# design 1

Figure 1. Nets reached from selected ports (design 1).
Scale: 3 px per um.
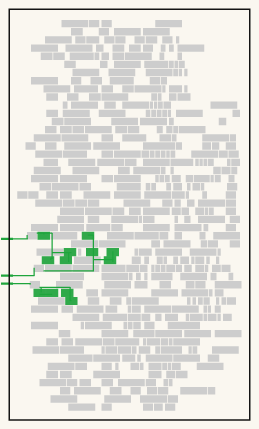

### src/rtl/rgb_led_sequencer.sv
// rgb_led_sequencer: walks a programmable table of colour steps, fading each
// channel one level per tick toward the step target and then holding it.
module rgb_led_sequencer #(
  parameter int COUNT = 7,
  parameter int STEPS = 4,
  parameter int TICK_DIV = 1000,
  parameter int HOLD_W = 8,
  localparam int CW = $clog2(COUNT + 1),
  localparam int SW = $clog2(STEPS)
) (
  input  logic              clk,
  input  logic              reset_n,
  input  logic              wr_en,
  input  logic [SW-1:0]     wr_addr,
  input  logic [CW-1:0]     wr_r,
  input  logic [CW-1:0]     wr_g,
  input  logic [CW-1:0]     wr_b,
  input  logic [HOLD_W-1:0] wr_hold,
  input  logic [SW-1:0]     cfg_last,
  input  logic              cfg_loop,
  input  logic              start,
  input  logic              stop,
  output logic              ctrl_on,
  output logic [CW-1:0]     ctrl_r,
  output logic [CW-1:0]     ctrl_g,
  output logic [CW-1:0]     ctrl_b,
  output logic              busy,
  output logic [SW-1:0]     step,
  output logic              done
);
  localparam int PW = TICK_DIV > 1 ? $clog2(TICK_DIV) : 1;
  typedef enum logic [1:0] {IDLE, FADE, HOLD} state_t;
  state_t state;
  logic [PW-1:0] presc;
  logic [HOLD_W-1:0] hold_cnt;
  logic [CW-1:0] tab_r [STEPS];
  logic [CW-1:0] tab_g [STEPS];
  logic [CW-1:0] tab_b [STEPS];
  logic [HOLD_W-1:0] tab_h [STEPS];
  logic tick, go, at_target;
  logic [SW-1:0] last;
  logic [CW-1:0] tgt_r, tgt_g, tgt_b;
  function automatic logic [CW-1:0] sat(input logic [CW-1:0] v);
    return v > CW'(COUNT) ? CW'(COUNT) : v;
  endfunction
  function automatic logic [CW-1:0] toward(input logic [CW-1:0] c, input logic [CW-1:0] t);
    return c < t ? c + CW'(1) : c > t ? c - CW'(1) : c;
  endfunction
  always_comb begin
    tick = presc == PW'(TICK_DIV - 1);
    go = state == IDLE && start && !stop;
    last = int'(cfg_last) >= STEPS ? SW'(STEPS - 1) : cfg_last;
    tgt_r = tab_r[step];
    tgt_g = tab_g[step];
    tgt_b = tab_b[step];
    at_target = ctrl_r == tgt_r && ctrl_g == tgt_g && ctrl_b == tgt_b;
  end
  always_ff @(posedge clk or negedge reset_n) begin
    if (!reset_n) begin
      state <= IDLE;
      presc <= '0;
      hold_cnt <= '0;
      step <= '0;
      busy <= 1'b0;
      done <= 1'b0;
      ctrl_on <= 1'b0;
      ctrl_r <= '0;
      ctrl_g <= '0;
      ctrl_b <= '0;
      for (int i = 0; i < STEPS; i++) begin
        tab_r[i] <= '0;
        tab_g[i] <= '0;
        tab_b[i] <= '0;
        tab_h[i] <= '0;
      end
    end else begin
      presc <= go || tick ? '0 : presc + PW'(1);
      done <= 1'b0;
      if (wr_en && int'(wr_addr) < STEPS) begin
        tab_r[wr_addr] <= sat(wr_r);
        tab_g[wr_addr] <= sat(wr_g);
        tab_b[wr_addr] <= sat(wr_b);
        tab_h[wr_addr] <= wr_hold;
      end
      if (stop) begin
        state <= IDLE;
        busy <= 1'b0;
        ctrl_on <= 1'b0;
      end else if (go) begin
        state <= FADE;
        step <= '0;
        busy <= 1'b1;
        ctrl_on <= 1'b1;
      end else if (tick && state == FADE) begin
        if (at_target) begin
          hold_cnt <= tab_h[step];
          state <= HOLD;
        end else begin
          ctrl_r <= toward(ctrl_r, tgt_r);
          ctrl_g <= toward(ctrl_g, tgt_g);
          ctrl_b <= toward(ctrl_b, tgt_b);
        end
      end else if (tick && state == HOLD) begin
        if (hold_cnt != '0) hold_cnt <= hold_cnt - HOLD_W'(1);
        else if (step != last) begin
          step <= step + SW'(1);
          state <= FADE;
        end else if (cfg_loop) begin
          step <= '0;
          state <= FADE;
        end else begin
          state <= IDLE;
          busy <= 1'b0;
          done <= 1'b1;
        end
      end
    end
  end
endmodule

### config.mk
export PLATFORM = sky130hd
export DESIGN_NAME = rgb_led_sequencer
export DESIGN_NICKNAME = d
export VERILOG_FILES = /design/src/rtl/rgb_led_sequencer.sv
export SDC_FILE = /design/constraint.sdc
export NUM_CORES = 1
export LEC_CHECK = 0
export CORE_ASPECT_RATIO = 1.75
export CORE_MARGIN = 2
export CORE_UTILIZATION = 50
export DETAILED_ROUTE_END_ITERATION = 12
export PLACE_DENSITY = 0.75
export SKIP_CTS_REPAIR_TIMING = 1
export SLEW_MARGIN = 20
export SYNTH_ARGS = -nofsm -noshare
export SYNTH_HDL_FRONTEND = slang
export SYNTH_SLANG_ARGS = --single-unit
### constraint.sdc
create_clock -name clk -period 9.46 [get_ports clk]
set_input_delay 1.892 -clock clk [delete_from_list [all_inputs] [get_ports clk]]
set_output_delay 1.892 -clock clk [all_outputs]
set_load 0.01 [all_outputs]
# design 2

[src/rtl/spi_follower_if.sv]
// Host-side and SPI-pad signals of the SPI follower, bundled for port connection.
// The follower uses the slave view; whatever drives the host side and the SPI leader uses master.
interface spi_follower_if;
  logic        cfg_wr;
  logic [7:0]  cfg_data;
  logic [15:0] tx_data;
  logic        tx_load;
  logic        tx_ready;
  logic [15:0] rx_data;
  logic        rx_valid;
  logic        rx_read;
  logic        overrun;
  logic        busy;
  logic        sclk;
  logic        cs_n;
  logic        mosi;
  logic        miso;
  logic        miso_oe;

  modport slave (
    input  cfg_wr, cfg_data, tx_data, tx_load, rx_read, sclk, cs_n, mosi,
    output tx_ready, rx_data, rx_valid, overrun, busy, miso, miso_oe
  );

  modport master (
    output cfg_wr, cfg_data, tx_data, tx_load, rx_read, sclk, cs_n, mosi,
    input  tx_ready, rx_data, rx_valid, overrun, busy, miso, miso_oe
  );
endinterface

[src/rtl/spi_follower.sv]
// SPI follower, modes 0-3, 8/16-bit words, bus oversampled on clk through a synchronizer chain.
// state | meaning:  IDLE | cs_n high, bus ignored;  ACTIVE | cs_n low, words shifting
module spi_follower #(
  parameter int SYNC_STAGES = 2
) (
  input  logic          clk,
  input  logic          rst,
  spi_follower_if.slave bus
);

  typedef enum logic {IDLE = 1'b0, ACTIVE = 1'b1} state_t;
  state_t state_q, state_d;

  logic [SYNC_STAGES-1:0] sclk_sync_q, cs_sync_q, mosi_sync_q;
  logic        sclk_prev_q, cs_prev_q;
  logic        sclk_s, cs_s, mosi_s;
  logic        cpol_q, cpol_d, cpha_q, cpha_d, len_q, len_d;
  logic [3:0]  bit_cnt_q, bit_cnt_d;
  logic [15:0] tx_sr_q, tx_sr_d, rx_sr_q, rx_sr_d;
  logic [15:0] tx_buf_q, tx_buf_d, rx_data_q, rx_data_d;
  logic        tx_full_q, tx_full_d, rx_valid_q, rx_valid_d, overrun_q, overrun_d;
  logic        lead_edge, trail_edge, sample_edge, shift_edge, cs_fall, cs_rise;
  logic        active, abort, do_sample, do_shift, word_start, word_done;
  logic [3:0]  last_bit;
  logic [15:0] rx_word, tx_word;
  logic        unused_bits;

  // cs_n chain resets low: a leader already holding cs_n low must release and re-assert it.
  always_ff @(posedge clk or posedge rst) begin
    if (rst) begin
      sclk_sync_q <= '0;
      cs_sync_q   <= '0;
      mosi_sync_q <= '0;
      sclk_prev_q <= 1'b0;
      cs_prev_q   <= 1'b0;
    end else begin
      sclk_sync_q <= {sclk_sync_q[SYNC_STAGES-2:0], bus.sclk};
      cs_sync_q   <= {cs_sync_q[SYNC_STAGES-2:0], bus.cs_n};
      mosi_sync_q <= {mosi_sync_q[SYNC_STAGES-2:0], bus.mosi};
      sclk_prev_q <= sclk_s;
      cs_prev_q   <= cs_s;
    end
  end

  assign sclk_s      = sclk_sync_q[SYNC_STAGES-1];
  assign cs_s        = cs_sync_q[SYNC_STAGES-1];
  assign mosi_s      = mosi_sync_q[SYNC_STAGES-1];
  assign lead_edge   = cpol_q ? (sclk_prev_q & ~sclk_s) : (sclk_s & ~sclk_prev_q);
  assign trail_edge  = cpol_q ? (sclk_s & ~sclk_prev_q) : (sclk_prev_q & ~sclk_s);
  assign sample_edge = cpha_q ? trail_edge : lead_edge;
  assign shift_edge  = cpha_q ? lead_edge : trail_edge;
  assign cs_fall     = cs_prev_q & ~cs_s;
  assign cs_rise     = cs_s & ~cs_prev_q;
  assign active      = (state_q == ACTIVE);
  assign abort       = active & cs_rise;
  assign last_bit    = len_q ? 4'd15 : 4'd7;
  assign do_sample   = active & ~cs_rise & sample_edge;
  assign word_done   = do_sample & (bit_cnt_q == last_bit);
  // A shift edge with the counter at zero opens a word; for cpha=0 that is the previous word's last one.
  assign do_shift    = active & ~cs_rise & shift_edge & (bit_cnt_q != 4'd0);
  assign word_start  = (~active & cs_fall & ~cpha_q) |
                       (active & ~cs_rise & shift_edge & (bit_cnt_q == 4'd0));
  assign rx_word     = len_q ? {rx_sr_q[14:0], mosi_s} : {8'h00, rx_sr_q[6:0], mosi_s};
  assign tx_word     = len_q ? tx_buf_q : {tx_buf_q[7:0], 8'h00};
  assign unused_bits = ^{bus.cfg_data[7], bus.cfg_data[3:0], rx_sr_q[15]};

  always_ff @(posedge clk or posedge rst) begin
    if (rst) state_q <= IDLE;
    else     state_q <= state_d;
  end

  always_comb begin
    state_d = state_q;
    case (state_q)
      IDLE:    if (cs_fall) state_d = ACTIVE;
      ACTIVE:  if (cs_rise) state_d = IDLE;
      default: state_d = IDLE;
    endcase
  end

  always_comb begin
    bus.busy     = active;
    bus.miso_oe  = active;
    bus.miso     = active & tx_sr_q[15];
    bus.tx_ready = ~tx_full_q;
    bus.rx_data  = rx_data_q;
    bus.rx_valid = rx_valid_q;
    bus.overrun  = overrun_q;
  end

  always_comb begin
    cpol_d     = cpol_q;
    cpha_d     = cpha_q;
    len_d      = len_q;
    bit_cnt_d  = bit_cnt_q;
    tx_sr_d    = tx_sr_q;
    rx_sr_d    = rx_sr_q;
    tx_buf_d   = tx_buf_q;
    tx_full_d  = tx_full_q;
    rx_data_d  = rx_data_q;
    rx_valid_d = rx_valid_q;
    overrun_d  = overrun_q;

    if (word_start) begin
      tx_sr_d   = tx_full_q ? tx_word : 16'hFFFF;
      tx_full_d = 1'b0;
    end else if (do_shift) begin
      tx_sr_d = {tx_sr_q[14:0], 1'b0};
    end
    if (bus.tx_load && !tx_full_q) begin
      tx_buf_d  = bus.tx_data;
      tx_full_d = 1'b1;
    end

    if (do_sample) begin
      rx_sr_d   = {rx_sr_q[14:0], mosi_s};
      bit_cnt_d = word_done ? 4'd0 : bit_cnt_q + 4'd1;
    end
    if (word_done) begin
      rx_data_d  = rx_word;
      rx_valid_d = 1'b1;
      if (rx_valid_q && !bus.rx_read) overrun_d = 1'b1;
    end else if (bus.rx_read) begin
      rx_valid_d = 1'b0;
    end

    if (abort) begin
      bit_cnt_d = 4'd0;
      rx_sr_d   = '0;
      tx_sr_d   = '0;
    end

    if (!active && bus.cfg_wr) begin
      len_d     = bus.cfg_data[6];
      cpol_d    = bus.cfg_data[5];
      cpha_d    = bus.cfg_data[4];
      overrun_d = 1'b0;
    end
  end

  always_ff @(posedge clk or posedge rst) begin
    if (rst) begin
      cpol_q     <= 1'b0;
      cpha_q     <= 1'b0;
      len_q      <= 1'b0;
      bit_cnt_q  <= 4'd0;
      tx_sr_q    <= '0;
      rx_sr_q    <= '0;
      tx_buf_q   <= '0;
      tx_full_q  <= 1'b0;
      rx_data_q  <= '0;
      rx_valid_q <= 1'b0;
      overrun_q  <= 1'b0;
    end else begin
      cpol_q     <= cpol_d;
      cpha_q     <= cpha_d;
      len_q      <= len_d;
      bit_cnt_q  <= bit_cnt_d;
      tx_sr_q    <= tx_sr_d;
      rx_sr_q    <= rx_sr_d;
      tx_buf_q   <= tx_buf_d;
      tx_full_q  <= tx_full_d;
      rx_data_q  <= rx_data_d;
      rx_valid_q <= rx_valid_d;
      overrun_q  <= overrun_d;
    end
  end

endmodule

[src/flat_wrapper.sv]
// flat-port wrapper written by rule: the top's interface ports become plain ports
module spi_follower_flat 
#(
  parameter int SYNC_STAGES = 2
)
  (clk, rst, bus_cfg_wr, bus_cfg_data, bus_tx_data, bus_tx_load, bus_rx_read, bus_sclk, bus_cs_n, bus_mosi, bus_tx_ready, bus_rx_data, bus_rx_valid, bus_overrun, bus_busy, bus_miso, bus_miso_oe);
  spi_follower_if bus_i ();
  input  logic clk;
  input  logic rst;
  input wire logic [$bits(bus_i.cfg_wr)-1:0] bus_cfg_wr;
  input wire logic [$bits(bus_i.cfg_data)-1:0] bus_cfg_data;
  input wire logic [$bits(bus_i.tx_data)-1:0] bus_tx_data;
  input wire logic [$bits(bus_i.tx_load)-1:0] bus_tx_load;
  input wire logic [$bits(bus_i.rx_read)-1:0] bus_rx_read;
  input wire logic [$bits(bus_i.sclk)-1:0] bus_sclk;
  input wire logic [$bits(bus_i.cs_n)-1:0] bus_cs_n;
  input wire logic [$bits(bus_i.mosi)-1:0] bus_mosi;
  output wire logic [$bits(bus_i.tx_ready)-1:0] bus_tx_ready;
  output wire logic [$bits(bus_i.rx_data)-1:0] bus_rx_data;
  output wire logic [$bits(bus_i.rx_valid)-1:0] bus_rx_valid;
  output wire logic [$bits(bus_i.overrun)-1:0] bus_overrun;
  output wire logic [$bits(bus_i.busy)-1:0] bus_busy;
  output wire logic [$bits(bus_i.miso)-1:0] bus_miso;
  output wire logic [$bits(bus_i.miso_oe)-1:0] bus_miso_oe;
  assign bus_i.cfg_wr = bus_cfg_wr;
  assign bus_i.cfg_data = bus_cfg_data;
  assign bus_i.tx_data = bus_tx_data;
  assign bus_i.tx_load = bus_tx_load;
  assign bus_i.rx_read = bus_rx_read;
  assign bus_i.sclk = bus_sclk;
  assign bus_i.cs_n = bus_cs_n;
  assign bus_i.mosi = bus_mosi;
  assign bus_tx_ready = bus_i.tx_ready;
  assign bus_rx_data = bus_i.rx_data;
  assign bus_rx_valid = bus_i.rx_valid;
  assign bus_overrun = bus_i.overrun;
  assign bus_busy = bus_i.busy;
  assign bus_miso = bus_i.miso;
  assign bus_miso_oe = bus_i.miso_oe;
  spi_follower #(.SYNC_STAGES(SYNC_STAGES)) u_core (.clk(clk), .rst(rst), .bus(bus_i));
endmodule
[config.mk]
export PLATFORM = sky130hd
export DESIGN_NAME = spi_follower_flat
export DESIGN_NICKNAME = d
export VERILOG_FILES = /design/src/rtl/spi_follower_if.sv /design/src/rtl/spi_follower.sv /design/src/flat_wrapper.sv
export SDC_FILE = /design/constraint.sdc
export NUM_CORES = 1
export LEC_CHECK = 0
export ABC_CLOCK_PERIOD_IN_PS = 2940
export CORE_ASPECT_RATIO = 0.8
export CORE_MARGIN = 2
export CORE_UTILIZATION = 53
export DETAILED_ROUTE_END_ITERATION = 12
export PLACE_DENSITY = 0.82
export SLEW_MARGIN = 5
export SYNTH_ARGS = -nofsm -noshare
export SYNTH_HDL_FRONTEND = slang
export SYNTH_SLANG_ARGS = --single-unit
[constraint.sdc]
create_clock -name clk -period 2.94 [get_ports clk]
set_clock_uncertainty 0.1 [all_clocks]
set_input_delay 0.441 -clock clk [delete_from_list [all_inputs] [get_ports clk]]
set_output_delay 0.441 -clock clk [all_outputs]
set_load 0.1 [all_outputs]
# design 3

==> config.mk <==
export PLATFORM = sky130hd
export DESIGN_NAME = mem_1r1w_wmask_lowered
export DESIGN_NICKNAME = d
export VERILOG_FILES = /design/src/rtl/mem_lower_pkg.sv /design/src/rtl/mem_1r1w_lane_macro.sv /design/src/rtl/mem_1r1w_wmask_lowered.sv
export SDC_FILE = /design/constraint.sdc
export NUM_CORES = 2
export LEC_CHECK = 0
export CORE_MARGIN = 2
export CORE_UTILIZATION = 30
export DETAILED_ROUTE_END_ITERATION = 8
export HOLD_SLACK_MARGIN = 0.03
export PLACE_DENSITY = 0.44
export SLEW_MARGIN = 20
export SYNTH_ARGS = -nofsm -noshare
export SYNTH_HDL_FRONTEND = slang
export SYNTH_MEMORY_MAX_BITS = 65536
export SYNTH_SLANG_ARGS = --single-unit
==> constraint.sdc <==
create_clock -name clock -period 7.42 [get_ports clock]
set_input_delay 1.484 -clock clock [delete_from_list [all_inputs] [get_ports clock]]
set_output_delay 1.484 -clock clock [all_outputs]
set_load 0.1 [all_outputs]
==> src/rtl/mem_lower_pkg.sv <==
// Shared definitions for the lowered 1R1W masked memory.
//   - state_e      : controller states (INIT = zero-fill running, READY = serving requests)
//   - rf2 tie-offs : constant levels for the macro's margin, retention, test and scan pins
//   - clog2 / ceil_div : constant functions used to size addresses and the bank array
//   - cfg_ok       : geometry check the top evaluates at elaboration
package mem_lower_pkg;

  typedef enum logic {
    INIT  = 1'b0,
    READY = 1'b1
  } state_e;

  // rf2 macro static pins. Functional mode: retention off, RAM bypass off,
  // test muxes selecting the functional ports, scan idle, default margins.
  localparam logic       COLLDISN  = 1'b1;
  localparam logic       DFTRAMBYP = 1'b0;
  localparam logic [2:0] EMAA      = 3'd3;
  localparam logic [2:0] EMAB      = 3'd3;
  localparam logic       EMASA     = 1'b0;
  localparam logic       RET1N     = 1'b1;
  localparam logic       TENA      = 1'b1;
  localparam logic       TENB      = 1'b1;
  localparam logic       TCENA     = 1'b1;
  localparam logic       TCENB     = 1'b1;
  localparam logic       SE        = 1'b0;

  function automatic int clog2(input int n);
    int r;
    r = 0;
    while ((1 << r) < n) r++;
    return r;
  endfunction

  function automatic int ceil_div(input int a, input int b);
    return (a + b - 1) / b;
  endfunction

  // Lanes must tile the word exactly and fit inside one macro; macro depth
  // must be a power of two so the bank/offset split is a plain bit split.
  function automatic bit cfg_ok(input int depth, input int width, input int mask_gran,
                                input int macro_depth, input int macro_width);
    return (depth >= 2) && (mask_gran >= 1) && (width % mask_gran == 0) &&
           (mask_gran <= macro_width) && (macro_depth >= 2) &&
           ((macro_depth & (macro_depth - 1)) == 0);
  endfunction

endpackage

==> src/rtl/mem_1r1w_lane_macro.sv <==
// One rf2 dual-port macro covering one mask lane of one depth bank.
// The array below is the behavioural stand-in for the hard macro: port A is
// the synchronous read port, port B the write port, both with active-low
// chip enables. Lane data sits in the DB LSBs with the MSBs padded with 0;
// QA is truncated back to the lane width.
//   clock   : macro clock
//   rd_en   : read request (drives CENA low)
//   rd_addr : word within the macro
//   rd_data : QA LSBs, valid the cycle after rd_en, held otherwise
//   wr_en   : write request (drives CENB low)
//   wr_addr : word within the macro
//   wr_data : lane data to store
module mem_1r1w_lane_macro
  import mem_lower_pkg::*;
#(
  parameter int  MACRO_DEPTH = 32,
  parameter int  MACRO_WIDTH = 19,
  parameter int  MASK_GRAN   = 16,
  localparam int MAW         = clog2(MACRO_DEPTH)
) (
  input  logic                 clock,
  input  logic                 rd_en,
  input  logic [MAW-1:0]       rd_addr,
  output logic [MASK_GRAN-1:0] rd_data,
  input  logic                 wr_en,
  input  logic [MAW-1:0]       wr_addr,
  input  logic [MASK_GRAN-1:0] wr_data
);

  logic                   cena, cenb;
  logic [MAW-1:0]         aa, ab;
  logic [MACRO_WIDTH-1:0] db, qa;
  logic                   ret1n, dftrambyp, tena, tenb, tcena, tcenb, colldisn, se, emasa;
  logic [2:0]             emaa, emab;

  assign cena      = ~rd_en;
  assign cenb      = ~wr_en;
  assign aa        = rd_addr;
  assign ab        = wr_addr;
  assign db        = MACRO_WIDTH'(wr_data);
  assign ret1n     = RET1N;
  assign dftrambyp = DFTRAMBYP;
  assign tena      = TENA;
  assign tenb      = TENB;
  assign tcena     = TCENA;
  assign tcenb     = TCENB;
  assign colldisn  = COLLDISN;
  assign se        = SE;
  assign emaa      = EMAA;
  assign emab      = EMAB;
  assign emasa     = EMASA;

  // Margin, collision-detect and scan pins only tune the silicon.
  logic margin_pins_unused;
  assign margin_pins_unused = ^{emaa, emab, emasa, colldisn, se};

  logic macro_on, cena_eff, cenb_eff;
  assign macro_on = ret1n & ~dftrambyp;
  assign cena_eff = tena ? cena : tcena;
  assign cenb_eff = tenb ? cenb : tcenb;

  logic [MACRO_WIDTH-1:0] array_q [MACRO_DEPTH];

  // NOTE: storage arrays get no reset branch -- a reset would turn the array
  // into flops; clearing contents is the job of the zero-fill engine.
  // NOTE: clocked state uses <= so every flop samples pre-edge values.
  always_ff @(posedge clock) begin
    if (macro_on && !cenb_eff) array_q[ab] <= db;
    if (macro_on && !cena_eff) qa <= array_q[aa];
  end

  logic qa_msb_unused;
  assign qa_msb_unused = ^(qa >> MASK_GRAN);
  assign rd_data       = qa[MASK_GRAN-1:0];

endmodule

==> src/rtl/mem_1r1w_wmask_lowered.sv <==
// 1R1W masked memory lowered onto rf2 macros: NB depth banks x NL lanes.
// Adds same-address read-during-write forwarding, optional output register
// and a zero-fill engine that clears every word after reset or init_start.
//   clock, reset : single clock, asynchronous active-high reset
//   R0_addr/R0_en : read request; result on R0_data/R0_valid 1+OUT_REG cycles later
//   W0_addr/W0_en/W0_data/W0_mask : write request with per-lane enables
//   init_start : in READY, restart the zero-fill
//   ready : high when requests are accepted
module mem_1r1w_wmask_lowered
  import mem_lower_pkg::*;
#(
  parameter int  DEPTH         = 48,
  parameter int  WIDTH         = 64,
  parameter int  MASK_GRAN     = 16,
  parameter int  MACRO_DEPTH   = 32,
  parameter int  MACRO_WIDTH   = 19,
  parameter bit  OUT_REG       = 1'b0,
  parameter bit  INIT_ON_RESET = 1'b1,
  localparam int AW            = clog2(DEPTH),
  localparam int NL            = WIDTH / MASK_GRAN
) (
  input  logic             clock,
  input  logic             reset,
  input  logic [AW-1:0]    R0_addr,
  input  logic             R0_en,
  output logic [WIDTH-1:0] R0_data,
  output logic             R0_valid,
  input  logic [AW-1:0]    W0_addr,
  input  logic             W0_en,
  input  logic [WIDTH-1:0] W0_data,
  input  logic [NL-1:0]    W0_mask,
  input  logic             init_start,
  output logic             ready
);

  localparam int            MAW       = clog2(MACRO_DEPTH);
  localparam int            NB        = ceil_div(DEPTH, MACRO_DEPTH);
  localparam int            BW        = (NB > 1) ? clog2(NB) : 1;
  localparam logic [AW:0]   DEPTH_W   = (AW + 1)'(DEPTH);
  localparam logic [AW-1:0] LAST_ADDR = AW'(DEPTH - 1);

  if (!cfg_ok(DEPTH, WIDTH, MASK_GRAN, MACRO_DEPTH, MACRO_WIDTH)) begin : g_bad_cfg
    $error("mem_1r1w_wmask_lowered: unsupported DEPTH/WIDTH/MASK_GRAN/MACRO geometry");
  end

  function automatic logic [BW-1:0] bank_of(input logic [AW-1:0] a);
    return BW'(a >> MAW);
  endfunction

  // ---------------- controller: zero-fill FSM ----------------
  state_e        state_q;
  logic [AW-1:0] cnt_q;

  always_ff @(posedge clock or posedge reset) begin
    if (reset) begin
      state_q <= INIT_ON_RESET ? INIT : READY;
      cnt_q   <= '0;
    end else begin
      case (state_q)
        INIT: begin
          if (cnt_q == LAST_ADDR) begin
            state_q <= READY;
            cnt_q   <= '0;
          end else begin
            cnt_q <= cnt_q + 1'b1;
          end
        end
        READY: begin
          if (init_start) begin
            state_q <= INIT;
            cnt_q   <= '0;
          end
        end
      endcase
    end
  end

  assign ready = (state_q == READY);

  // ---------------- request qualification ----------------
  logic rd_in_range, wr_in_range, rd_go, wr_user, collide;

  assign rd_in_range = {1'b0, R0_addr} < DEPTH_W;
  assign wr_in_range = {1'b0, W0_addr} < DEPTH_W;
  assign rd_go       = ready & R0_en;
  assign wr_user     = ready & W0_en & wr_in_range;
  // Same-word read and write: the written lanes are served from the bypass
  // registers, so those macros never see a simultaneous read of that word.
  assign collide     = rd_go & rd_in_range & wr_user & (R0_addr == W0_addr);

  // Write port: zero-fill owns it during INIT, otherwise the user request.
  logic [AW-1:0]    wr_addr;
  logic [WIDTH-1:0] wr_data;
  logic [NL-1:0]    wr_lanes;

  // NOTE: combinational blocks use blocking '=' and assign every output a
  // default first, so no path leaves a value held (no latch).
  always_comb begin
    wr_addr  = W0_addr;
    wr_data  = W0_data;
    wr_lanes = wr_user ? W0_mask : '0;
    if (state_q == INIT) begin
      wr_addr  = cnt_q;
      wr_data  = '0;
      wr_lanes = '1;
    end
  end

  // ---------------- macro array ----------------
  logic [MASK_GRAN-1:0] lane_q [NB][NL];

  for (genvar b = 0; b < NB; b++) begin : g_bank
    logic rd_hit, wr_hit;
    assign rd_hit = rd_go & rd_in_range & (bank_of(R0_addr) == BW'(b));
    assign wr_hit = (bank_of(wr_addr) == BW'(b));

    for (genvar l = 0; l < NL; l++) begin : g_lane
      mem_1r1w_lane_macro #(
        .MACRO_DEPTH(MACRO_DEPTH),
        .MACRO_WIDTH(MACRO_WIDTH),
        .MASK_GRAN  (MASK_GRAN)
      ) u_macro (
        .clock  (clock),
        .rd_en  (rd_hit & ~(collide & W0_mask[l])),
        .rd_addr(MAW'(R0_addr)),
        .rd_data(lane_q[b][l]),
        .wr_en  (wr_hit & wr_lanes[l]),
        .wr_addr(MAW'(wr_addr)),
        .wr_data(wr_data[l*MASK_GRAN +: MASK_GRAN])
      );
    end
  end

  // ---------------- read-side bookkeeping and bypass ----------------
  logic             rd_valid_q, rd_oor_q;
  logic [BW-1:0]    rd_bank_q;
  logic [NL-1:0]    byp_lanes_q;
  logic [WIDTH-1:0] byp_data_q;

  always_ff @(posedge clock or posedge reset) begin
    if (reset) begin
      rd_valid_q  <= 1'b0;
      rd_oor_q    <= 1'b0;
      rd_bank_q   <= '0;
      byp_lanes_q <= '0;
      byp_data_q  <= '0;
    end else begin
      rd_valid_q <= rd_go;
      if (rd_go) begin
        rd_oor_q    <= ~rd_in_range;
        rd_bank_q   <= bank_of(R0_addr);
        byp_lanes_q <= collide ? W0_mask : '0;
        byp_data_q  <= W0_data;
      end
    end
  end

  logic [WIDTH-1:0] rd_mux;

  always_comb begin
    rd_mux = '0;
    if (!rd_oor_q) begin
      for (int l = 0; l < NL; l++) begin
        rd_mux[l*MASK_GRAN +: MASK_GRAN] = byp_lanes_q[l] ? byp_data_q[l*MASK_GRAN +: MASK_GRAN]
                                                          : lane_q[rd_bank_q][l];
      end
    end
  end

  // Last delivered word: holds R0_data between reads and, with OUT_REG,
  // doubles as the output pipeline register.
  logic [WIDTH-1:0] data_last_q;

  always_ff @(posedge clock or posedge reset) begin
    if (reset) data_last_q <= '0;
    else if (rd_valid_q) data_last_q <= rd_mux;
  end

  if (OUT_REG) begin : g_out_reg
    logic valid_pipe_q;
    always_ff @(posedge clock or posedge reset) begin
      if (reset) valid_pipe_q <= 1'b0;
      else valid_pipe_q <= rd_valid_q;
    end
    assign R0_data  = data_last_q;
    assign R0_valid = valid_pipe_q;
  end else begin : g_out_comb
    assign R0_data  = rd_valid_q ? rd_mux : data_last_q;
    assign R0_valid = rd_valid_q;
  end

endmodule


==> layout pictures side by side <==
Metal 2.
panel A
Scale: 4 px per um.
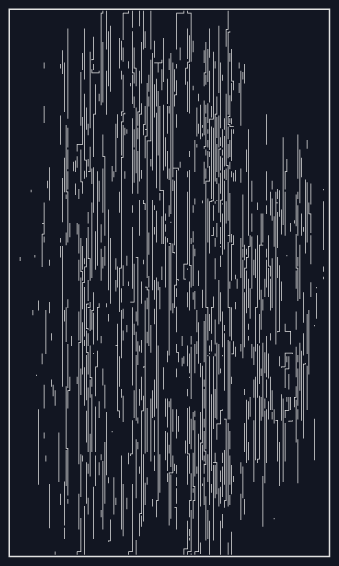
panel B
Scale: 4 px per um.
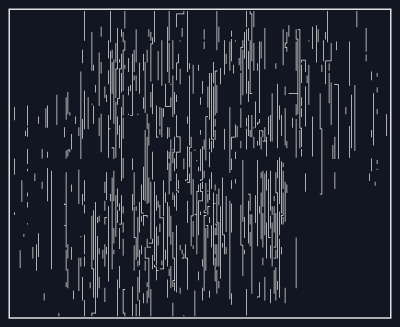
panel C
Scale: 1 px per um.
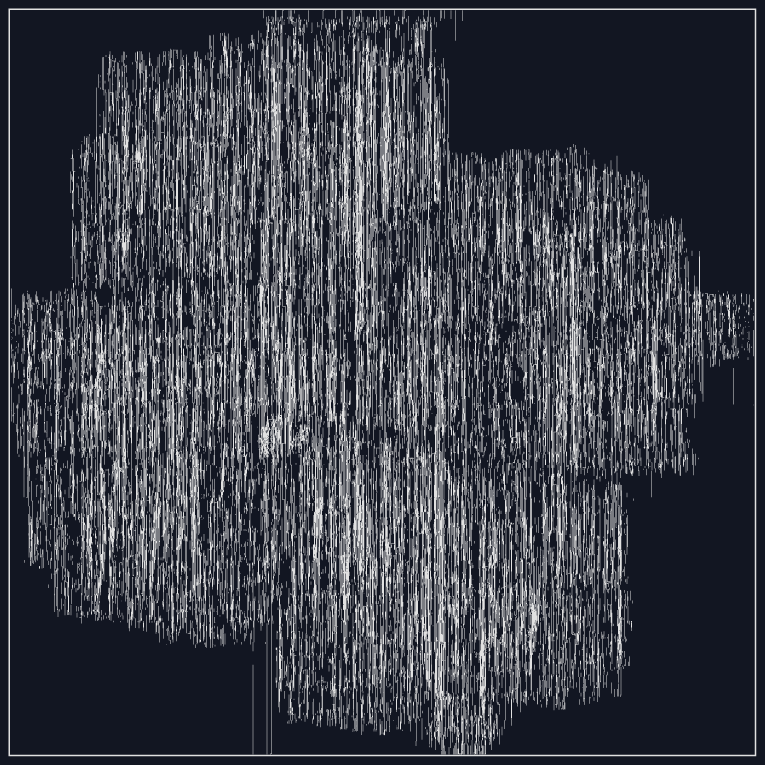
- panel B = design 2
- panel C = design 3
- panel A = design 1
- largest die: panel C
- smallest die: panel B

Key to panel A:
main direction: vertical
longest straight run: 40.1 um
wire length on this layer: 5600 um
share of all routed wire: 56%
nets with wire on the layer: 437

Figure 2. Cell placement (design 3).
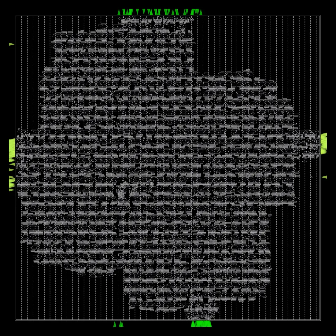
Final Core Density: 0.350
tally of non-filler cells in the final layout: 15500
tapcells inserted: 7261
flip-flops: 4366

==> notes.md, design 3 <==
Flow results.

- The run finished with clean final reports.
- The clock drives 4366 sinks.
- The total tool warning count is 32.
- The buffer count from post-CTS setup fixing is 0.
- The report gives the cell count of the worst hold path as 1.
- The capture point of the critical path was reported as R0_data[24].
- The remaining global-route overflow is 0.
- Final hold analysis gives a worst-case slack of 0.504 ns.
- Looking at the max-slew report, the worst-margin pin has a slew of 1.14 ns.
- The share of the synthesized area in the top cell type is 0.770.
- The number of buffer cells added on primary ports is 150.
- Summed over all cells, the static leakage comes to 60.1 nW.
- The met1 track utilization from global routing is 0.248.
- The root cell of the clock tree is sky130_fd_sc_hd__clkbuf_16.
- STA lists the startpoint of the worst hold path as byp_data_q[0]$_DFFE_PP0N_.
- The area of the core region is 0.548 sq mm.
- Counting tap cells, the placed design contains a total of 14600 instances.
- The average wire per cell in the routed design is 31.8 um.
- For the final routed database, the setup TNS stands at 0 ns.
- For this block, the initial DRC count from the detailed router was 8483.
- Per the Yosys statistics, synthesis produced 7301 cells.
- For reference, the critical path cell chain is buf_4 -> mux2i_1 -> nor2_1 -> a21oi_1 -> o22ai_1 -> clkdlybuf4s50_1.
- Derived from the worst setup path, the maximum achievable clock frequency is 166 MHz.
- The final worst-path cycle share is 0.813.
- The synthesis report lists the Yosys warning total as 0.
==> design 3: final cells by class <==
class                   instances  share of cell area
diodes                         23            0.000300
clock buffers                 584              0.0638
clock inverters               269              0.0141
inverters                      69             0.00139
multi-input cells            2444               0.171
flip-flops and latches       4366               0.680
well taps                    7261              0.0474
repair buffers                450              0.0217
==> design 3: cells in the final DEF, fill, tap and decap left out, drive strengths merged, types with 127 or more instances in the layout <==
cell type	Yosys	final
clkinv	0	206
dfrtp	142	142
mux4	1024	1024
edfxtp	4224	4224
clkdlybuf4s50	0	147
o22ai	570	570
nor4	127	127
nor2	324	324
buf	275	303
clkbuf	147	584
==> design 3: flip-flops by register name, indices dropped and copies added (netlist names) <==
name                           flops
data_last_q                       64
rd_oor_q                           1
g_bank.g_lane.u_macro.qa         128
ready                              1
R0_valid                           1
cnt_q                              6
byp_data_q                        64
byp_lanes_q                        4
g_bank.g_lane.u_macro.array_q   4096
rd_bank_q                          1
==> design 3: power by group through the flow <==
stage,logic (mW),clock network [mW],registers [mW]
floorplan,4.29,0,29.6
global placement,7.15,0,29.8
detailed placement,7.27,0,29.9
CTS,7.28,23.4,29.3
global route,7.50,24.3,29.4
finish,7.16,22.9,29.3
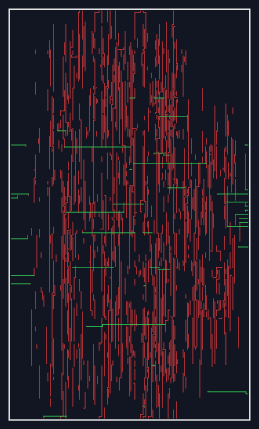
Figure 3: design 1, wiring by layer.
Scale: 3 px per um. Only two layers are drawn.
| color | layer | wire length |
|---|---|---|
| green | M3 | 266 um |
| red | M2 | 5600 um |

About Figure 1:
| color | port | direction | end cells | buffers | wire |
|---|---|---|---|---|---|
| green | `wr_g` | input | 12 | 3 | 108 um |
Ports: 41
number of port buffers: 40

==> notes.md, design 1 <==
Flow results.

- The clock tree skew after final layout is 0.00690 ns.
- Summing all non-filler instances in the final layout gives an area of 0.00586 sq mm.
- The normalized max-slew margin is 0.327.
- Max fanout on the critical path was recorded as 23.
- The run finished with clean final reports.
- The number of rows created at floorplan is 48.
- The highest clock rate is 280 MHz.
- In the log, the iteration count for the first detailed-route pass is 4.
- The analysis attributes to cell leakage a power of 2.52 nW.
- The detailed placer reported the number of placed instances as 543.
- The post-detailed-route via-to-cell ratio is 5.82.
- In this run the critical register-to-register path is captured at hold_cnt[0]$_DFFE_PN0P_.
- The worst hold path belongs to the class reg -> reg.
- Measured along the y axis, the die boundary spans 136 um.
- A synthesized cell averages 13.0 sq um.
- The clock network latency to the later pin of the worst-skew pair is 0.34 ns.
- The count of cells along the worst register-to-register path is 8.
- Ranked by total cell area, the synthesized netlist is headed by sky130_fd_sc_hd__dfrtp_1, sky130_fd_sc_hd__mux2_2, sky130_fd_sc_hd__mux4_2, sky130_fd_sc_hd__ha_1, sky130_fd_sc_hd__nor2_1.
- The critical path's slowest stage uses the library cell sky130_fd_sc_hd__clkdlybuf4s50_1.
- The H-tree was split into 3 levels.
- Entering global routing, the biggest net connects 88 pins.
- The warning tally printed by Yosys for this design is 0.
- Summed over all nets, the switching power comes to 0.260 mW.
- The worst hold path terminates at tab_r[5]$_DFFE_PN0P_.
- The minimum clock period after layout is 3.57 ns.
- The initial antenna violation count is 0.
- The routed design shows a wire length per standard cell of 17.9 um.
- The data arrival time at the worst-slack endpoint is 1.67 ns.
- The clock-pin transition on the worst setup and hold timing paths is 0.06 ns.
- The met1 routed wirelength after detailed routing is 3.91 mm.
- The worst hold slack is 0.500 ns.
- The via count is 3254.
[design 1: cell type report]
cell class              count  area, sq um
clock buffers              12          246
well taps                 125          156
fillers                   773         3930
clock inverters             4         70.1
multi-input cells         256         2350
repair buffers             44          432
inverters                  16         60.1
flip-flops and latches    102         2550
[design 1: flip-flops by register name, summed over array words and instances, names as in the netlist]
register	count
tab_h	32
tab_b	12
tab_g	12
tab_r	12
presc	10
hold_cnt	8
ctrl_b	3
ctrl_g	3
ctrl_r	3
state	2
step	2
busy	1
ctrl_on	1
done	1
[design 1: cells by family (layout without fill, tap and decap cells)]
| family | count (synthesis) | in the layout | share of synthesized area |
|---|---|---|---|
| XOR/XNOR | 19 | 19 | 0.0332 |
| flip-flops | 102 | 102 | 0.509 |
| multiplexers | 88 | 88 | 0.236 |
| AND-OR/OR-AND | 44 | 44 | 0.0534 |
| adder cells (fa/ha/maj) | 15 | 15 | 0.0419 |
| buffers and inverters | 29 | 76 | 0.0225 |
| AND/OR/NAND/NOR | 90 | 90 | 0.104 |
Figure 4. Nets reached from selected ports (design 2).
Scale: 3 px per um.
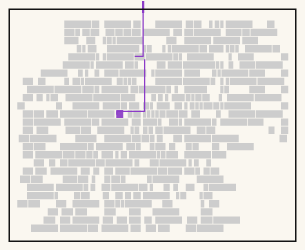
| color | port | direction | end cells | buffers | wire |
|---|---|---|---|---|---|
| purple | `bus_cfg_wr` | input | 1 | 1 | 45.5 um |
Ports: 54
number of port buffers: 48

==> notes.md, design 2 <==
Flow results.

- The run finished with clean final reports.
- The share of the core area taken by cells at floorplan is 0.548.
- The multiplexer fraction of the synthesized cell area is 0.125.
- After global routing the overflow that remains totals 0.
- The final worst-path cycle share is 0.802.
- The count of nets after finishing is 380.
- After layout, the worst setup slack is 0.582 ns.
- Setup repair after global routing left no endpoint under its margin.
- The worst setup path startpoint is u_core.bus.busy$_DFF_PP0_.
- The final layout reports a setup TNS of 0 ns.
- The total number of clock tree sinks is 82.
- The sort of element at the end of the critical path is a flip-flop.
- The required arrival time at the worst endpoint is 3.08 ns.
- The cell area power density is 742 mW/mm^2.
- The final antenna diode tally reported by the flow is 0.
- The worst setup path is launched from a flip-flop.
[design 2: state kept, by name, summed over array words and instances, names as in the netlist, 2 cells and up]
signal and count:
u_core.bit_cnt_q 4, u_core.bus.rx_data 16, u_core.cs_sync_q 2, u_core.mosi_sync_q 2, u_core.rx_sr_q 15, u_core.sclk_sync_q 2
u_core.tx_buf_q 16, u_core.tx_sr_q 16
[design 2: area by class of cell]
class                           count  area (sq um)  share of cell area
Tap cell                           84           105              0.0247
Inverter                            6          23.8             0.00559
Multi-Input combinational cell    192          1360               0.319
Timing Repair Buffer               55           490               0.115
Clock inverter                      6          88.8              0.0209
Clock buffer                       10           138              0.0324
Sequential cell                    82          2050               0.482
[design 2: power by group]
group	internal [mW]	switching, mW
logic	0.331	0.354
clock network	0.503	0.413
registers	1.36	0.195
[design 2: metrics by stage]
stage	hold slack, ns	std cells	area [sq um]	power, mW
detailed placement	0.236	419	4030	2.26
global placement	0.231	419	4030	2.22
global route	0.261	435	4250	3.32
finish	0.254	435	4250	3.16
floorplan	0.231	298	3510	2.05
CTS	0.255	435	4250	3.17

# design 4

Figure 5. Nets reached from selected ports (design 4).
Scale: 3 px per um.
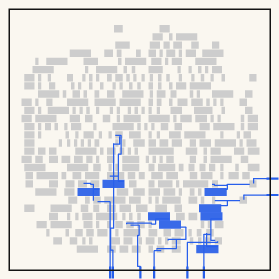

## src/rtl/usbhost_avs_bridge.sv

```systemverilog
// Avalon-MM slave to single-outstanding strobe/ack bridge for the USB host core, with latched maskable IRQs.
// Optional macro USBHOST_BRIDGE_TIMEOUT_EN builds the core ack timeout counter and its sticky BRIDGE_STAT flag.
module usbhost_avs_bridge #(
    parameter int ADDR_WIDTH     = 8,
    parameter int DATA_WIDTH     = 8,
    parameter int IRQ_NUM        = 4,
    parameter int TIMEOUT_CYCLES = 255
) (
    input  logic                  avs_s1_clk,
    input  logic                  avs_s1_reset_n,
    input  logic                  avs_s1_chipselect,
    input  logic [ADDR_WIDTH-1:0] avs_s1_address,
    input  logic                  avs_s1_read,
    input  logic                  avs_s1_write,
    input  logic [DATA_WIDTH-1:0] avs_s1_writedata,
    output logic [DATA_WIDTH-1:0] avs_s1_readdata,
    output logic                  avs_s1_waitrequest,
    output logic                  avs_s1_irq,
    output logic                  core_strobe_o,
    output logic                  core_we_o,
    output logic [ADDR_WIDTH-1:0] core_addr_o,
    output logic [DATA_WIDTH-1:0] core_data_o,
    input  logic [DATA_WIDTH-1:0] core_data_i,
    input  logic                  core_ack_i,
    input  logic [IRQ_NUM-1:0]    core_irq_i
);

    localparam logic [1:0] ST_IDLE = 2'd0;
    localparam logic [1:0] ST_CORE = 2'd1;
    localparam logic [1:0] ST_DONE = 2'd2;

    localparam logic [1:0] OFS_IRQ_STAT    = 2'd0;
    localparam logic [1:0] OFS_IRQ_MASK    = 2'd1;
    localparam logic [1:0] OFS_BRIDGE_STAT = 2'd2;

    logic [1:0]            state_reg, state_next;
    logic [DATA_WIDTH-1:0] readdata_reg, readdata_next;
    logic [ADDR_WIDTH-1:0] core_addr_reg, core_addr_next;
    logic [DATA_WIDTH-1:0] core_data_reg, core_data_next;
    logic                  core_we_reg, core_we_next;
    logic [IRQ_NUM-1:0]    irq_stat_reg, irq_stat_next;
    logic [IRQ_NUM-1:0]    irq_mask_reg, irq_mask_next;
    logic [IRQ_NUM-1:0]    irq_prev_reg;
    logic                  irq_out_reg;
    logic [IRQ_NUM-1:0]    irq_rise;
    logic [IRQ_NUM-1:0]    irq_clr;

    logic                  req;
    logic                  local_hit;
    logic [1:0]            local_ofs;
    logic                  local_acc;
    logic                  local_wr;
    logic                  stat_wr;
    logic                  mask_wr;
    logic [DATA_WIDTH-1:0] local_rdata;
    logic                  timeout_hit;
    logic                  timeout_flag;

    assign req       = avs_s1_chipselect & (avs_s1_read | avs_s1_write);
    // The top four addresses share all-ones upper bits; everything else belongs to the core.
    assign local_hit = &avs_s1_address[ADDR_WIDTH-1:2];
    assign local_ofs = avs_s1_address[1:0];
    assign local_acc = (state_reg == ST_IDLE) & req & local_hit;
    assign local_wr  = local_acc & ~avs_s1_read;
    assign stat_wr   = local_wr & (local_ofs == OFS_IRQ_STAT);
    assign mask_wr   = local_wr & (local_ofs == OFS_IRQ_MASK);

    assign avs_s1_waitrequest = req & (state_reg != ST_DONE);
    assign avs_s1_readdata    = readdata_reg;
    assign avs_s1_irq         = irq_out_reg;
    assign core_strobe_o      = (state_reg == ST_CORE);
    assign core_we_o          = core_we_reg;
    assign core_addr_o        = core_addr_reg;
    assign core_data_o        = core_data_reg;

    // A new rising edge beats a simultaneous write-1-to-clear so no event is lost.
    genvar gi;
    generate
        for (gi = 0; gi < IRQ_NUM; gi++) begin : g_irq
            assign irq_rise[gi]      = core_irq_i[gi] & ~irq_prev_reg[gi];
            assign irq_clr[gi]       = stat_wr & avs_s1_writedata[gi];
            assign irq_stat_next[gi] = irq_rise[gi] | (irq_stat_reg[gi] & ~irq_clr[gi]);
            assign irq_mask_next[gi] = mask_wr ? avs_s1_writedata[gi] : irq_mask_reg[gi];
        end
    endgenerate

`ifdef USBHOST_BRIDGE_TIMEOUT_EN
    localparam logic [15:0] TIMEOUT_LAST = 16'(TIMEOUT_CYCLES - 1);

    logic [15:0] tmo_cnt_reg, tmo_cnt_next;
    logic        tmo_flag_reg, tmo_flag_next;
    logic        bstat_wr;

    assign bstat_wr     = local_wr & (local_ofs == OFS_BRIDGE_STAT);
    // Ack in the final allowed strobe cycle still counts as a normal completion.
    assign timeout_hit  = (state_reg == ST_CORE) & ~core_ack_i & (tmo_cnt_reg == TIMEOUT_LAST);
    assign tmo_cnt_next = ((state_reg == ST_CORE) & ~core_ack_i & ~timeout_hit) ?
                          tmo_cnt_reg + 16'd1 : 16'd0;
    assign tmo_flag_next = timeout_hit | (tmo_flag_reg & ~(bstat_wr & avs_s1_writedata[0]));
    assign timeout_flag  = tmo_flag_reg;

    always_ff @(posedge avs_s1_clk) begin
        if (!avs_s1_reset_n) begin
            tmo_cnt_reg  <= 16'd0;
            tmo_flag_reg <= 1'b0;
        end else begin
            tmo_cnt_reg  <= tmo_cnt_next;
            tmo_flag_reg <= tmo_flag_next;
        end
    end
`else
    assign timeout_hit  = 1'b0;
    assign timeout_flag = 1'b0;
`endif

    always_comb begin
        local_rdata = '0;
        case (local_ofs)
            OFS_IRQ_STAT:    local_rdata[IRQ_NUM-1:0] = irq_stat_reg;
            OFS_IRQ_MASK:    local_rdata[IRQ_NUM-1:0] = irq_mask_reg;
            OFS_BRIDGE_STAT: local_rdata[0]           = timeout_flag;
            default:         local_rdata              = '0;
        endcase
    end

    always_comb begin
        state_next     = state_reg;
        readdata_next  = readdata_reg;
        core_addr_next = core_addr_reg;
        core_data_next = core_data_reg;
        core_we_next   = core_we_reg;
        case (state_reg)
            ST_IDLE: begin
                if (req) begin
                    if (local_hit) begin
                        if (avs_s1_read) begin
                            readdata_next = local_rdata;
                        end
                        state_next = ST_DONE;
                    end else begin
                        core_addr_next = avs_s1_address;
                        core_data_next = avs_s1_writedata;
                        core_we_next   = ~avs_s1_read;
                        state_next     = ST_CORE;
                    end
                end
            end
            ST_CORE: begin
                if (core_ack_i) begin
                    if (!core_we_reg) begin
                        readdata_next = core_data_i;
                    end
                    state_next = ST_DONE;
                end else if (timeout_hit) begin
                    if (!core_we_reg) begin
                        readdata_next = '1;
                    end
                    state_next = ST_DONE;
                end
            end
            ST_DONE: state_next = ST_IDLE;
            default: state_next = ST_IDLE;
        endcase
    end

    always_ff @(posedge avs_s1_clk) begin
        if (!avs_s1_reset_n) begin
            state_reg     <= ST_IDLE;
            readdata_reg  <= '0;
            core_addr_reg <= '0;
            core_data_reg <= '0;
            core_we_reg   <= 1'b0;
            irq_stat_reg  <= '0;
            irq_mask_reg  <= '0;
            irq_prev_reg  <= '0;
            irq_out_reg   <= 1'b0;
        end else begin
            state_reg     <= state_next;
            readdata_reg  <= readdata_next;
            core_addr_reg <= core_addr_next;
            core_data_reg <= core_data_next;
            core_we_reg   <= core_we_next;
            irq_stat_reg  <= irq_stat_next;
            irq_mask_reg  <= irq_mask_next;
            irq_prev_reg  <= core_irq_i;
            irq_out_reg   <= |(irq_stat_reg & irq_mask_reg);
        end
    end

endmodule

```

## config.mk

```make
export PLATFORM = sky130hd
export DESIGN_NAME = usbhost_avs_bridge
export DESIGN_NICKNAME = d
export VERILOG_FILES = /design/src/rtl/usbhost_avs_bridge.sv
export SDC_FILE = /design/constraint.sdc
export NUM_CORES = 1
export LEC_CHECK = 0
export ABC_AREA = 1
export ABC_CLOCK_PERIOD_IN_PS = 1200
export CELL_PAD_IN_SITES_DETAIL_PLACEMENT = 1
export CELL_PAD_IN_SITES_GLOBAL_PLACEMENT = 1
export CORE_MARGIN = 3
export CORE_UTILIZATION = 28
export DETAILED_ROUTE_END_ITERATION = 10
export PLACE_DENSITY = 0.82
export SYNTH_ARGS = -nofsm -noshare
export SYNTH_HDL_FRONTEND = slang
export SYNTH_SLANG_ARGS = --single-unit
```

## constraint.sdc

```tcl
create_clock -name avs_s1_clk -period 1.2 [get_ports avs_s1_clk]
set_input_delay 0.24 -clock avs_s1_clk [delete_from_list [all_inputs] [get_ports avs_s1_clk]]
set_output_delay 0.24 -clock avs_s1_clk [all_outputs]
set_load 0.03 [all_outputs]
```

# design 5

[src/rtl/sync_fifo_prog.sv]
// sync_fifo_prog: single-clock FIFO with programmable almost-full/almost-empty thresholds and optional FWFT read
module sync_fifo_prog #(
    parameter int FIFO_WIDTH = 16,
    parameter int FIFO_DEPTH = 8,
    parameter int FWFT       = 0,
    parameter int CNT_W      = $clog2(FIFO_DEPTH + 1)
) (
    input  logic                  clk,
    input  logic                  rst_n,
    input  logic [FIFO_WIDTH-1:0] data_in,
    input  logic                  wr_en,
    input  logic                  rd_en,
    input  logic [CNT_W-1:0]      af_level,
    input  logic [CNT_W-1:0]      ae_level,
    output logic [FIFO_WIDTH-1:0] data_out,
    output logic                  wr_ack,
    output logic                  overflow,
    output logic                  underflow,
    output logic                  full,
    output logic                  empty,
    output logic                  almostfull,
    output logic                  almostempty,
    output logic [CNT_W-1:0]      data_count
);
    localparam int PW = $clog2(FIFO_DEPTH);
    localparam logic [PW-1:0] LAST = PW'(FIFO_DEPTH - 1);
    localparam logic [CNT_W-1:0] DEPTH_C = CNT_W'(FIFO_DEPTH);

    logic [FIFO_WIDTH-1:0] mem [FIFO_DEPTH];
    logic [PW-1:0] wr_ptr_q, wr_ptr_d, rd_ptr_q, rd_ptr_d;
    logic [CNT_W-1:0] count_q, count_d;
    logic wr_ack_q, overflow_q, underflow_q;
    logic wr_acc, rd_acc;

    assign full        = count_q == DEPTH_C;
    assign empty       = count_q == '0;
    assign almostfull  = count_q >= af_level && count_q < DEPTH_C;
    assign almostempty = count_q != '0 && count_q <= ae_level;
    assign data_count  = count_q;
    assign wr_ack      = wr_ack_q;
    assign overflow    = overflow_q;
    assign underflow   = underflow_q;
    assign wr_acc      = wr_en && !full;
    assign rd_acc      = rd_en && !empty;

    // next pointers wrap at the last entry so non-power-of-two depths work; count moves only on one-sided traffic
    always_comb begin
        wr_ptr_d = wr_acc ? (wr_ptr_q == LAST ? '0 : wr_ptr_q + PW'(1)) : wr_ptr_q;
        rd_ptr_d = rd_acc ? (rd_ptr_q == LAST ? '0 : rd_ptr_q + PW'(1)) : rd_ptr_q;
        count_d  = (wr_acc && !rd_acc) ? count_q + CNT_W'(1) :
                   (rd_acc && !wr_acc) ? count_q - CNT_W'(1) : count_q;
    end

    // occupancy state and one-cycle handshake pulses
    always_ff @(posedge clk or negedge rst_n) begin
        if (!rst_n) begin
            wr_ptr_q    <= '0;
            rd_ptr_q    <= '0;
            count_q     <= '0;
            wr_ack_q    <= 1'b0;
            overflow_q  <= 1'b0;
            underflow_q <= 1'b0;
        end else begin
            wr_ptr_q    <= wr_ptr_d;
            rd_ptr_q    <= rd_ptr_d;
            count_q     <= count_d;
            wr_ack_q    <= wr_acc;
            overflow_q  <= wr_en && full;
            underflow_q <= rd_en && empty;
        end
    end

    // storage is not reset; stale words become unreachable once the pointers clear
    always_ff @(posedge clk) begin
        if (wr_acc) mem[wr_ptr_q] <= data_in;
    end

    generate
        if (FWFT != 0) begin : g_fwft
            assign data_out = empty ? '0 : mem[rd_ptr_q];
        end else begin : g_std
            logic [FIFO_WIDTH-1:0] dout_q;
            // registered read port, holds its word when no read is accepted
            always_ff @(posedge clk or negedge rst_n) begin
                if (!rst_n) dout_q <= '0;
                else if (rd_acc) dout_q <= mem[rd_ptr_q];
            end
            assign data_out = dout_q;
        end
    endgenerate
endmodule
[config.mk]
export PLATFORM = sky130hd
export DESIGN_NAME = sync_fifo_prog
export DESIGN_NICKNAME = d
export VERILOG_FILES = /design/src/rtl/sync_fifo_prog.sv
export SDC_FILE = /design/constraint.sdc
export NUM_CORES = 1
export LEC_CHECK = 0
export ABC_AREA = 1
export CAP_MARGIN = 10
export CORE_ASPECT_RATIO = 1.25
export CORE_MARGIN = 4
export CORE_UTILIZATION = 63
export CTS_BUF_LIST = sky130_fd_sc_hd__clkbuf_4 sky130_fd_sc_hd__clkbuf_8 sky130_fd_sc_hd__clkbuf_16
export CTS_CLUSTER_SIZE = 25
export DETAILED_ROUTE_END_ITERATION = 16
export PLACE_DENSITY = 0.81
export SKIP_LAST_GASP = 1
export SLEW_MARGIN = 20
export SYNTH_ARGS = -nofsm -noshare
export SYNTH_HDL_FRONTEND = slang
export SYNTH_SLANG_ARGS = --single-unit
[constraint.sdc]
create_clock -name clk -period 3.7 [get_ports clk]
set_clock_uncertainty 0.2 [all_clocks]
set_input_delay 0.37 -clock clk [delete_from_list [all_inputs] [get_ports clk]]
set_output_delay 0.37 -clock clk [all_outputs]
set_load 0.02 [all_outputs]
# design 6

==> config.mk <==
export PLATFORM = sky130hd
export DESIGN_NAME = cache_mem_responder_flat
export DESIGN_NICKNAME = d
export VERILOG_FILES = /design/src/rtl/cpu_types_pkg.sv /design/src/rtl/cache_mem_responder_if.sv /design/src/rtl/mem_arb_grant.sv /design/src/rtl/cache_mem_responder.sv /design/src/flat_wrapper.sv
export SDC_FILE = /design/constraint.sdc
export NUM_CORES = 1
export LEC_CHECK = 0
export CAP_MARGIN = 40
export CORE_MARGIN = 5
export CORE_UTILIZATION = 44
export DETAILED_ROUTE_END_ITERATION = 7
export GPL_TIMING_DRIVEN = 1
export HOLD_SLACK_MARGIN = 0.15
export PLACE_DENSITY = 0.86
export SYNTH_ARGS = -nofsm -noshare
export SYNTH_HDL_FRONTEND = slang
export SYNTH_SLANG_ARGS = --single-unit
==> constraint.sdc <==
create_clock -name CLK -period 3.66 [get_ports CLK]
set_input_delay 0.549 -clock CLK [delete_from_list [all_inputs] [get_ports CLK]]
set_output_delay 0.549 -clock CLK [all_outputs]
set_load 0.005 [all_outputs]
==> src/rtl/cpu_types_pkg.sv <==
// Shared types for the cache/memory subsystem: bus word, RAM handshake states,
// responder FSM states and the arbiter's one-hot grant bit positions.
package cpu_types_pkg;

  typedef logic [31:0] word_t;

  typedef enum logic [1:0] {
    FREE   = 2'b00,
    BUSY   = 2'b01,
    ACCESS = 2'b10,
    ERROR  = 2'b11
  } ramstate_t;

  typedef enum logic [1:0] {
    IDLE   = 2'b00,
    IREAD  = 2'b01,
    DREAD  = 2'b10,
    DWRITE = 2'b11
  } respstate_t;

  localparam word_t ERR_WORD_DEFAULT = 32'hBAD1BAD1;

  // Bit positions inside the arbiter's one-hot grant vector
  localparam int GNT_I  = 0;
  localparam int GNT_DR = 1;
  localparam int GNT_DW = 2;

endpackage

==> src/rtl/cache_mem_responder_if.sv <==
// Cache-side request/response signals plus the RAM port, bundled for the responder.
// master = requesters and RAM model side, slave = the responder.
interface cache_mem_responder_if;
  import cpu_types_pkg::*;

  logic      iREN;
  word_t     iaddr;
  logic      iwait;
  word_t     iload;

  logic      dREN;
  logic      dWEN;
  word_t     daddr;
  word_t     dstore;
  logic      dwait;
  word_t     dload;

  logic      ramREN;
  logic      ramWEN;
  word_t     ramaddr;
  word_t     ramstore;
  word_t     ramload;
  ramstate_t ramstate;

  modport master (
    output iREN, iaddr, dREN, dWEN, daddr, dstore, ramload, ramstate,
    input  iwait, iload, dwait, dload, ramREN, ramWEN, ramaddr, ramstore
  );

  modport slave (
    input  iREN, iaddr, dREN, dWEN, daddr, dstore, ramload, ramstate,
    output iwait, iload, dwait, dload, ramREN, ramWEN, ramaddr, ramstore
  );

endinterface

==> src/rtl/mem_arb_grant.sv <==
// Fixed-priority pick (write > read > instruction) with a starvation override that
// hands the port to the instruction side after STARVE_LIMIT back-to-back data grants.
module mem_arb_grant
  import cpu_types_pkg::*;
#(
  parameter int STARVE_LIMIT = 4
) (
  input  logic       CLK,
  input  logic       RST,
  input  logic       grant_en,
  input  logic       iren,
  input  logic       dren,
  input  logic       dwen,
  output logic [2:0] grant
);
  localparam int SW = $clog2(STARVE_LIMIT + 1);

  logic [SW-1:0] starve_cnt_reg, starve_cnt_next;
  logic          starved;
  logic          any_grant;

  assign starved   = iren && (starve_cnt_reg == SW'(STARVE_LIMIT));
  assign any_grant = |grant;

  always_comb begin
    grant = '0;
    if (grant_en) begin
      if (starved)   grant[GNT_I]  = 1'b1;
      else if (dwen) grant[GNT_DW] = 1'b1;
      else if (dren) grant[GNT_DR] = 1'b1;
      else if (iren) grant[GNT_I]  = 1'b1;
    end
  end

  // Count only data grants that actually bypassed a waiting instruction fetch
  always_comb begin
    starve_cnt_next = starve_cnt_reg;
    if (any_grant) begin
      if (grant[GNT_I] || !iren)
        starve_cnt_next = '0;
      else if (starve_cnt_reg != SW'(STARVE_LIMIT))
        starve_cnt_next = starve_cnt_reg + SW'(1);
    end
  end

  always_ff @(posedge CLK or posedge RST) begin
    if (RST) starve_cnt_reg <= '0;
    else     starve_cnt_reg <= starve_cnt_next;
  end

endmodule

==> src/rtl/cache_mem_responder.sv <==
// Memory-side responder: serialises icache/dcache accesses onto one RAM port and
// completes each on RAM ACCESS, on RAM ERROR, or after TIMEOUT busy cycles.
module cache_mem_responder
  import cpu_types_pkg::*;
#(
  parameter int    STARVE_LIMIT = 4,
  parameter int    TIMEOUT      = 255,
  parameter word_t ERR_WORD     = ERR_WORD_DEFAULT
) (
  input  logic                  CLK,
  input  logic                  RST,
  cache_mem_responder_if.slave  cmif,
  output logic                  err
);
  localparam int TW = $clog2(TIMEOUT + 1);

  respstate_t    state_reg, state_next;
  word_t         addr_reg, store_reg;
  logic [TW-1:0] tmo_cnt_reg;
  logic          err_reg;
  logic [2:0]    grant;

  logic  idle, busy, req_live, timed_out;
  logic  done_ok, done_fail, abort, complete;
  word_t read_word;

  assign idle = (state_reg == IDLE);
  assign busy = !idle;

  mem_arb_grant #(
    .STARVE_LIMIT(STARVE_LIMIT)
  ) u_grant (
    .CLK      (CLK),
    .RST      (RST),
    .grant_en (idle),
    .iren     (cmif.iREN),
    .dren     (cmif.dREN),
    .dwen     (cmif.dWEN),
    .grant    (grant)
  );

  always_comb begin
    req_live = 1'b0;
    case (state_reg)
      IREAD:   req_live = cmif.iREN;
      DREAD:   req_live = cmif.dREN;
      DWRITE:  req_live = cmif.dWEN;
      default: req_live = 1'b0;
    endcase
  end

  // ACCESS always completes; otherwise a withdrawn request aborts before any failure
  assign timed_out = (tmo_cnt_reg == TW'(TIMEOUT));
  assign done_ok   = busy && (cmif.ramstate == ACCESS);
  assign abort     = busy && !done_ok && !req_live;
  assign done_fail = busy && !done_ok && !abort &&
                     ((cmif.ramstate == ERROR) || timed_out);
  assign complete  = done_ok || done_fail;
  assign read_word = done_ok ? cmif.ramload : ERR_WORD;

  always_comb begin
    state_next = state_reg;
    if (idle) begin
      if (grant[GNT_DW])      state_next = DWRITE;
      else if (grant[GNT_DR]) state_next = DREAD;
      else if (grant[GNT_I])  state_next = IREAD;
    end else if (complete || abort) begin
      state_next = IDLE;
    end
  end

  always_ff @(posedge CLK or posedge RST) begin
    if (RST) begin
      state_reg   <= IDLE;
      addr_reg    <= '0;
      store_reg   <= '0;
      tmo_cnt_reg <= '0;
      err_reg     <= 1'b0;
    end else begin
      state_reg <= state_next;
      if (idle && (|grant)) begin
        addr_reg <= grant[GNT_I] ? cmif.iaddr : cmif.daddr;
        if (grant[GNT_DW]) store_reg <= cmif.dstore;
      end
      if (busy && !complete && !abort) tmo_cnt_reg <= tmo_cnt_reg + TW'(1);
      else                             tmo_cnt_reg <= '0;
      if (done_fail) err_reg <= 1'b1;
    end
  end

  always_comb begin
    cmif.iwait    = 1'b1;
    cmif.dwait    = 1'b1;
    cmif.iload    = '0;
    cmif.dload    = '0;
    cmif.ramREN   = 1'b0;
    cmif.ramWEN   = 1'b0;
    cmif.ramaddr  = '0;
    cmif.ramstore = '0;
    case (state_reg)
      IREAD: begin
        cmif.ramREN  = 1'b1;
        cmif.ramaddr = addr_reg;
        if (complete) begin
          cmif.iwait = 1'b0;
          cmif.iload = read_word;
        end
      end
      DREAD: begin
        cmif.ramREN  = 1'b1;
        cmif.ramaddr = addr_reg;
        if (complete) begin
          cmif.dwait = 1'b0;
          cmif.dload = read_word;
        end
      end
      DWRITE: begin
        cmif.ramWEN   = 1'b1;
        cmif.ramaddr  = addr_reg;
        cmif.ramstore = store_reg;
        if (complete) begin
          cmif.dwait = 1'b0;
          cmif.dload = done_ok ? word_t'(0) : ERR_WORD;
        end
      end
      default: ;
    endcase
  end

  assign err = err_reg;

endmodule

==> src/flat_wrapper.sv <==
// flat-port wrapper written by rule: the top's interface ports become plain ports
module cache_mem_responder_flat import cpu_types_pkg::*;
#(
  parameter int    STARVE_LIMIT = 4,
  parameter int    TIMEOUT      = 255,
  parameter word_t ERR_WORD     = ERR_WORD_DEFAULT
)
  (CLK, RST, err, cmif_iREN, cmif_iaddr, cmif_dREN, cmif_dWEN, cmif_daddr, cmif_dstore, cmif_ramload, cmif_ramstate, cmif_iwait, cmif_iload, cmif_dwait, cmif_dload, cmif_ramREN, cmif_ramWEN, cmif_ramaddr, cmif_ramstore);
  cache_mem_responder_if cmif_i ();
  input  logic CLK;
  input  logic RST;
  output logic err;
  input wire logic [$bits(cmif_i.iREN)-1:0] cmif_iREN;
  input wire logic [$bits(cmif_i.iaddr)-1:0] cmif_iaddr;
  input wire logic [$bits(cmif_i.dREN)-1:0] cmif_dREN;
  input wire logic [$bits(cmif_i.dWEN)-1:0] cmif_dWEN;
  input wire logic [$bits(cmif_i.daddr)-1:0] cmif_daddr;
  input wire logic [$bits(cmif_i.dstore)-1:0] cmif_dstore;
  input wire logic [$bits(cmif_i.ramload)-1:0] cmif_ramload;
  input wire logic [$bits(cmif_i.ramstate)-1:0] cmif_ramstate;
  output wire logic [$bits(cmif_i.iwait)-1:0] cmif_iwait;
  output wire logic [$bits(cmif_i.iload)-1:0] cmif_iload;
  output wire logic [$bits(cmif_i.dwait)-1:0] cmif_dwait;
  output wire logic [$bits(cmif_i.dload)-1:0] cmif_dload;
  output wire logic [$bits(cmif_i.ramREN)-1:0] cmif_ramREN;
  output wire logic [$bits(cmif_i.ramWEN)-1:0] cmif_ramWEN;
  output wire logic [$bits(cmif_i.ramaddr)-1:0] cmif_ramaddr;
  output wire logic [$bits(cmif_i.ramstore)-1:0] cmif_ramstore;
  assign cmif_i.iREN = cmif_iREN;
  assign cmif_i.iaddr = cmif_iaddr;
  assign cmif_i.dREN = cmif_dREN;
  assign cmif_i.dWEN = cmif_dWEN;
  assign cmif_i.daddr = cmif_daddr;
  assign cmif_i.dstore = cmif_dstore;
  assign cmif_i.ramload = cmif_ramload;
  assign cmif_i.ramstate = cmif_ramstate;
  assign cmif_iwait = cmif_i.iwait;
  assign cmif_iload = cmif_i.iload;
  assign cmif_dwait = cmif_i.dwait;
  assign cmif_dload = cmif_i.dload;
  assign cmif_ramREN = cmif_i.ramREN;
  assign cmif_ramWEN = cmif_i.ramWEN;
  assign cmif_ramaddr = cmif_i.ramaddr;
  assign cmif_ramstore = cmif_i.ramstore;
  cache_mem_responder #(.STARVE_LIMIT(STARVE_LIMIT), .TIMEOUT(TIMEOUT), .ERR_WORD(ERR_WORD)) u_core (.CLK(CLK), .RST(RST), .cmif(cmif_i), .err(err));
endmodule
# design 7

===== config.mk =====
export PLATFORM = sky130hd
export DESIGN_NAME = capture_sequencer
export DESIGN_NICKNAME = d
export VERILOG_FILES = /design/src/rtl/capture_sequencer.sv
export SDC_FILE = /design/constraint.sdc
export NUM_CORES = 1
export LEC_CHECK = 0
export CAP_MARGIN = 20
export CORE_AREA = 2 2 91 93
export DETAILED_ROUTE_END_ITERATION = 10
export DIE_AREA = 0 0 93 95
export PLACE_DENSITY = 0.78
export SLEW_MARGIN = 20
export SYNTH_ARGS = -nofsm -noshare
export SYNTH_HDL_FRONTEND = slang
export SYNTH_SLANG_ARGS = --single-unit

===== constraint.sdc =====
create_clock -name clk -period 3.7 [get_ports clk]
set_input_delay 0.555 -clock clk [delete_from_list [all_inputs] [get_ports clk]]
set_output_delay 0.555 -clock clk [all_outputs]
set_load 0.01 [all_outputs]

===== src/rtl/capture_sequencer.sv =====
// capture_sequencer: pre/post-trigger capture into a circular sample buffer, then an oldest-first readout stream.
// Optional feature macro CAPSEQ_DECIMATE_EN: sample enable once every 2^div cycles, div latched on start.
module capture_sequencer #(
  parameter int WIDTH = 4,
  parameter int DEPTH = 16
) (
  input  logic                     clk,
  input  logic                     rst,
  input  logic                     start,
  input  logic                     abort,
  input  logic [$clog2(DEPTH)-1:0] post_len,
  input  logic [WIDTH-1:0]         sample_in,
  input  logic                     trig_hit,
  input  logic [1:0]               div,
  output logic                     arm,
  output logic                     busy,
  output logic                     done,
  output logic [WIDTH-1:0]         rd_data,
  output logic                     rd_valid,
  output logic                     rd_last,
  input  logic                     rd_ready,
  output logic [$clog2(DEPTH)-1:0] trig_pos
);

  localparam int AW = $clog2(DEPTH);

  typedef enum logic [2:0] {IDLE, FILL, ARMED, POST, READ} state_t;

  state_t           state, state_next;
  logic [AW-1:0]    wr_ptr, rd_ptr, cnt, pre_q, post_q;
  logic [WIDTH-1:0] mem [DEPTH];
  logic             se, wr_en;

`ifdef CAPSEQ_DECIMATE_EN
  logic [2:0] presc;
  logic [2:0] presc_mask;
  logic [1:0] div_q;

  always_comb begin
    case (div_q)
      2'd0:    presc_mask = 3'b000;
      2'd1:    presc_mask = 3'b001;
      2'd2:    presc_mask = 3'b011;
      default: presc_mask = 3'b111;
    endcase
  end

  assign se = ((presc & presc_mask) == 3'b000);

  // Prescaler is held at zero in IDLE so the first capture cycle always samples.
  always_ff @(posedge clk or posedge rst) begin
    if (rst) begin
      presc <= 3'b000;
      div_q <= 2'd0;
    end else if (state == IDLE) begin
      presc <= 3'b000;
      if (start && !abort) div_q <= div;
    end else begin
      presc <= presc + 3'd1;
    end
  end
`else
  logic unused_div;
  assign unused_div = ^div;
  assign se         = 1'b1;
`endif

  assign trig_pos = pre_q;
  assign rd_data  = mem[rd_ptr];

  always_comb begin
    state_next = state;
    arm        = 1'b0;
    busy       = (state != IDLE);
    done       = 1'b0;
    rd_valid   = 1'b0;
    rd_last    = 1'b0;
    wr_en      = 1'b0;
    case (state)
      IDLE: begin
        if (start && !abort) state_next = FILL;
      end
      FILL: begin
        wr_en = se;
        if (pre_q == '0) state_next = ARMED;
        else if (se && cnt == pre_q - AW'(1)) state_next = ARMED;
      end
      ARMED: begin
        arm   = 1'b1;
        wr_en = se;
        if (se && trig_hit) begin
          if (post_q == '0) begin
            done       = 1'b1;
            state_next = READ;
          end else begin
            state_next = POST;
          end
        end
      end
      POST: begin
        wr_en = se;
        if (se && cnt == post_q - AW'(1)) begin
          done       = 1'b1;
          state_next = READ;
        end
      end
      READ: begin
        rd_valid = 1'b1;
        rd_last  = (rd_ptr + AW'(1) == wr_ptr);
        if (rd_ready && rd_last) state_next = IDLE;
      end
      default: state_next = IDLE;
    endcase
    // abort overrides everything, including the completing write and its done pulse
    if (abort && state != IDLE) begin
      state_next = IDLE;
      done       = 1'b0;
      wr_en      = 1'b0;
    end
  end

  always_ff @(posedge clk or posedge rst) begin
    if (rst) begin
      state  <= IDLE;
      wr_ptr <= '0;
      rd_ptr <= '0;
      cnt    <= '0;
      pre_q  <= '0;
      post_q <= '0;
    end else begin
      state <= state_next;
      if (state == IDLE) begin
        wr_ptr <= '0;
        rd_ptr <= '0;
        cnt    <= '0;
        if (start && !abort) begin
          post_q <= post_len;
          pre_q  <= ~post_len;
        end
      end else begin
        if (wr_en) wr_ptr <= wr_ptr + AW'(1);
        if (state == ARMED) cnt <= '0;
        else if (wr_en) cnt <= cnt + AW'(1);
        // Entry into READ coincides with the final write, so the oldest entry is one past wr_ptr.
        if (state != READ && state_next == READ) rd_ptr <= wr_ptr + AW'(1);
        else if (state == READ && rd_ready) rd_ptr <= rd_ptr + AW'(1);
      end
    end
  end

  always_ff @(posedge clk) begin
    if (wr_en) mem[wr_ptr] <= sample_in;
  end

endmodule



==> screenshots <==
Wiring by layer.
Plate I
Scale: 2 px per um. Only two layers are drawn.
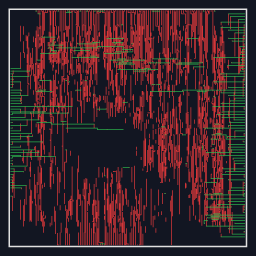
Plate II
Scale: 2 px per um. Only two layers are drawn.
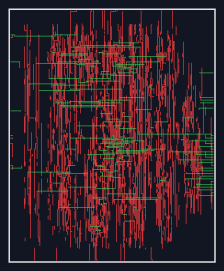
Plate III
Scale: 3 px per um. Only two layers are drawn.
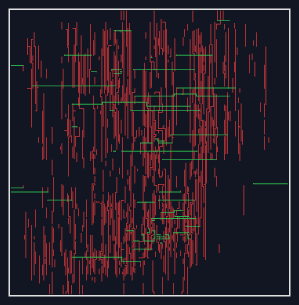
Plate IV
Scale: 3 px per um. Only two layers are drawn.
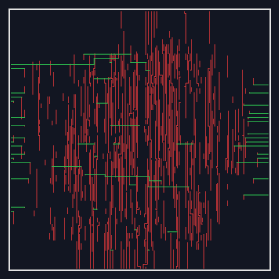
Plate III -> design 7
Plate IV -> design 4
Plate I -> design 6
Plate II -> design 5

Key to Plate III:
| color | layer | wire length |
|---|---|---|
| red | M2 | 4190 um |
| green | M3 | 442 um |

Figure 6. Cell placement (design 4).
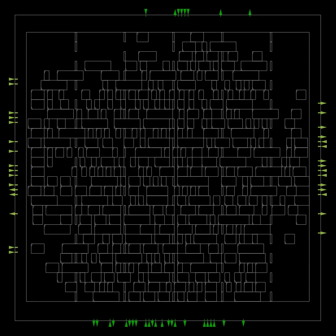
tally of non-filler cells in the final layout: 435
core footprint: 0.00610 sq mm

## Picture notes: Figure 5
| color | port | direction | end cells | buffers | wire |
|---|---|---|---|---|---|
| blue | `core_addr_o` | output | 8 | 8 | 270 um |
number of port buffers: 61
Ports: 62

==> notes.md, design 4 <==
Flow results.

- Entering global routing, the biggest net connects 17 pins.
- The run finished, with violations left.
- The final reports fail on setup timing.
- The net switching power of the design is 1.13 mW.
- The final report lists the setup-violating endpoint count as 36.
- After global routing, the most crowded layer is met2.
- The initial core utilization is 0.298.
- The final worst-path setup slack is -0.186 ns.
- The clock buffer count from CTS is 5.
- The cell with the largest stage delay on the worst path is sky130_fd_sc_hd__dfxtp_4.
- Yosys mapped a number of flops with a built-in enable equal to 0.
- The cell type with the highest occurrence count on the critical path is sky130_fd_sc_hd__buf_6.
- The count of non-CTS inverters in the layout is 44.
- The detail route stage leaves a number of antenna-violating nets equal to 0.
- The post-synthesis register bit count is 40.
design 4: Yosys cell counts, types with 2 or more instances:
master                    count  area, sq um
sky130_fd_sc_hd__dfxtp_1     40          801
sky130_fd_sc_hd__a21oi_1     11         55.1
sky130_fd_sc_hd__nand2_2      2         12.5
sky130_fd_sc_hd__o21ai_0     14         70.1
sky130_fd_sc_hd__inv_1       37          139
sky130_fd_sc_hd__nand3_2      2         20.0
sky130_fd_sc_hd__buf_1        2         7.51
sky130_fd_sc_hd__nand2_1     58          218
sky130_fd_sc_hd__o21ai_1      3         15.0
sky130_fd_sc_hd__nand4_1      2         12.5
sky130_fd_sc_hd__inv_2        2         7.51
sky130_fd_sc_hd__nor2_4       4         45.0
sky130_fd_sc_hd__or2_2        4         25.0
sky130_fd_sc_hd__nor2_1      48          180
sky130_fd_sc_hd__nand3_1     20          100
design 4: cell families (layout without fill, tap and decap cells):
logic type,Yosys count,in the layout,synth area share
flops,40,40,0.441
simple gates,144,144,0.359
compound gates,31,31,0.0917
buf+inv,46,145,0.108
Figure 7. Metal 2 (design 6).
Scale: 4 px per um.
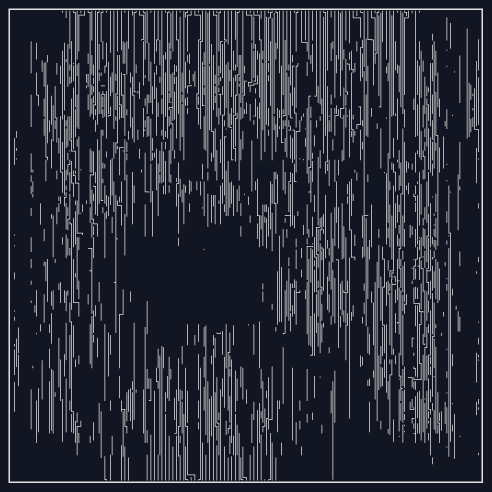
wire length on this layer: 9020 um
share of all routed wire: 50%
main direction: vertical
nets with wire on the layer: 810
met2 usage in global routing: 0.432
final WL: 17.9 mm
via total after detailed routing: 5309

==> notes.md, design 6 <==
Flow results.

- The half-perimeter wire length of the detailed placement result is 13.3 mm.
- The initial detailed-routing violation count is 521.
- Per the layout area report, the register area comes to 0.00195 sq mm.
- The floorplan step records an initial core utilization of 0.449.
- The cell-mix breakdown from Yosys lists the XOR/XNOR area share as 0.00513.
- Per the detail_route report, DRC violations left total 0.
- According to the hold report, the worst path is of the in -> async type.
- The flow ran to the end, and the final reports show no timing, DRC or antenna violations.
- The cell area power density is 640 mW/mm^2.
- In this run, synthesis inferred 0 flip-flops with an integrated enable.
- The clock-pin transition on the worst setup and hold timing paths is 0.06 ns.
- The share of total power dissipated in combinational logic is 0.564.
- At the end of the flow, the number of nets in the layout was 946.
- 268 I/O pins were placed.
- Across all checked pins, the minimum headroom to the slew limit is 0.616.
- The buffer depth of the longest clock path is 2.
==> design 6: path summary, 6_finish.rpt <==
check                                                     start                               end  depth (start not counted)
worst max-delay path                           cmif_ramstate[1]                     cmif_iload[9]                          5
worst min-delay path                                        RST   u_core.addr_reg[21]$_DFFE_PP0P_                          2
worst max register to register  u_core.state_reg[0]$_DFFE_PP0P_  u_core.store_reg[31]$_DFFE_PP0P_                          6
worst min register to register           u_core.err$_DFFE_PP0N_            u_core.err$_DFFE_PP0N_                          1
max in group asynchronous                                   RST  u_core.store_reg[28]$_DFFE_PP0P_                          4
min in group CLK                         u_core.err$_DFFE_PP0N_            u_core.err$_DFFE_PP0N_                          1
==> design 6: cells by family after synthesis <==
kind of cell	after synthesis
compound gates	176
xor+xnor	3
fa+ha+maj	7
buf+inv	66
flops	78
mux	32
simple gates	196
==> design 6: power groups by stage <==
stage | registers [mW] | logic [mW] | clock network (mW)
floorplan | 1.40 | 1.68 | 0
global placement | 1.45 | 2.84 | 0
finish | 1.46 | 2.95 | 0.816
CTS | 1.46 | 2.95 | 0.832
detailed placement | 1.47 | 2.93 | 0
global route | 1.51 | 3.17 | 0.878
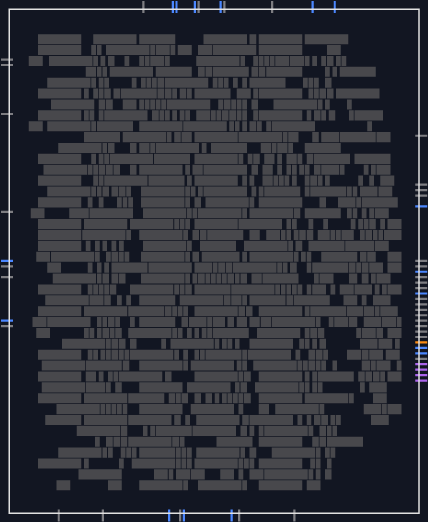
Figure 8: design 5, pin placement.
Scale: 4 px per um. Pins as bars across the die edge, other pins in gray.
| color | port | pins | direction | edge |
|---|---|---|---|---|
| purple | `ae_level` | 4 | input | east |
| orange | `empty` | 1 | output | east |
| blue | `data_out` | 16 | output | 6 north, 5 east, 3 south, 2 west |
all pins by edge: 28 east, 10 north, 9 west, 8 south
horizontal die dimension: 102 um
die height: 126 um
number of port buffers: 54

==> notes.md, design 5 <==
Flow results.

- The final worst-path setup slack is 0.869 ns.
- Per the OpenROAD floorplan log, the area of the core is 0.0107 sq mm.
- Measured against its own limit, the worst slew margin works out to 0.395.
- Among all stages on the critical path, the largest delay is contributed by sky130_fd_sc_hd__clkdlybuf4s50_1.
- The final weighted congestion in routability-driven placement is 0.798.
- The via count is 4869.
- The met1 track utilization from global routing is 0.303.
- The flop-to-flop setup slack is 1.22 ns.
- The tally of unique sky130hd cells used after synthesis is 24.
- The summed area of non-filler cells in the final layout is 0.00816 sq mm.
- The net switching power in the latest report is 2.35 mW.
- The clock network contribution to total cell area is 0.0719.
- The number of logic gates is 371.
- Combinational power for this build is 2.32 mW.
- The number of non-clock buffers in the layout is 67.
- The path class of the tightest hold or removal check is in -> async.
- Across every metal layer, demand over resource in global routing totals 0.248.
- Of the total standard cell area in the layout, the multi-input combinational portion is 0.213.
- The met2 layer usage reported by global route is 0.421.
- The via count of the first global-routing pass is 4826.
- The count of filler cells inserted in the layout is 657.
- The run finished with clean final reports.
- The remaining global-route overflow is 0.
- STA on the placed design reports a worst setup slack of 0.976 ns.
- The buffer count from post-CTS setup fixing is 0.
- Among all flip-flop cells after synthesis, the most frequent one is sky130_fd_sc_hd__edfxtp_1.
## design 5: worst max path at each step
stage / from / endpoint / slack (ns)
finish: data_count[1]$_DFFE_PN0P_ / almostfull / 0.87
floorplan: data_count[1]$_DFFE_PN0P_ / mem[0][0]$_DFFE_PP_ / 1.31
detailed placement: af_level[1] / almostfull / 0.98
global route: data_count[1]$_DFFE_PN0P_ / almostfull / 0.72
global placement: ae_level[3] / almostempty / 1.0
CTS: data_count[1]$_DFFE_PN0P_ / almostfull / 0.86
## design 5: synth_stat cells, types with 4 or more instances
cell type	instances	share of area
sky130_fd_sc_hd__buf_4	4	0.0043
sky130_fd_sc_hd__nand3_1	103	0.074
sky130_fd_sc_hd__o21ai_1	6	0.0043
sky130_fd_sc_hd__dfrtp_1	29	0.10
sky130_fd_sc_hd__buf_2	12	0.0086
sky130_fd_sc_hd__a21oi_1	4	0.0029
sky130_fd_sc_hd__buf_6	10	0.016
sky130_fd_sc_hd__inv_1	116	0.062
sky130_fd_sc_hd__ha_1	15	0.027
sky130_fd_sc_hd__edfxtp_1	128	0.55
sky130_fd_sc_hd__nor2_1	12	0.0065
sky130_fd_sc_hd__nand2_1	218	0.12
sky130_fd_sc_hd__inv_2	6	0.0032
Figure 9. Nets reached from selected ports (design 7).
Scale: 3 px per um.
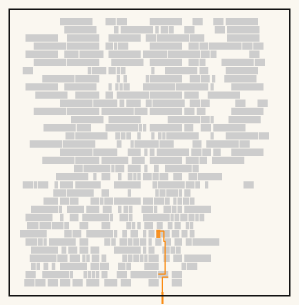
| color | port | direction | end cells | buffers | wire |
|---|---|---|---|---|---|
| orange | `arm` | output | 1 | 1 | 26.8 um |

==> notes.md, design 7 <==
Flow results.

- Timing analysis after detailed placement gives a worst setup slack of 0.583 ns.
- Along the worst hold path, the cell count comes to 1.
- Post-CTS timing repair inserted 0 buffers for setup.
- For this run, global-route usage on met3 was measured as 0.0503.
- The count of cells along the worst register-to-register path is 5.
- The startpoint of the most critical register-to-register path is state[2]$_DFF_PP0_.
- TritonRoute output was used to compute an average wire per cell of 18.4 um.
- In the final routing, the length of wire on met1 measures 3.62 mm.
- The share of cells above drive strength 1 is 0.102.
- For this design, the sink count on the clock tree is 87.
- The OpenROAD report gives the critical path a data arrival time of 2.78 ns.
- The flow ran to the end, and the final reports show no timing, DRC or antenna violations.
- The switching part of the total is 0.320.
- Ranked by total cell area, the synthesized netlist is headed by sky130_fd_sc_hd__edfxtp_1, sky130_fd_sc_hd__dfrtp_1, sky130_fd_sc_hd__mux4_2, sky130_fd_sc_hd__mux2i_1, sky130_fd_sc_hd__ha_1.
- The initial antenna violation count was 0.
- From the final report, the count of setup violators was given as 0.
## design 7: worst max-delay path: stages (launching register included)
cell and delay (ns):
sky130_fd_sc_hd__dfrtp_1 0.75, sky130_fd_sc_hd__ha_1 0.35, sky130_fd_sc_hd__xor2_1 0.21, sky130_fd_sc_hd__xnor2_1 0.15, sky130_fd_sc_hd__nand4_1 0.16, sky130_fd_sc_hd__nor3_1 0.21, sky130_fd_sc_hd__clkdlybuf4s50_1 0.58
## design 7: cells by family after synthesis
kind of cell	synth area share
muxes	0.0949
buffers and inverters	0.0278
AOI/OAI and AO/OA	0.0982
xor gates and xnor gates	0.0488
adders and majority gates	0.0299
and+or+nand+nor	0.103
DFF	0.598
## design 7: power groups by stage
stage          clock, mW  sequential [mW]  combinational (mW)
5_1_grt            0.730             1.26               0.765
6_report           0.684             1.25               0.692
3_5_place_dp           0             1.26               0.692
4_1_cts            0.695             1.24               0.698
2_1_floorplan          0             1.23               0.497
3_3_place_gp           0             1.26               0.667
## design 7: cell type report
cell class | count | area [sq um]
clock buffers | 9 | 124
repair buffers | 28 | 275
flip-flops and latches | 87 | 2500
fillers | 638 | 3200
multi-input cells | 209 | 1570
clock inverters | 7 | 80.1
well taps | 105 | 131
inverters | 14 | 52.6

# design 8

Figure 10. Metal 2 (design 8).
Scale: 4 px per um.
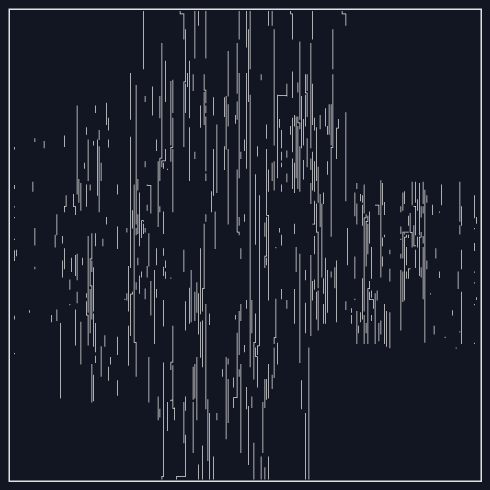

## src/rtl/demux_pkg.sv

```systemverilog
// demux_pkg: shared types and sizing helpers for the TDM frame receiver
package demux_pkg;
  typedef enum logic {IDLE, RUN} state_t;
  localparam int FRAME_CNT_W = 16;
  function automatic int slot_w(input int n);
    return $clog2(n + 1);
  endfunction
  localparam int SLOT_W = slot_w(4);
endpackage

```

## src/rtl/slot_decoder.sv

```systemverilog
// slot_decoder: one-hot decode of the slot being written, gated by enable
module slot_decoder #(
  parameter int SLOT_W = 3,
  parameter int N = 5
) (
  input  logic [SLOT_W-1:0] slot,
  input  logic              en,
  output logic [N-1:0]      oh
);
  // single hot bit selects the staging register that captures this word
  always_comb oh = en ? {{(N-1){1'b0}}, 1'b1} << slot : '0;
endmodule

```

## src/rtl/demux4_frame_rx.sv

```systemverilog
// demux4_frame_rx: TDM frame receiver, distributes frame slots to channel outputs; DEMUX_PARITY_EN adds a trailing XOR parity slot
module demux4_frame_rx
  import demux_pkg::*;
#(
  parameter int DATA_W = 8,
  parameter int NUM_CH = 4
) (
  input  logic                     clk,
  input  logic                     rst,
  input  logic                     in_valid,
  input  logic                     in_sync,
  input  logic [DATA_W-1:0]        in_data,
  output logic                     out_valid,
  output logic [NUM_CH*DATA_W-1:0] out_data,
  output logic                     sync_err,
  output logic [FRAME_CNT_W-1:0]   frame_cnt
`ifdef DEMUX_PARITY_EN
  , output logic                   parity_err
`endif
);
  localparam int SW = slot_w(NUM_CH);
`ifdef DEMUX_PARITY_EN
  localparam int LAST = NUM_CH;
`else
  localparam int LAST = NUM_CH - 1;
`endif
  localparam int NST = LAST;
  state_t                   state;
  logic [SW-1:0]            slot_cnt;
  logic [DATA_W-1:0]        stage [NST];
  logic [NUM_CH:0]          oh;
  logic [NUM_CH*DATA_W-1:0] frame;
  logic                     mid, wr_en, last, good;
  logic [SW-1:0]            wr_slot;
  assign mid     = slot_cnt != '0;
  assign wr_en   = in_valid & (in_sync | mid);
  assign wr_slot = in_sync ? '0 : slot_cnt;
  assign last    = |oh[NUM_CH:LAST];
  slot_decoder #(.SLOT_W(SW), .N(NUM_CH + 1)) u_dec (
    .slot(wr_slot),
    .en  (wr_en),
    .oh  (oh)
  );
  // assemble the outgoing frame from staged words and the final data word
  always_comb begin
    frame = '0;
    for (int k = 0; k < NUM_CH - 1; k++) frame[k*DATA_W +: DATA_W] = stage[k];
`ifdef DEMUX_PARITY_EN
    frame[(NUM_CH-1)*DATA_W +: DATA_W] = stage[NUM_CH-1];
`else
    frame[(NUM_CH-1)*DATA_W +: DATA_W] = in_data;
`endif
  end
`ifdef DEMUX_PARITY_EN
  // trailing word must equal the XOR of all staged data words
  always_comb begin
    logic [DATA_W-1:0] par;
    par = '0;
    for (int k = 0; k < NUM_CH; k++) par = par ^ stage[k];
    good = par == in_data;
  end
`else
  assign good = 1'b1;
`endif
  // framing FSM, staging registers and registered outputs
  always_ff @(posedge clk or posedge rst) begin
    if (rst) begin
      state     <= IDLE;
      slot_cnt  <= '0;
      out_valid <= 1'b0;
      out_data  <= '0;
      sync_err  <= 1'b0;
      frame_cnt <= '0;
      for (int k = 0; k < NST; k++) stage[k] <= '0;
`ifdef DEMUX_PARITY_EN
      parity_err <= 1'b0;
`endif
    end else begin
      out_valid <= 1'b0;
      sync_err  <= 1'b0;
`ifdef DEMUX_PARITY_EN
      parity_err <= 1'b0;
`endif
      for (int k = 0; k < NST; k++) if (oh[k]) stage[k] <= in_data;
      if (in_valid && in_sync) begin
        sync_err <= mid;
        slot_cnt <= SW'(1);
        state    <= RUN;
      end else if (last) begin
        slot_cnt <= '0;
        if (good) begin
          out_valid <= 1'b1;
          out_data  <= frame;
          frame_cnt <= &frame_cnt ? frame_cnt : frame_cnt + 1'b1;
        end
`ifdef DEMUX_PARITY_EN
        parity_err <= !good;
`endif
      end else if (wr_en) begin
        slot_cnt <= slot_cnt + 1'b1;
      end else if (in_valid && state == RUN) begin
        sync_err <= 1'b1;
        state    <= IDLE;
      end
    end
  end
endmodule
```

## config.mk

```make
export PLATFORM = sky130hd
export DESIGN_NAME = demux4_frame_rx
export DESIGN_NICKNAME = d
export VERILOG_FILES = /design/src/rtl/demux_pkg.sv /design/src/rtl/slot_decoder.sv /design/src/rtl/demux4_frame_rx.sv
export SDC_FILE = /design/constraint.sdc
export NUM_CORES = 1
export LEC_CHECK = 0
export CORE_MARGIN = 1
export CORE_UTILIZATION = 25
export DETAILED_ROUTE_END_ITERATION = 8
export SYNTH_ARGS = -nofsm -noshare
export SYNTH_HDL_FRONTEND = slang
export SYNTH_SLANG_ARGS = --single-unit
export TNS_END_PERCENT = 10
```

## constraint.sdc

```tcl
create_clock -name clk -period 3.1 [get_ports clk]
set_clock_uncertainty 0.2 [all_clocks]
set_input_delay 0.62 -clock clk [delete_from_list [all_inputs] [get_ports clk]]
set_output_delay 0.62 -clock clk [all_outputs]
set_load 0.005 [all_outputs]
```

# design 9

[src/rtl/timer_device_pkg.sv]
// Shared definitions for the interval timer: FSM encodings, register offsets,
// CTRL bit positions and the bridge-side base address.
package timer_device_pkg;

  typedef enum logic [1:0] {
    ST_IDLE = 2'd0,
    ST_LOAD = 2'd1,
    ST_CNT  = 2'd2,
    ST_INT  = 2'd3
  } timer_state_e;

  localparam logic [1:0] TIMER_CTRL   = 2'd0;
  localparam logic [1:0] TIMER_PRESET = 2'd1;
  localparam logic [1:0] TIMER_COUNT  = 2'd2;

  localparam int CTRL_EN      = 0;
  localparam int CTRL_MODE_LO = 1;
  localparam int CTRL_MODE_HI = 2;
  localparam int CTRL_IM      = 3;

  localparam logic [1:0]  MODE_ONESHOT = 2'd0;
  localparam logic [1:0]  MODE_RELOAD  = 2'd1;
  localparam logic [31:0] TIMER_BASE_ADDR = 32'h0000_7F00;

  // Only MODE 1 reloads; the unused encodings 2 and 3 fall back to one-shot.
  function automatic logic is_reload(input logic [3:0] ctrl);
    return ctrl[CTRL_MODE_HI:CTRL_MODE_LO] == MODE_RELOAD;
  endfunction

endpackage

[src/rtl/timer_device_if.sv]
// Memory-stage bus toward the timer: word offset, write strobe, write data and
// combinational read data.
interface timer_device_if;
  logic [1:0]  addr;
  logic        we;
  logic [31:0] din;
  logic [31:0] dout;

  modport master (output addr, output we, output din, input dout);
  modport slave  (input addr, input we, input din, output dout);
endinterface

[src/rtl/timer_device.sv]
// Interval timer with CTRL/PRESET/COUNT registers, one-shot and auto-reload
// modes, and an interrupt request masked by CTRL.IM.
module timer_device
  import timer_device_pkg::*;
(
  input  logic           clk,
  input  logic           reset,
  timer_device_if.slave  bus,
  output logic           irq
);

  timer_state_e state_q;
  logic [3:0]   ctrl_q;
  logic [31:0]  preset_q;
  logic [31:0]  count_q;
  logic         intr_q;

  logic wr_ctrl_s;
  logic wr_preset_s;
  logic en_s;
  logic reload_s;

  assign wr_ctrl_s   = bus.we && (bus.addr == TIMER_CTRL);
  assign wr_preset_s = bus.we && (bus.addr == TIMER_PRESET);
  assign en_s        = ctrl_q[CTRL_EN];
  assign reload_s    = is_reload(ctrl_q);

  assign irq = intr_q & ctrl_q[CTRL_IM];

  // Read mux: zero latency, reserved offset reads as zero.
  always_comb begin
    bus.dout = 32'd0;
    case (bus.addr)
      TIMER_CTRL:   bus.dout = {28'd0, ctrl_q};
      TIMER_PRESET: bus.dout = preset_q;
      TIMER_COUNT:  bus.dout = count_q;
      default:      bus.dout = 32'd0;
    endcase
  end

  // Countdown FSM plus bus writes; bus updates are placed last so they win
  // over same-cycle FSM effects on EN and intr.
  always_ff @(posedge clk) begin
    if (reset) begin
      state_q  <= ST_IDLE;
      ctrl_q   <= 4'd0;
      preset_q <= 32'd0;
      count_q  <= 32'd0;
      intr_q   <= 1'b0;
    end else begin
      // In auto-reload mode intr is a single-cycle pulse.
      if (reload_s) begin
        intr_q <= 1'b0;
      end
      case (state_q)
        ST_IDLE: begin
          if (en_s) begin
            state_q <= ST_LOAD;
          end
        end
        ST_LOAD: begin
          count_q <= preset_q;
          state_q <= ST_CNT;
        end
        ST_CNT: begin
          if (!en_s) begin
            state_q <= ST_IDLE;
          end else if (count_q > 32'd1) begin
            count_q <= count_q - 32'd1;
          end else begin
            count_q <= 32'd0;
            state_q <= ST_INT;
          end
        end
        ST_INT: begin
          intr_q <= 1'b1;
          if (reload_s) begin
            state_q <= en_s ? ST_LOAD : ST_IDLE;
          end else begin
            ctrl_q[CTRL_EN] <= 1'b0;
            state_q         <= ST_IDLE;
          end
        end
        default: begin
          state_q <= ST_IDLE;
        end
      endcase
      if (wr_ctrl_s) begin
        ctrl_q <= bus.din[3:0];
      end
      if (wr_preset_s) begin
        preset_q <= bus.din;
      end
      if (wr_ctrl_s || wr_preset_s) begin
        intr_q <= 1'b0;
      end
    end
  end

endmodule
[src/flat_wrapper.sv]
// flat-port wrapper written by rule: the top's interface ports become plain ports
module timer_device_flat import timer_device_pkg::*;
  (clk, reset, irq, bus_addr, bus_we, bus_din, bus_dout);
  timer_device_if bus_i ();
  input  logic clk;
  input  logic reset;
  output logic irq;
  input wire logic [$bits(bus_i.addr)-1:0] bus_addr;
  input wire logic [$bits(bus_i.we)-1:0] bus_we;
  input wire logic [$bits(bus_i.din)-1:0] bus_din;
  output wire logic [$bits(bus_i.dout)-1:0] bus_dout;
  assign bus_i.addr = bus_addr;
  assign bus_i.we = bus_we;
  assign bus_i.din = bus_din;
  assign bus_dout = bus_i.dout;
  timer_device u_core (.clk(clk), .reset(reset), .bus(bus_i), .irq(irq));
endmodule
[config.mk]
export PLATFORM = sky130hd
export DESIGN_NAME = timer_device_flat
export DESIGN_NICKNAME = d
export VERILOG_FILES = /design/src/rtl/timer_device_pkg.sv /design/src/rtl/timer_device_if.sv /design/src/rtl/timer_device.sv /design/src/flat_wrapper.sv
export SDC_FILE = /design/constraint.sdc
export NUM_CORES = 1
export LEC_CHECK = 0
export CAP_MARGIN = 15
export CORE_MARGIN = 4
export CORE_UTILIZATION = 56
export DETAILED_ROUTE_END_ITERATION = 16
export GPL_ROUTABILITY_DRIVEN = 0
export PLACE_DENSITY = 0.88
export SETUP_SLACK_MARGIN = 0.15
export SLEW_MARGIN = 20
export SYNTH_ARGS = -nofsm -noshare
export SYNTH_HDL_FRONTEND = slang
export SYNTH_SLANG_ARGS = --single-unit
[constraint.sdc]
create_clock -name clk -period 3 [get_ports clk]
set_input_delay 0.45 -clock clk [delete_from_list [all_inputs] [get_ports clk]]
set_output_delay 0.45 -clock clk [all_outputs]
set_load 0.005 [all_outputs]
# design 10

===== src/rtl/seg7_scan_driver_if.sv =====
// Display-side bundle: the value/mode fed to the scan driver and the multiplexed
// seven-segment pins it drives back out.
interface seg7_scan_driver_if;
  logic [31:0] data_in;
  logic        dec_mode;
  logic [7:0]  an;
  logic [6:0]  seg;
  logic        dp;

  modport master (
    output data_in,
    output dec_mode,
    input  an,
    input  seg,
    input  dp
  );

  modport slave (
    input  data_in,
    input  dec_mode,
    output an,
    output seg,
    output dp
  );
endinterface


===== src/rtl/seg7_scan_driver.sv =====
// 8-digit multiplexed seven-segment driver: tear-free frame capture, hex or
// sequential double-dabble decimal, leading-zero blanking and decimal overflow dashes.
module seg7_scan_driver #(
  parameter int SCAN_DIV = 100000,
  parameter bit BLANK_LZ = 1'b1
) (
  input logic          clk,
  input logic          rst,
  seg7_scan_driver_if.slave bus
);

  localparam int DIV_W = (SCAN_DIV > 1) ? $clog2(SCAN_DIV) : 1;
  localparam logic [DIV_W-1:0] DIV_MAX = DIV_W'(SCAN_DIV - 1);

  typedef enum logic [1:0] {
    S_IDLE = 2'd0,
    S_CONV = 2'd1,
    S_LOAD = 2'd2
  } state_t;

  state_t           r_state;
  state_t           w_state_nxt;
  logic [DIV_W-1:0] r_div;
  logic [2:0]       r_idx;
  logic [31:0]      r_snap;
  logic             r_snap_dec;
  logic [39:0]      r_bcd;
  logic [4:0]       r_cnt;
  logic [31:0]      r_nib;
  logic             r_ovf;
  logic [7:0]       r_an;
  logic [6:0]       r_seg;
  logic             r_dp;
  logic             w_tick;
  logic             w_boundary;
  logic [7:0]       w_blank;
  logic [3:0]       w_cur_nib;

  // One double-dabble iteration: correct every BCD digit, then shift in the next binary bit.
  function automatic logic [39:0] dd_step(input logic [39:0] bcd, input logic bit_in);
    logic [39:0] adj;
    adj = 40'd0;
    for (int i = 0; i < 10; i++) begin
      adj[4*i +: 4] = (bcd[4*i +: 4] >= 4'd5) ? (bcd[4*i +: 4] + 4'd3) : bcd[4*i +: 4];
    end
    return {adj[38:0], bit_in};
  endfunction

  function automatic logic [6:0] hex7(input logic [3:0] n);
    logic [6:0] s;
    case (n)
      4'h0: s = 7'h40;
      4'h1: s = 7'h79;
      4'h2: s = 7'h24;
      4'h3: s = 7'h30;
      4'h4: s = 7'h19;
      4'h5: s = 7'h12;
      4'h6: s = 7'h02;
      4'h7: s = 7'h78;
      4'h8: s = 7'h00;
      4'h9: s = 7'h10;
      4'hA: s = 7'h08;
      4'hB: s = 7'h03;
      4'hC: s = 7'h46;
      4'hD: s = 7'h21;
      4'hE: s = 7'h06;
      4'hF: s = 7'h0E;
      default: s = 7'h7F;
    endcase
    return s;
  endfunction

  assign w_tick     = (r_div == DIV_MAX);
  assign w_boundary = w_tick && (r_idx == 3'd7);
  assign w_cur_nib  = r_nib[{r_idx, 2'b00} +: 4];

  // Slot timer and digit index.
  always_ff @(posedge clk) begin
    if (rst) begin
      r_div <= '0;
      r_idx <= 3'd0;
    end else if (w_tick) begin
      r_div <= '0;
      r_idx <= r_idx + 3'd1;
    end else begin
      r_div <= r_div + DIV_W'(1);
      r_idx <= r_idx;
    end
  end

  // FSM state register.
  always_ff @(posedge clk) begin
    if (rst) begin
      r_state <= S_IDLE;
    end else begin
      r_state <= w_state_nxt;
    end
  end

  // Boundaries arriving while a conversion is still running are simply ignored.
  always_comb begin
    w_state_nxt = r_state;
    case (r_state)
      S_IDLE: begin
        if (w_boundary) begin
          w_state_nxt = bus.dec_mode ? S_CONV : S_LOAD;
        end else begin
          w_state_nxt = S_IDLE;
        end
      end
      S_CONV: begin
        if (r_cnt == 5'd31) begin
          w_state_nxt = S_LOAD;
        end else begin
          w_state_nxt = S_CONV;
        end
      end
      S_LOAD:  w_state_nxt = S_IDLE;
      default: w_state_nxt = S_IDLE;
    endcase
  end

  // Snapshot capture, conversion datapath and display-nibble load.
  always_ff @(posedge clk) begin
    if (rst) begin
      r_snap     <= 32'd0;
      r_snap_dec <= 1'b0;
      r_bcd      <= 40'd0;
      r_cnt      <= 5'd0;
      r_nib      <= 32'd0;
      r_ovf      <= 1'b0;
    end else begin
      case (r_state)
        S_IDLE: begin
          if (w_boundary) begin
            r_snap     <= bus.data_in;
            r_snap_dec <= bus.dec_mode;
            r_bcd      <= 40'd0;
            r_cnt      <= 5'd0;
          end
        end
        S_CONV: begin
          r_bcd  <= dd_step(r_bcd, r_snap[31]);
          r_snap <= {r_snap[30:0], 1'b0};
          r_cnt  <= r_cnt + 5'd1;
        end
        S_LOAD: begin
          if (r_snap_dec) begin
            r_nib <= r_bcd[31:0];
            r_ovf <= |r_bcd[39:32];
          end else begin
            r_nib <= r_snap;
            r_ovf <= 1'b0;
          end
        end
        default: begin
          r_cnt <= 5'd0;
        end
      endcase
    end
  end

  // Digit k blanks when it and every more-significant nibble are zero; dashes disable blanking.
  always_comb begin
    w_blank = 8'h00;
    for (int k = 1; k < 8; k++) begin
      w_blank[k] = BLANK_LZ && !r_ovf && ((r_nib >> (4 * k)) == 32'd0);
    end
  end

  // Registered pin drivers, one cycle behind the digit index.
  always_ff @(posedge clk) begin
    if (rst) begin
      r_an  <= 8'hFF;
      r_seg <= 7'h7F;
      r_dp  <= 1'b1;
    end else if (w_blank[r_idx]) begin
      r_an  <= 8'hFF;
      r_seg <= 7'h7F;
      r_dp  <= 1'b1;
    end else begin
      r_an  <= ~(8'd1 << r_idx);
      r_seg <= r_ovf ? 7'b0111111 : hex7(w_cur_nib);
      r_dp  <= 1'b1;
    end
  end

  assign bus.an  = r_an;
  assign bus.seg = r_seg;
  assign bus.dp  = r_dp;

endmodule

===== src/flat_wrapper.sv =====
// flat-port wrapper written by rule: the top's interface ports become plain ports
module seg7_scan_driver_flat 
#(
  parameter int SCAN_DIV = 100000,
  parameter bit BLANK_LZ = 1'b1
)
  (clk, rst, bus_data_in, bus_dec_mode, bus_an, bus_seg, bus_dp);
  seg7_scan_driver_if bus_i ();
  input logic clk;
  input logic rst;
  input wire logic [$bits(bus_i.data_in)-1:0] bus_data_in;
  input wire logic [$bits(bus_i.dec_mode)-1:0] bus_dec_mode;
  output wire logic [$bits(bus_i.an)-1:0] bus_an;
  output wire logic [$bits(bus_i.seg)-1:0] bus_seg;
  output wire logic [$bits(bus_i.dp)-1:0] bus_dp;
  assign bus_i.data_in = bus_data_in;
  assign bus_i.dec_mode = bus_dec_mode;
  assign bus_an = bus_i.an;
  assign bus_seg = bus_i.seg;
  assign bus_dp = bus_i.dp;
  seg7_scan_driver #(.SCAN_DIV(SCAN_DIV), .BLANK_LZ(BLANK_LZ)) u_core (.clk(clk), .rst(rst), .bus(bus_i));
endmodule

===== config.mk =====
export PLATFORM = sky130hd
export DESIGN_NAME = seg7_scan_driver_flat
export DESIGN_NICKNAME = d
export VERILOG_FILES = /design/src/rtl/seg7_scan_driver_if.sv /design/src/rtl/seg7_scan_driver.sv /design/src/flat_wrapper.sv
export SDC_FILE = /design/constraint.sdc
export NUM_CORES = 1
export LEC_CHECK = 0
export CAP_MARGIN = 20
export CORE_MARGIN = 1
export CORE_UTILIZATION = 50
export DETAILED_ROUTE_END_ITERATION = 7
export PLACE_DENSITY = 0.69
export SLEW_MARGIN = 20
export SYNTH_ARGS = -nofsm -noshare
export SYNTH_HDL_FRONTEND = slang
export SYNTH_SLANG_ARGS = --single-unit

===== constraint.sdc =====
create_clock -name clk -period 2.6 [get_ports clk]
set_input_delay 0.52 -clock clk [delete_from_list [all_inputs] [get_ports clk]]
set_output_delay 0.52 -clock clk [all_outputs]
set_load 0.05 [all_outputs]

Figure 11. Pin placement (design 9).
Scale: 4 px per um. Pins as bars across the die edge, other pins in gray.
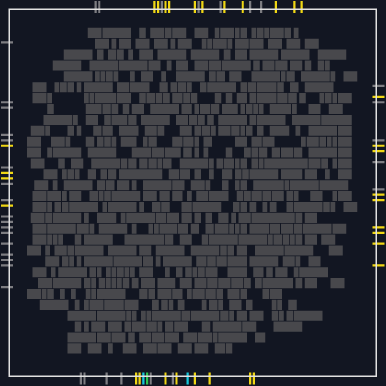
| color | port | pins | direction | edge |
|---|---|---|---|---|
| cyan | `bus_addr` | 2 | input | south |
| yellow | `bus_dout` | 32 | output | 11 north, 9 east, 8 south, 4 west |
| green | `reset` | 1 | input | south |

Figure 12. Nets reached from selected ports (design 9).
Scale: 3 px per um.
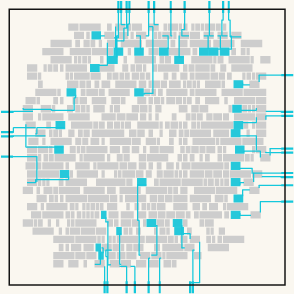
| color | port | direction | end cells | buffers | wire |
|---|---|---|---|---|---|
| cyan | `bus_dout` | output | 32 | 32 | 609 um |
Ports: 70
number of port buffers: 69

==> notes.md, design 9 <==
Flow results.

- In the post-synthesis netlist, the biggest area contributors are sky130_fd_sc_hd__dfxtp_1, sky130_fd_sc_hd__nand2_1, sky130_fd_sc_hd__a21oi_1, sky130_fd_sc_hd__a22o_1, sky130_fd_sc_hd__o21ai_0.
- The clock network latency to the later pin of the worst-skew pair is 0.35 ns.
- The post-layout utilization of the core is 0.724.
- The synthesized design spends more area on one cell type than any other, namely sky130_fd_sc_hd__dfxtp_1.
- The run finished with clean final reports.
- The critical path launch point type is an input port.
- The number of rows created at floorplan is 30.
- The half-perimeter wire length of the detailed placement result is 7.62 mm.
- In the hold timing report, the worst path depth is 2.
- The count of filler cells inserted in the layout is 511.
- TritonRoute reported its final design rule violation total as 0.
- The most frequent cell after synthesis is sky130_fd_sc_hd__nand2_1.
- Setup repair after global routing left no endpoint under its margin.
- Yosys mapped the design onto 52 distinct sky130hd cell types.
- The xor and xnor fraction of the mapped netlist area is 0.0135.
- The cell type with the highest occurrence count on the critical path is sky130_fd_sc_hd__clkdlybuf4s50_1.
- The cell area power density is 453 mW/mm^2.
- The final worst-path setup slack is 0.351 ns.
- The end point of the worst hold path is u_core.preset_q[28]$_SDFFE_PP0P_.
- According to the floorplan report, the total die area is 0.00835 sq mm.
- At the worst endpoint, the required time is 2.55 ns.
[design 9: worst max path at each step]
stage | depth (start not counted) | start | to
floorplan | 5 | bus_addr[1] | bus_dout[10]
global placement | 5 | bus_addr[0] | bus_dout[8]
detailed placement | 6 | bus_addr[0] | bus_dout[3]
CTS | 6 | bus_addr[0] | bus_dout[3]
global route | 6 | bus_addr[0] | bus_dout[3]
finish | 6 | bus_addr[0] | bus_dout[3]
[design 9: report_power, final]
| part | leakage, nW | internal [mW] | switching, mW |
|---|---|---|---|
| combinational | 1.11 | 0.134 | 0.160 |
| sequential | 0.575 | 0.963 | 0.0260 |
| clock | 0.123 | 0.594 | 0.353 |
[design 9: cell type report]
cell class	instances	area (sq um)	share of cell area
clock inverter	3	90.1	0.0183
multi-input combinational	373	2250	0.458
timing repair buffer	86	826	0.168
clock buffer	12	155	0.0315
inverter	15	56.3	0.0114
tap	96	120	0.0244
sequential	71	1420	0.289
[design 9: sequential cells by signal, indices dropped and copies added (netlist names)]
name             cells
u_core.count_q      32
u_core.preset_q     32
u_core.ctrl_q        4
u_core.state_q       2
u_core.intr_q        1
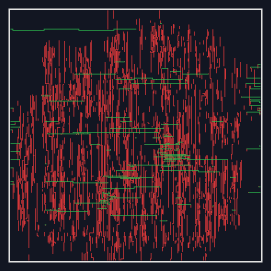
Figure 13: design 10, wiring by layer.
Scale: 2 px per um. Only two layers are drawn.
| color | layer | wire length |
|---|---|---|
| red | M2 | 7990 um |
| green | M3 | 877 um |

==> notes.md, design 10 <==
Flow results.

- The gate count after technology mapping is 782.
- The biggest area consumer among cell classes is multi-input combinational cells.
- The post-route setup TNS is 0 ns.
- Per the final report, the share of cell area in clock cells is 0.0637.
- According to the floorplan report, the placeable core area is 0.0147 sq mm.
- The run finished, with violations left.
- The count of non-CTS inverters in the layout is 30.
- The layout report gives the multi-input gate share of total cell area as 0.483.
- The DRC violation total left in the routed layout is recorded as 3.
- The normalized max-slew margin is 0.303.
- After synthesis, the cell types taking the most area are sky130_fd_sc_hd__dfxtp_1, sky130_fd_sc_hd__mux2i_1, sky130_fd_sc_hd__ha_1, sky130_fd_sc_hd__a22o_1, sky130_fd_sc_hd__a311oi_1.
- The critical path maximum fanout is 31.
- In the Yosys report the total cell count is 782.
- The most frequent cell after synthesis is sky130_fd_sc_hd__dfxtp_1.
- The routed wire length is 17.5 mm.
- The buffer count from post-CTS setup fixing is 0.
- The checks that failed: DRC.
- The quantity of gates resized following cts is 0.
- The final weighted congestion recorded by global placement is 0.892.
- The largest incremental delay on the critical path is 0.81 ns.
- The final antenna diode tally reported by the flow is 0.
- STA lists the endpoint of the worst register-to-register path as u_core.r_bcd[17]$_SDFFE_PP0P_.
- Measured in cells, the most critical reg-to-reg path has a length of 5.
-- design 10: stage by stage --
stage                     worst slack, ns  instances  instance area, sq um  total power [mW]  utilization
after floorplan                     0.256        782                  7630              2.42            -
after global placement              0.297        970                  8140              2.49        0.554
after detailed placement            0.204        970                  8140              2.49        0.554
after CTS                           0.177       1001                  8700              4.83        0.592
after global routing               0.0728       1001                  8700              4.94        0.592
final                               0.154       1001                  8700              4.79        0.592
-- design 10: power breakdown --
part           switching [mW]  total (mW)  internal, mW
Combinational          0.0874       0.160        0.0729
Sequential            0.00549        2.28          2.28
Clock                   0.898        2.35          1.45
-- design 10: flip-flops by register name (all words and copies together), names as in the netlist --
name,count
u_core.r_bcd,40
u_core.r_div,17
u_core.r_snap_dec,1
u_core.r_snap,32
u_core.r_cnt,5
u_core.r_ovf,1
u_core.bus.seg,7
u_core.r_nib,32
u_core.r_state,2
u_core.r_idx,3
u_core.bus.an,8
-- design 10: metal layers --
metal / share of wire / wire length [um]
met1: 0.47 / 8180
met2: 0.46 / 7990
met3: 0.050 / 877
met4: 0.024 / 426
met5: 0 / 0
Figure 14. Pin placement (design 8).
Scale: 4 px per um. Pins as bars across the die edge, other pins in gray.
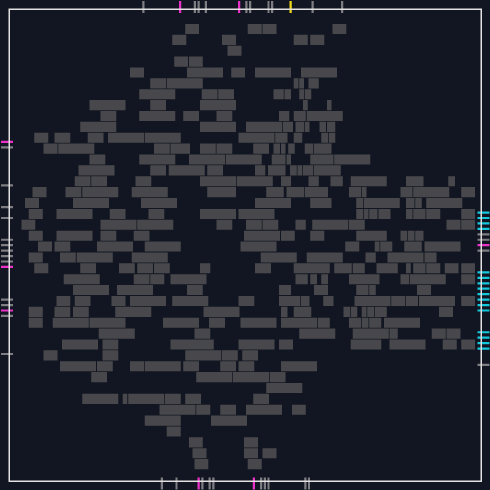
| color | port | pins | direction | edge |
|---|---|---|---|---|
| yellow | `in_sync` | 1 | input | north |
| magenta | `in_data` | 8 | input | 3 west, 2 north, 2 south, 1 east |
| cyan | `frame_cnt` | 16 | output | east |
all pins by edge: 21 east, 16 west, 13 north, 12 south
die height: 118 um
number of port buffers: 61
horizontal die dimension: 118 um

Figure 15. Nets reached from selected ports (design 8).
Scale: 2 px per um.
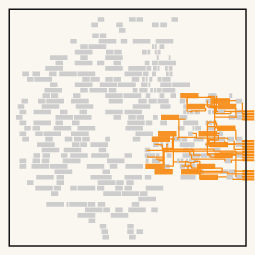
| color | port | direction | end cells | buffers | wire |
|---|---|---|---|---|---|
| orange | `frame_cnt` | output | 16 | 16 | 702 um |

Notes on Figure 10 above:
main direction: vertical
share of all routed wire: 47%
nets with wire on the layer: 295

==> notes.md, design 8 <==
Flow results.

- The run finished with clean final reports.
- The count of placed standard cells in the final layout, fillers left out is 478.
- At the pin with the least slew margin, the transition time is 0.694 ns.
- In the log, the iteration count for the first detailed-route pass is 4.
- Routed signal wires occupy layers up through met4.
- The origin of the worst min-delay path is frame[19]$_DFFE_PP0P_.
- Detailed placement ended at an HPWL of 4.82 mm.
- The post-detailed-route via-to-cell ratio is 4.30.
- The total number of clock tree sinks is 78.
- In this run the mean area of a mapped cell was 14.4 sq um.
- The area fraction of the largest cell type after synthesis is 0.584.
- The cell type contributing the most total cell area after synthesis is sky130_fd_sc_hd__dfrtp_1.
- In the final design database the tool counted 317 nets.
- Per the detail_route report, routed wire per instance is 14.4 um.
- Counting the warning lines in the Yosys log gives 0.
- The worst setup path is captured at a flip-flop.
==> design 8: layout make-up <==
class | count | area (sq um)
clock inverters | 5 | 60.1
well taps | 172 | 215
flip-flops and latches | 78 | 1950
multi-input cells | 138 | 1310
inverters | 7 | 27.5
fillers | 1276 | 8350
clock buffers | 10 | 239
repair buffers | 68 | 676
==> design 8: worst max-delay path, stage by stage (launching register included) <==
cell	delay [ns]
sky130_fd_sc_hd__dfrtp_1	0.37
sky130_fd_sc_hd__inv_1	0.11
sky130_fd_sc_hd__ha_1	0.25
sky130_fd_sc_hd__and4bb_4	0.27
sky130_fd_sc_hd__o21ai_4	0.36
sky130_fd_sc_hd__buf_4	0.49
sky130_fd_sc_hd__mux2_2	0.39
==> design 8: power by group through the flow <==
stage,Combinational [mW],Clock (mW),Sequential [mW]
4_1_cts,1.21,1.08,1.64
3_5_place_dp,1.21,0,1.65
2_1_floorplan,0.599,0,1.60
3_3_place_gp,1.17,0,1.64
6_report,1.19,1.05,1.63
5_1_grt,1.30,1.12,1.68
==> design 8: per-layer routing <==
layer  vias to the layer above  track usage
li1                        975            -
met1                      1020        0.137
met4                         0       0.0409
met5                         -            0
met2                        51        0.165
met3                        10       0.0363

==> notes/layouts.md <==
Pictures saved along the way, in no particular order.

Cell placement.
picture 1
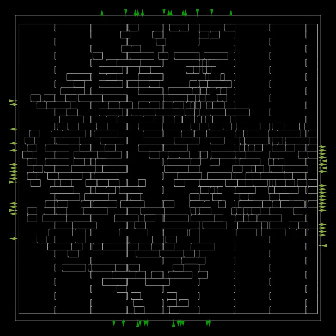
picture 2
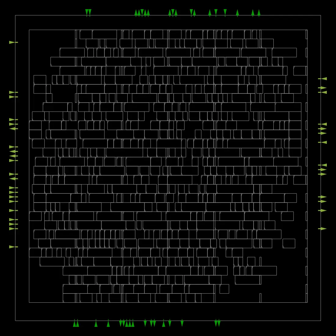
picture 3
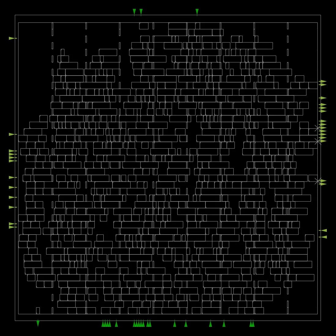
picture 2: design 9
picture 1: design 8
picture 3: design 10
The one with the highest utilization is picture 2.
The one with the most sequential cells is picture 3.



## Gallery

Metal 2.
image #1
Scale: 4 px per um.
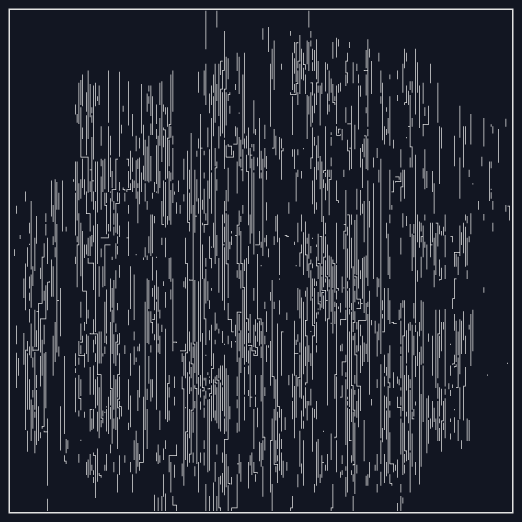
image #2
Scale: 6 px per um.
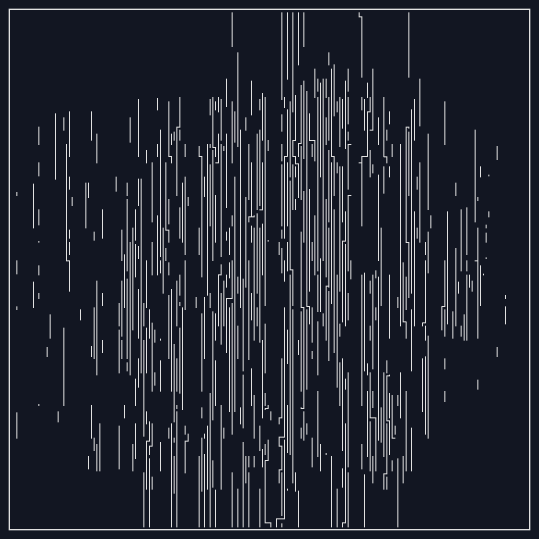
image #3
Scale: 4 px per um.
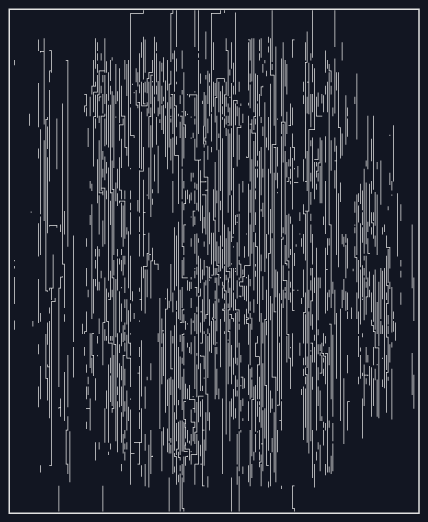
image #4
Scale: 4 px per um.
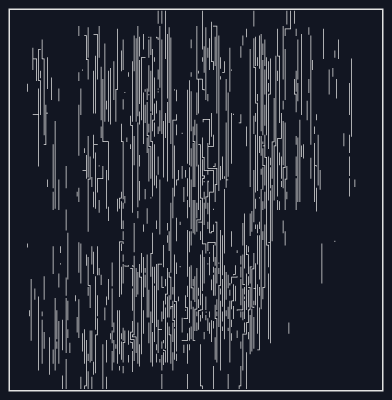
image #5
Scale: 4 px per um.
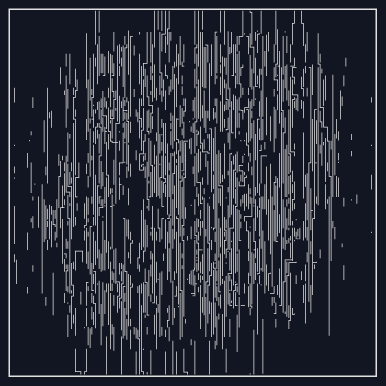
Of these, largest die: image #1
design 9: image #5
design 7: image #4
design 10: image #1
design 5: image #3
design 4: image #2

Key to image #4:
longest straight run: 38.8 um
wire length on this layer: 4190 um


==> layout pictures side by side <==
Pin placement.
shot_01.png
Scale: 4 px per um. Pins as bars across the die edge, other pins in gray.
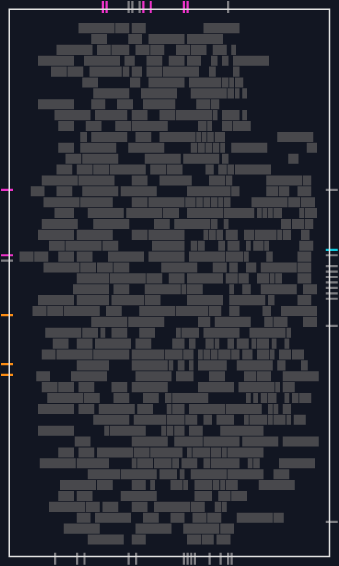
shot_02.png
Scale: 4 px per um. Pins as bars across the die edge, other pins in gray.
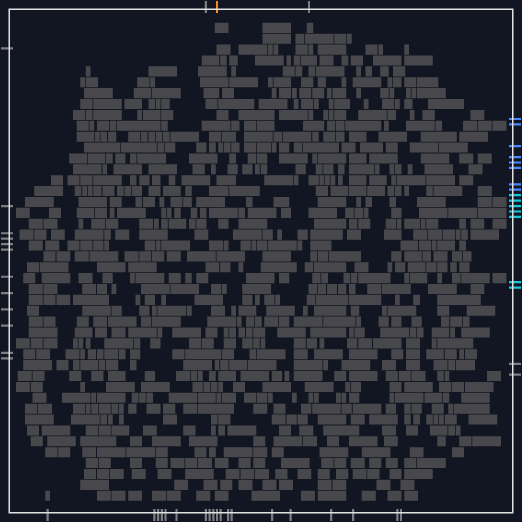
shot_03.png
Scale: 4 px per um. Pins as bars across the die edge, other pins in gray.
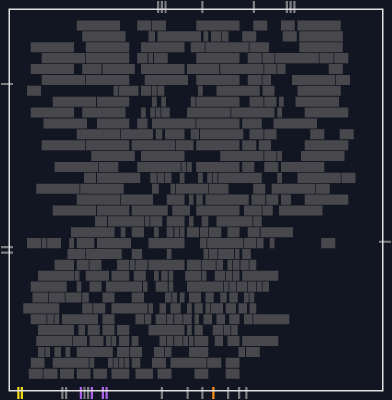
shot_04.png
Scale: 4 px per um. Pins as bars across the die edge, other pins in gray.
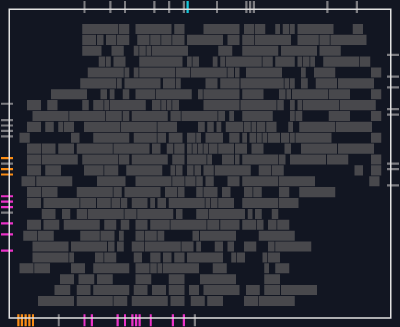
shot_05.png
Scale: 0.5 px per um. Pins as bars across the die edge, other pins in gray.
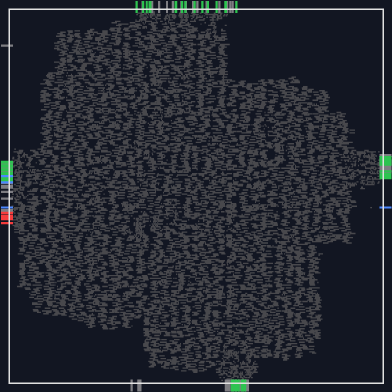
shot_06.png
Scale: 4 px per um. Pins as bars across the die edge, other pins in gray.
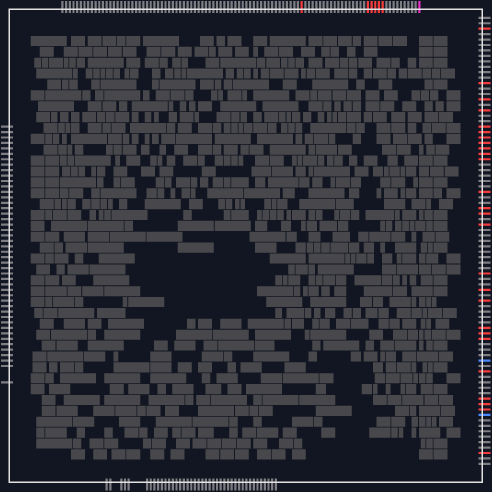
- largest die: shot_05.png
- fewest pins: shot_03.png
shot_03.png: design 7
shot_01.png: design 1
shot_06.png: design 6
shot_04.png: design 2
shot_05.png: design 3
shot_02.png: design 10

Key to shot_02.png:
| color | port | pins | direction | edge |
|---|---|---|---|---|
| blue | `bus_an` | 8 | output | east |
| orange | `bus_dec_mode` | 1 | input | north |
| cyan | `bus_seg` | 7 | output | east |
all pins by edge: 19 south, 17 east, 12 west, 3 north

Power and IR drop assume default switching activity.
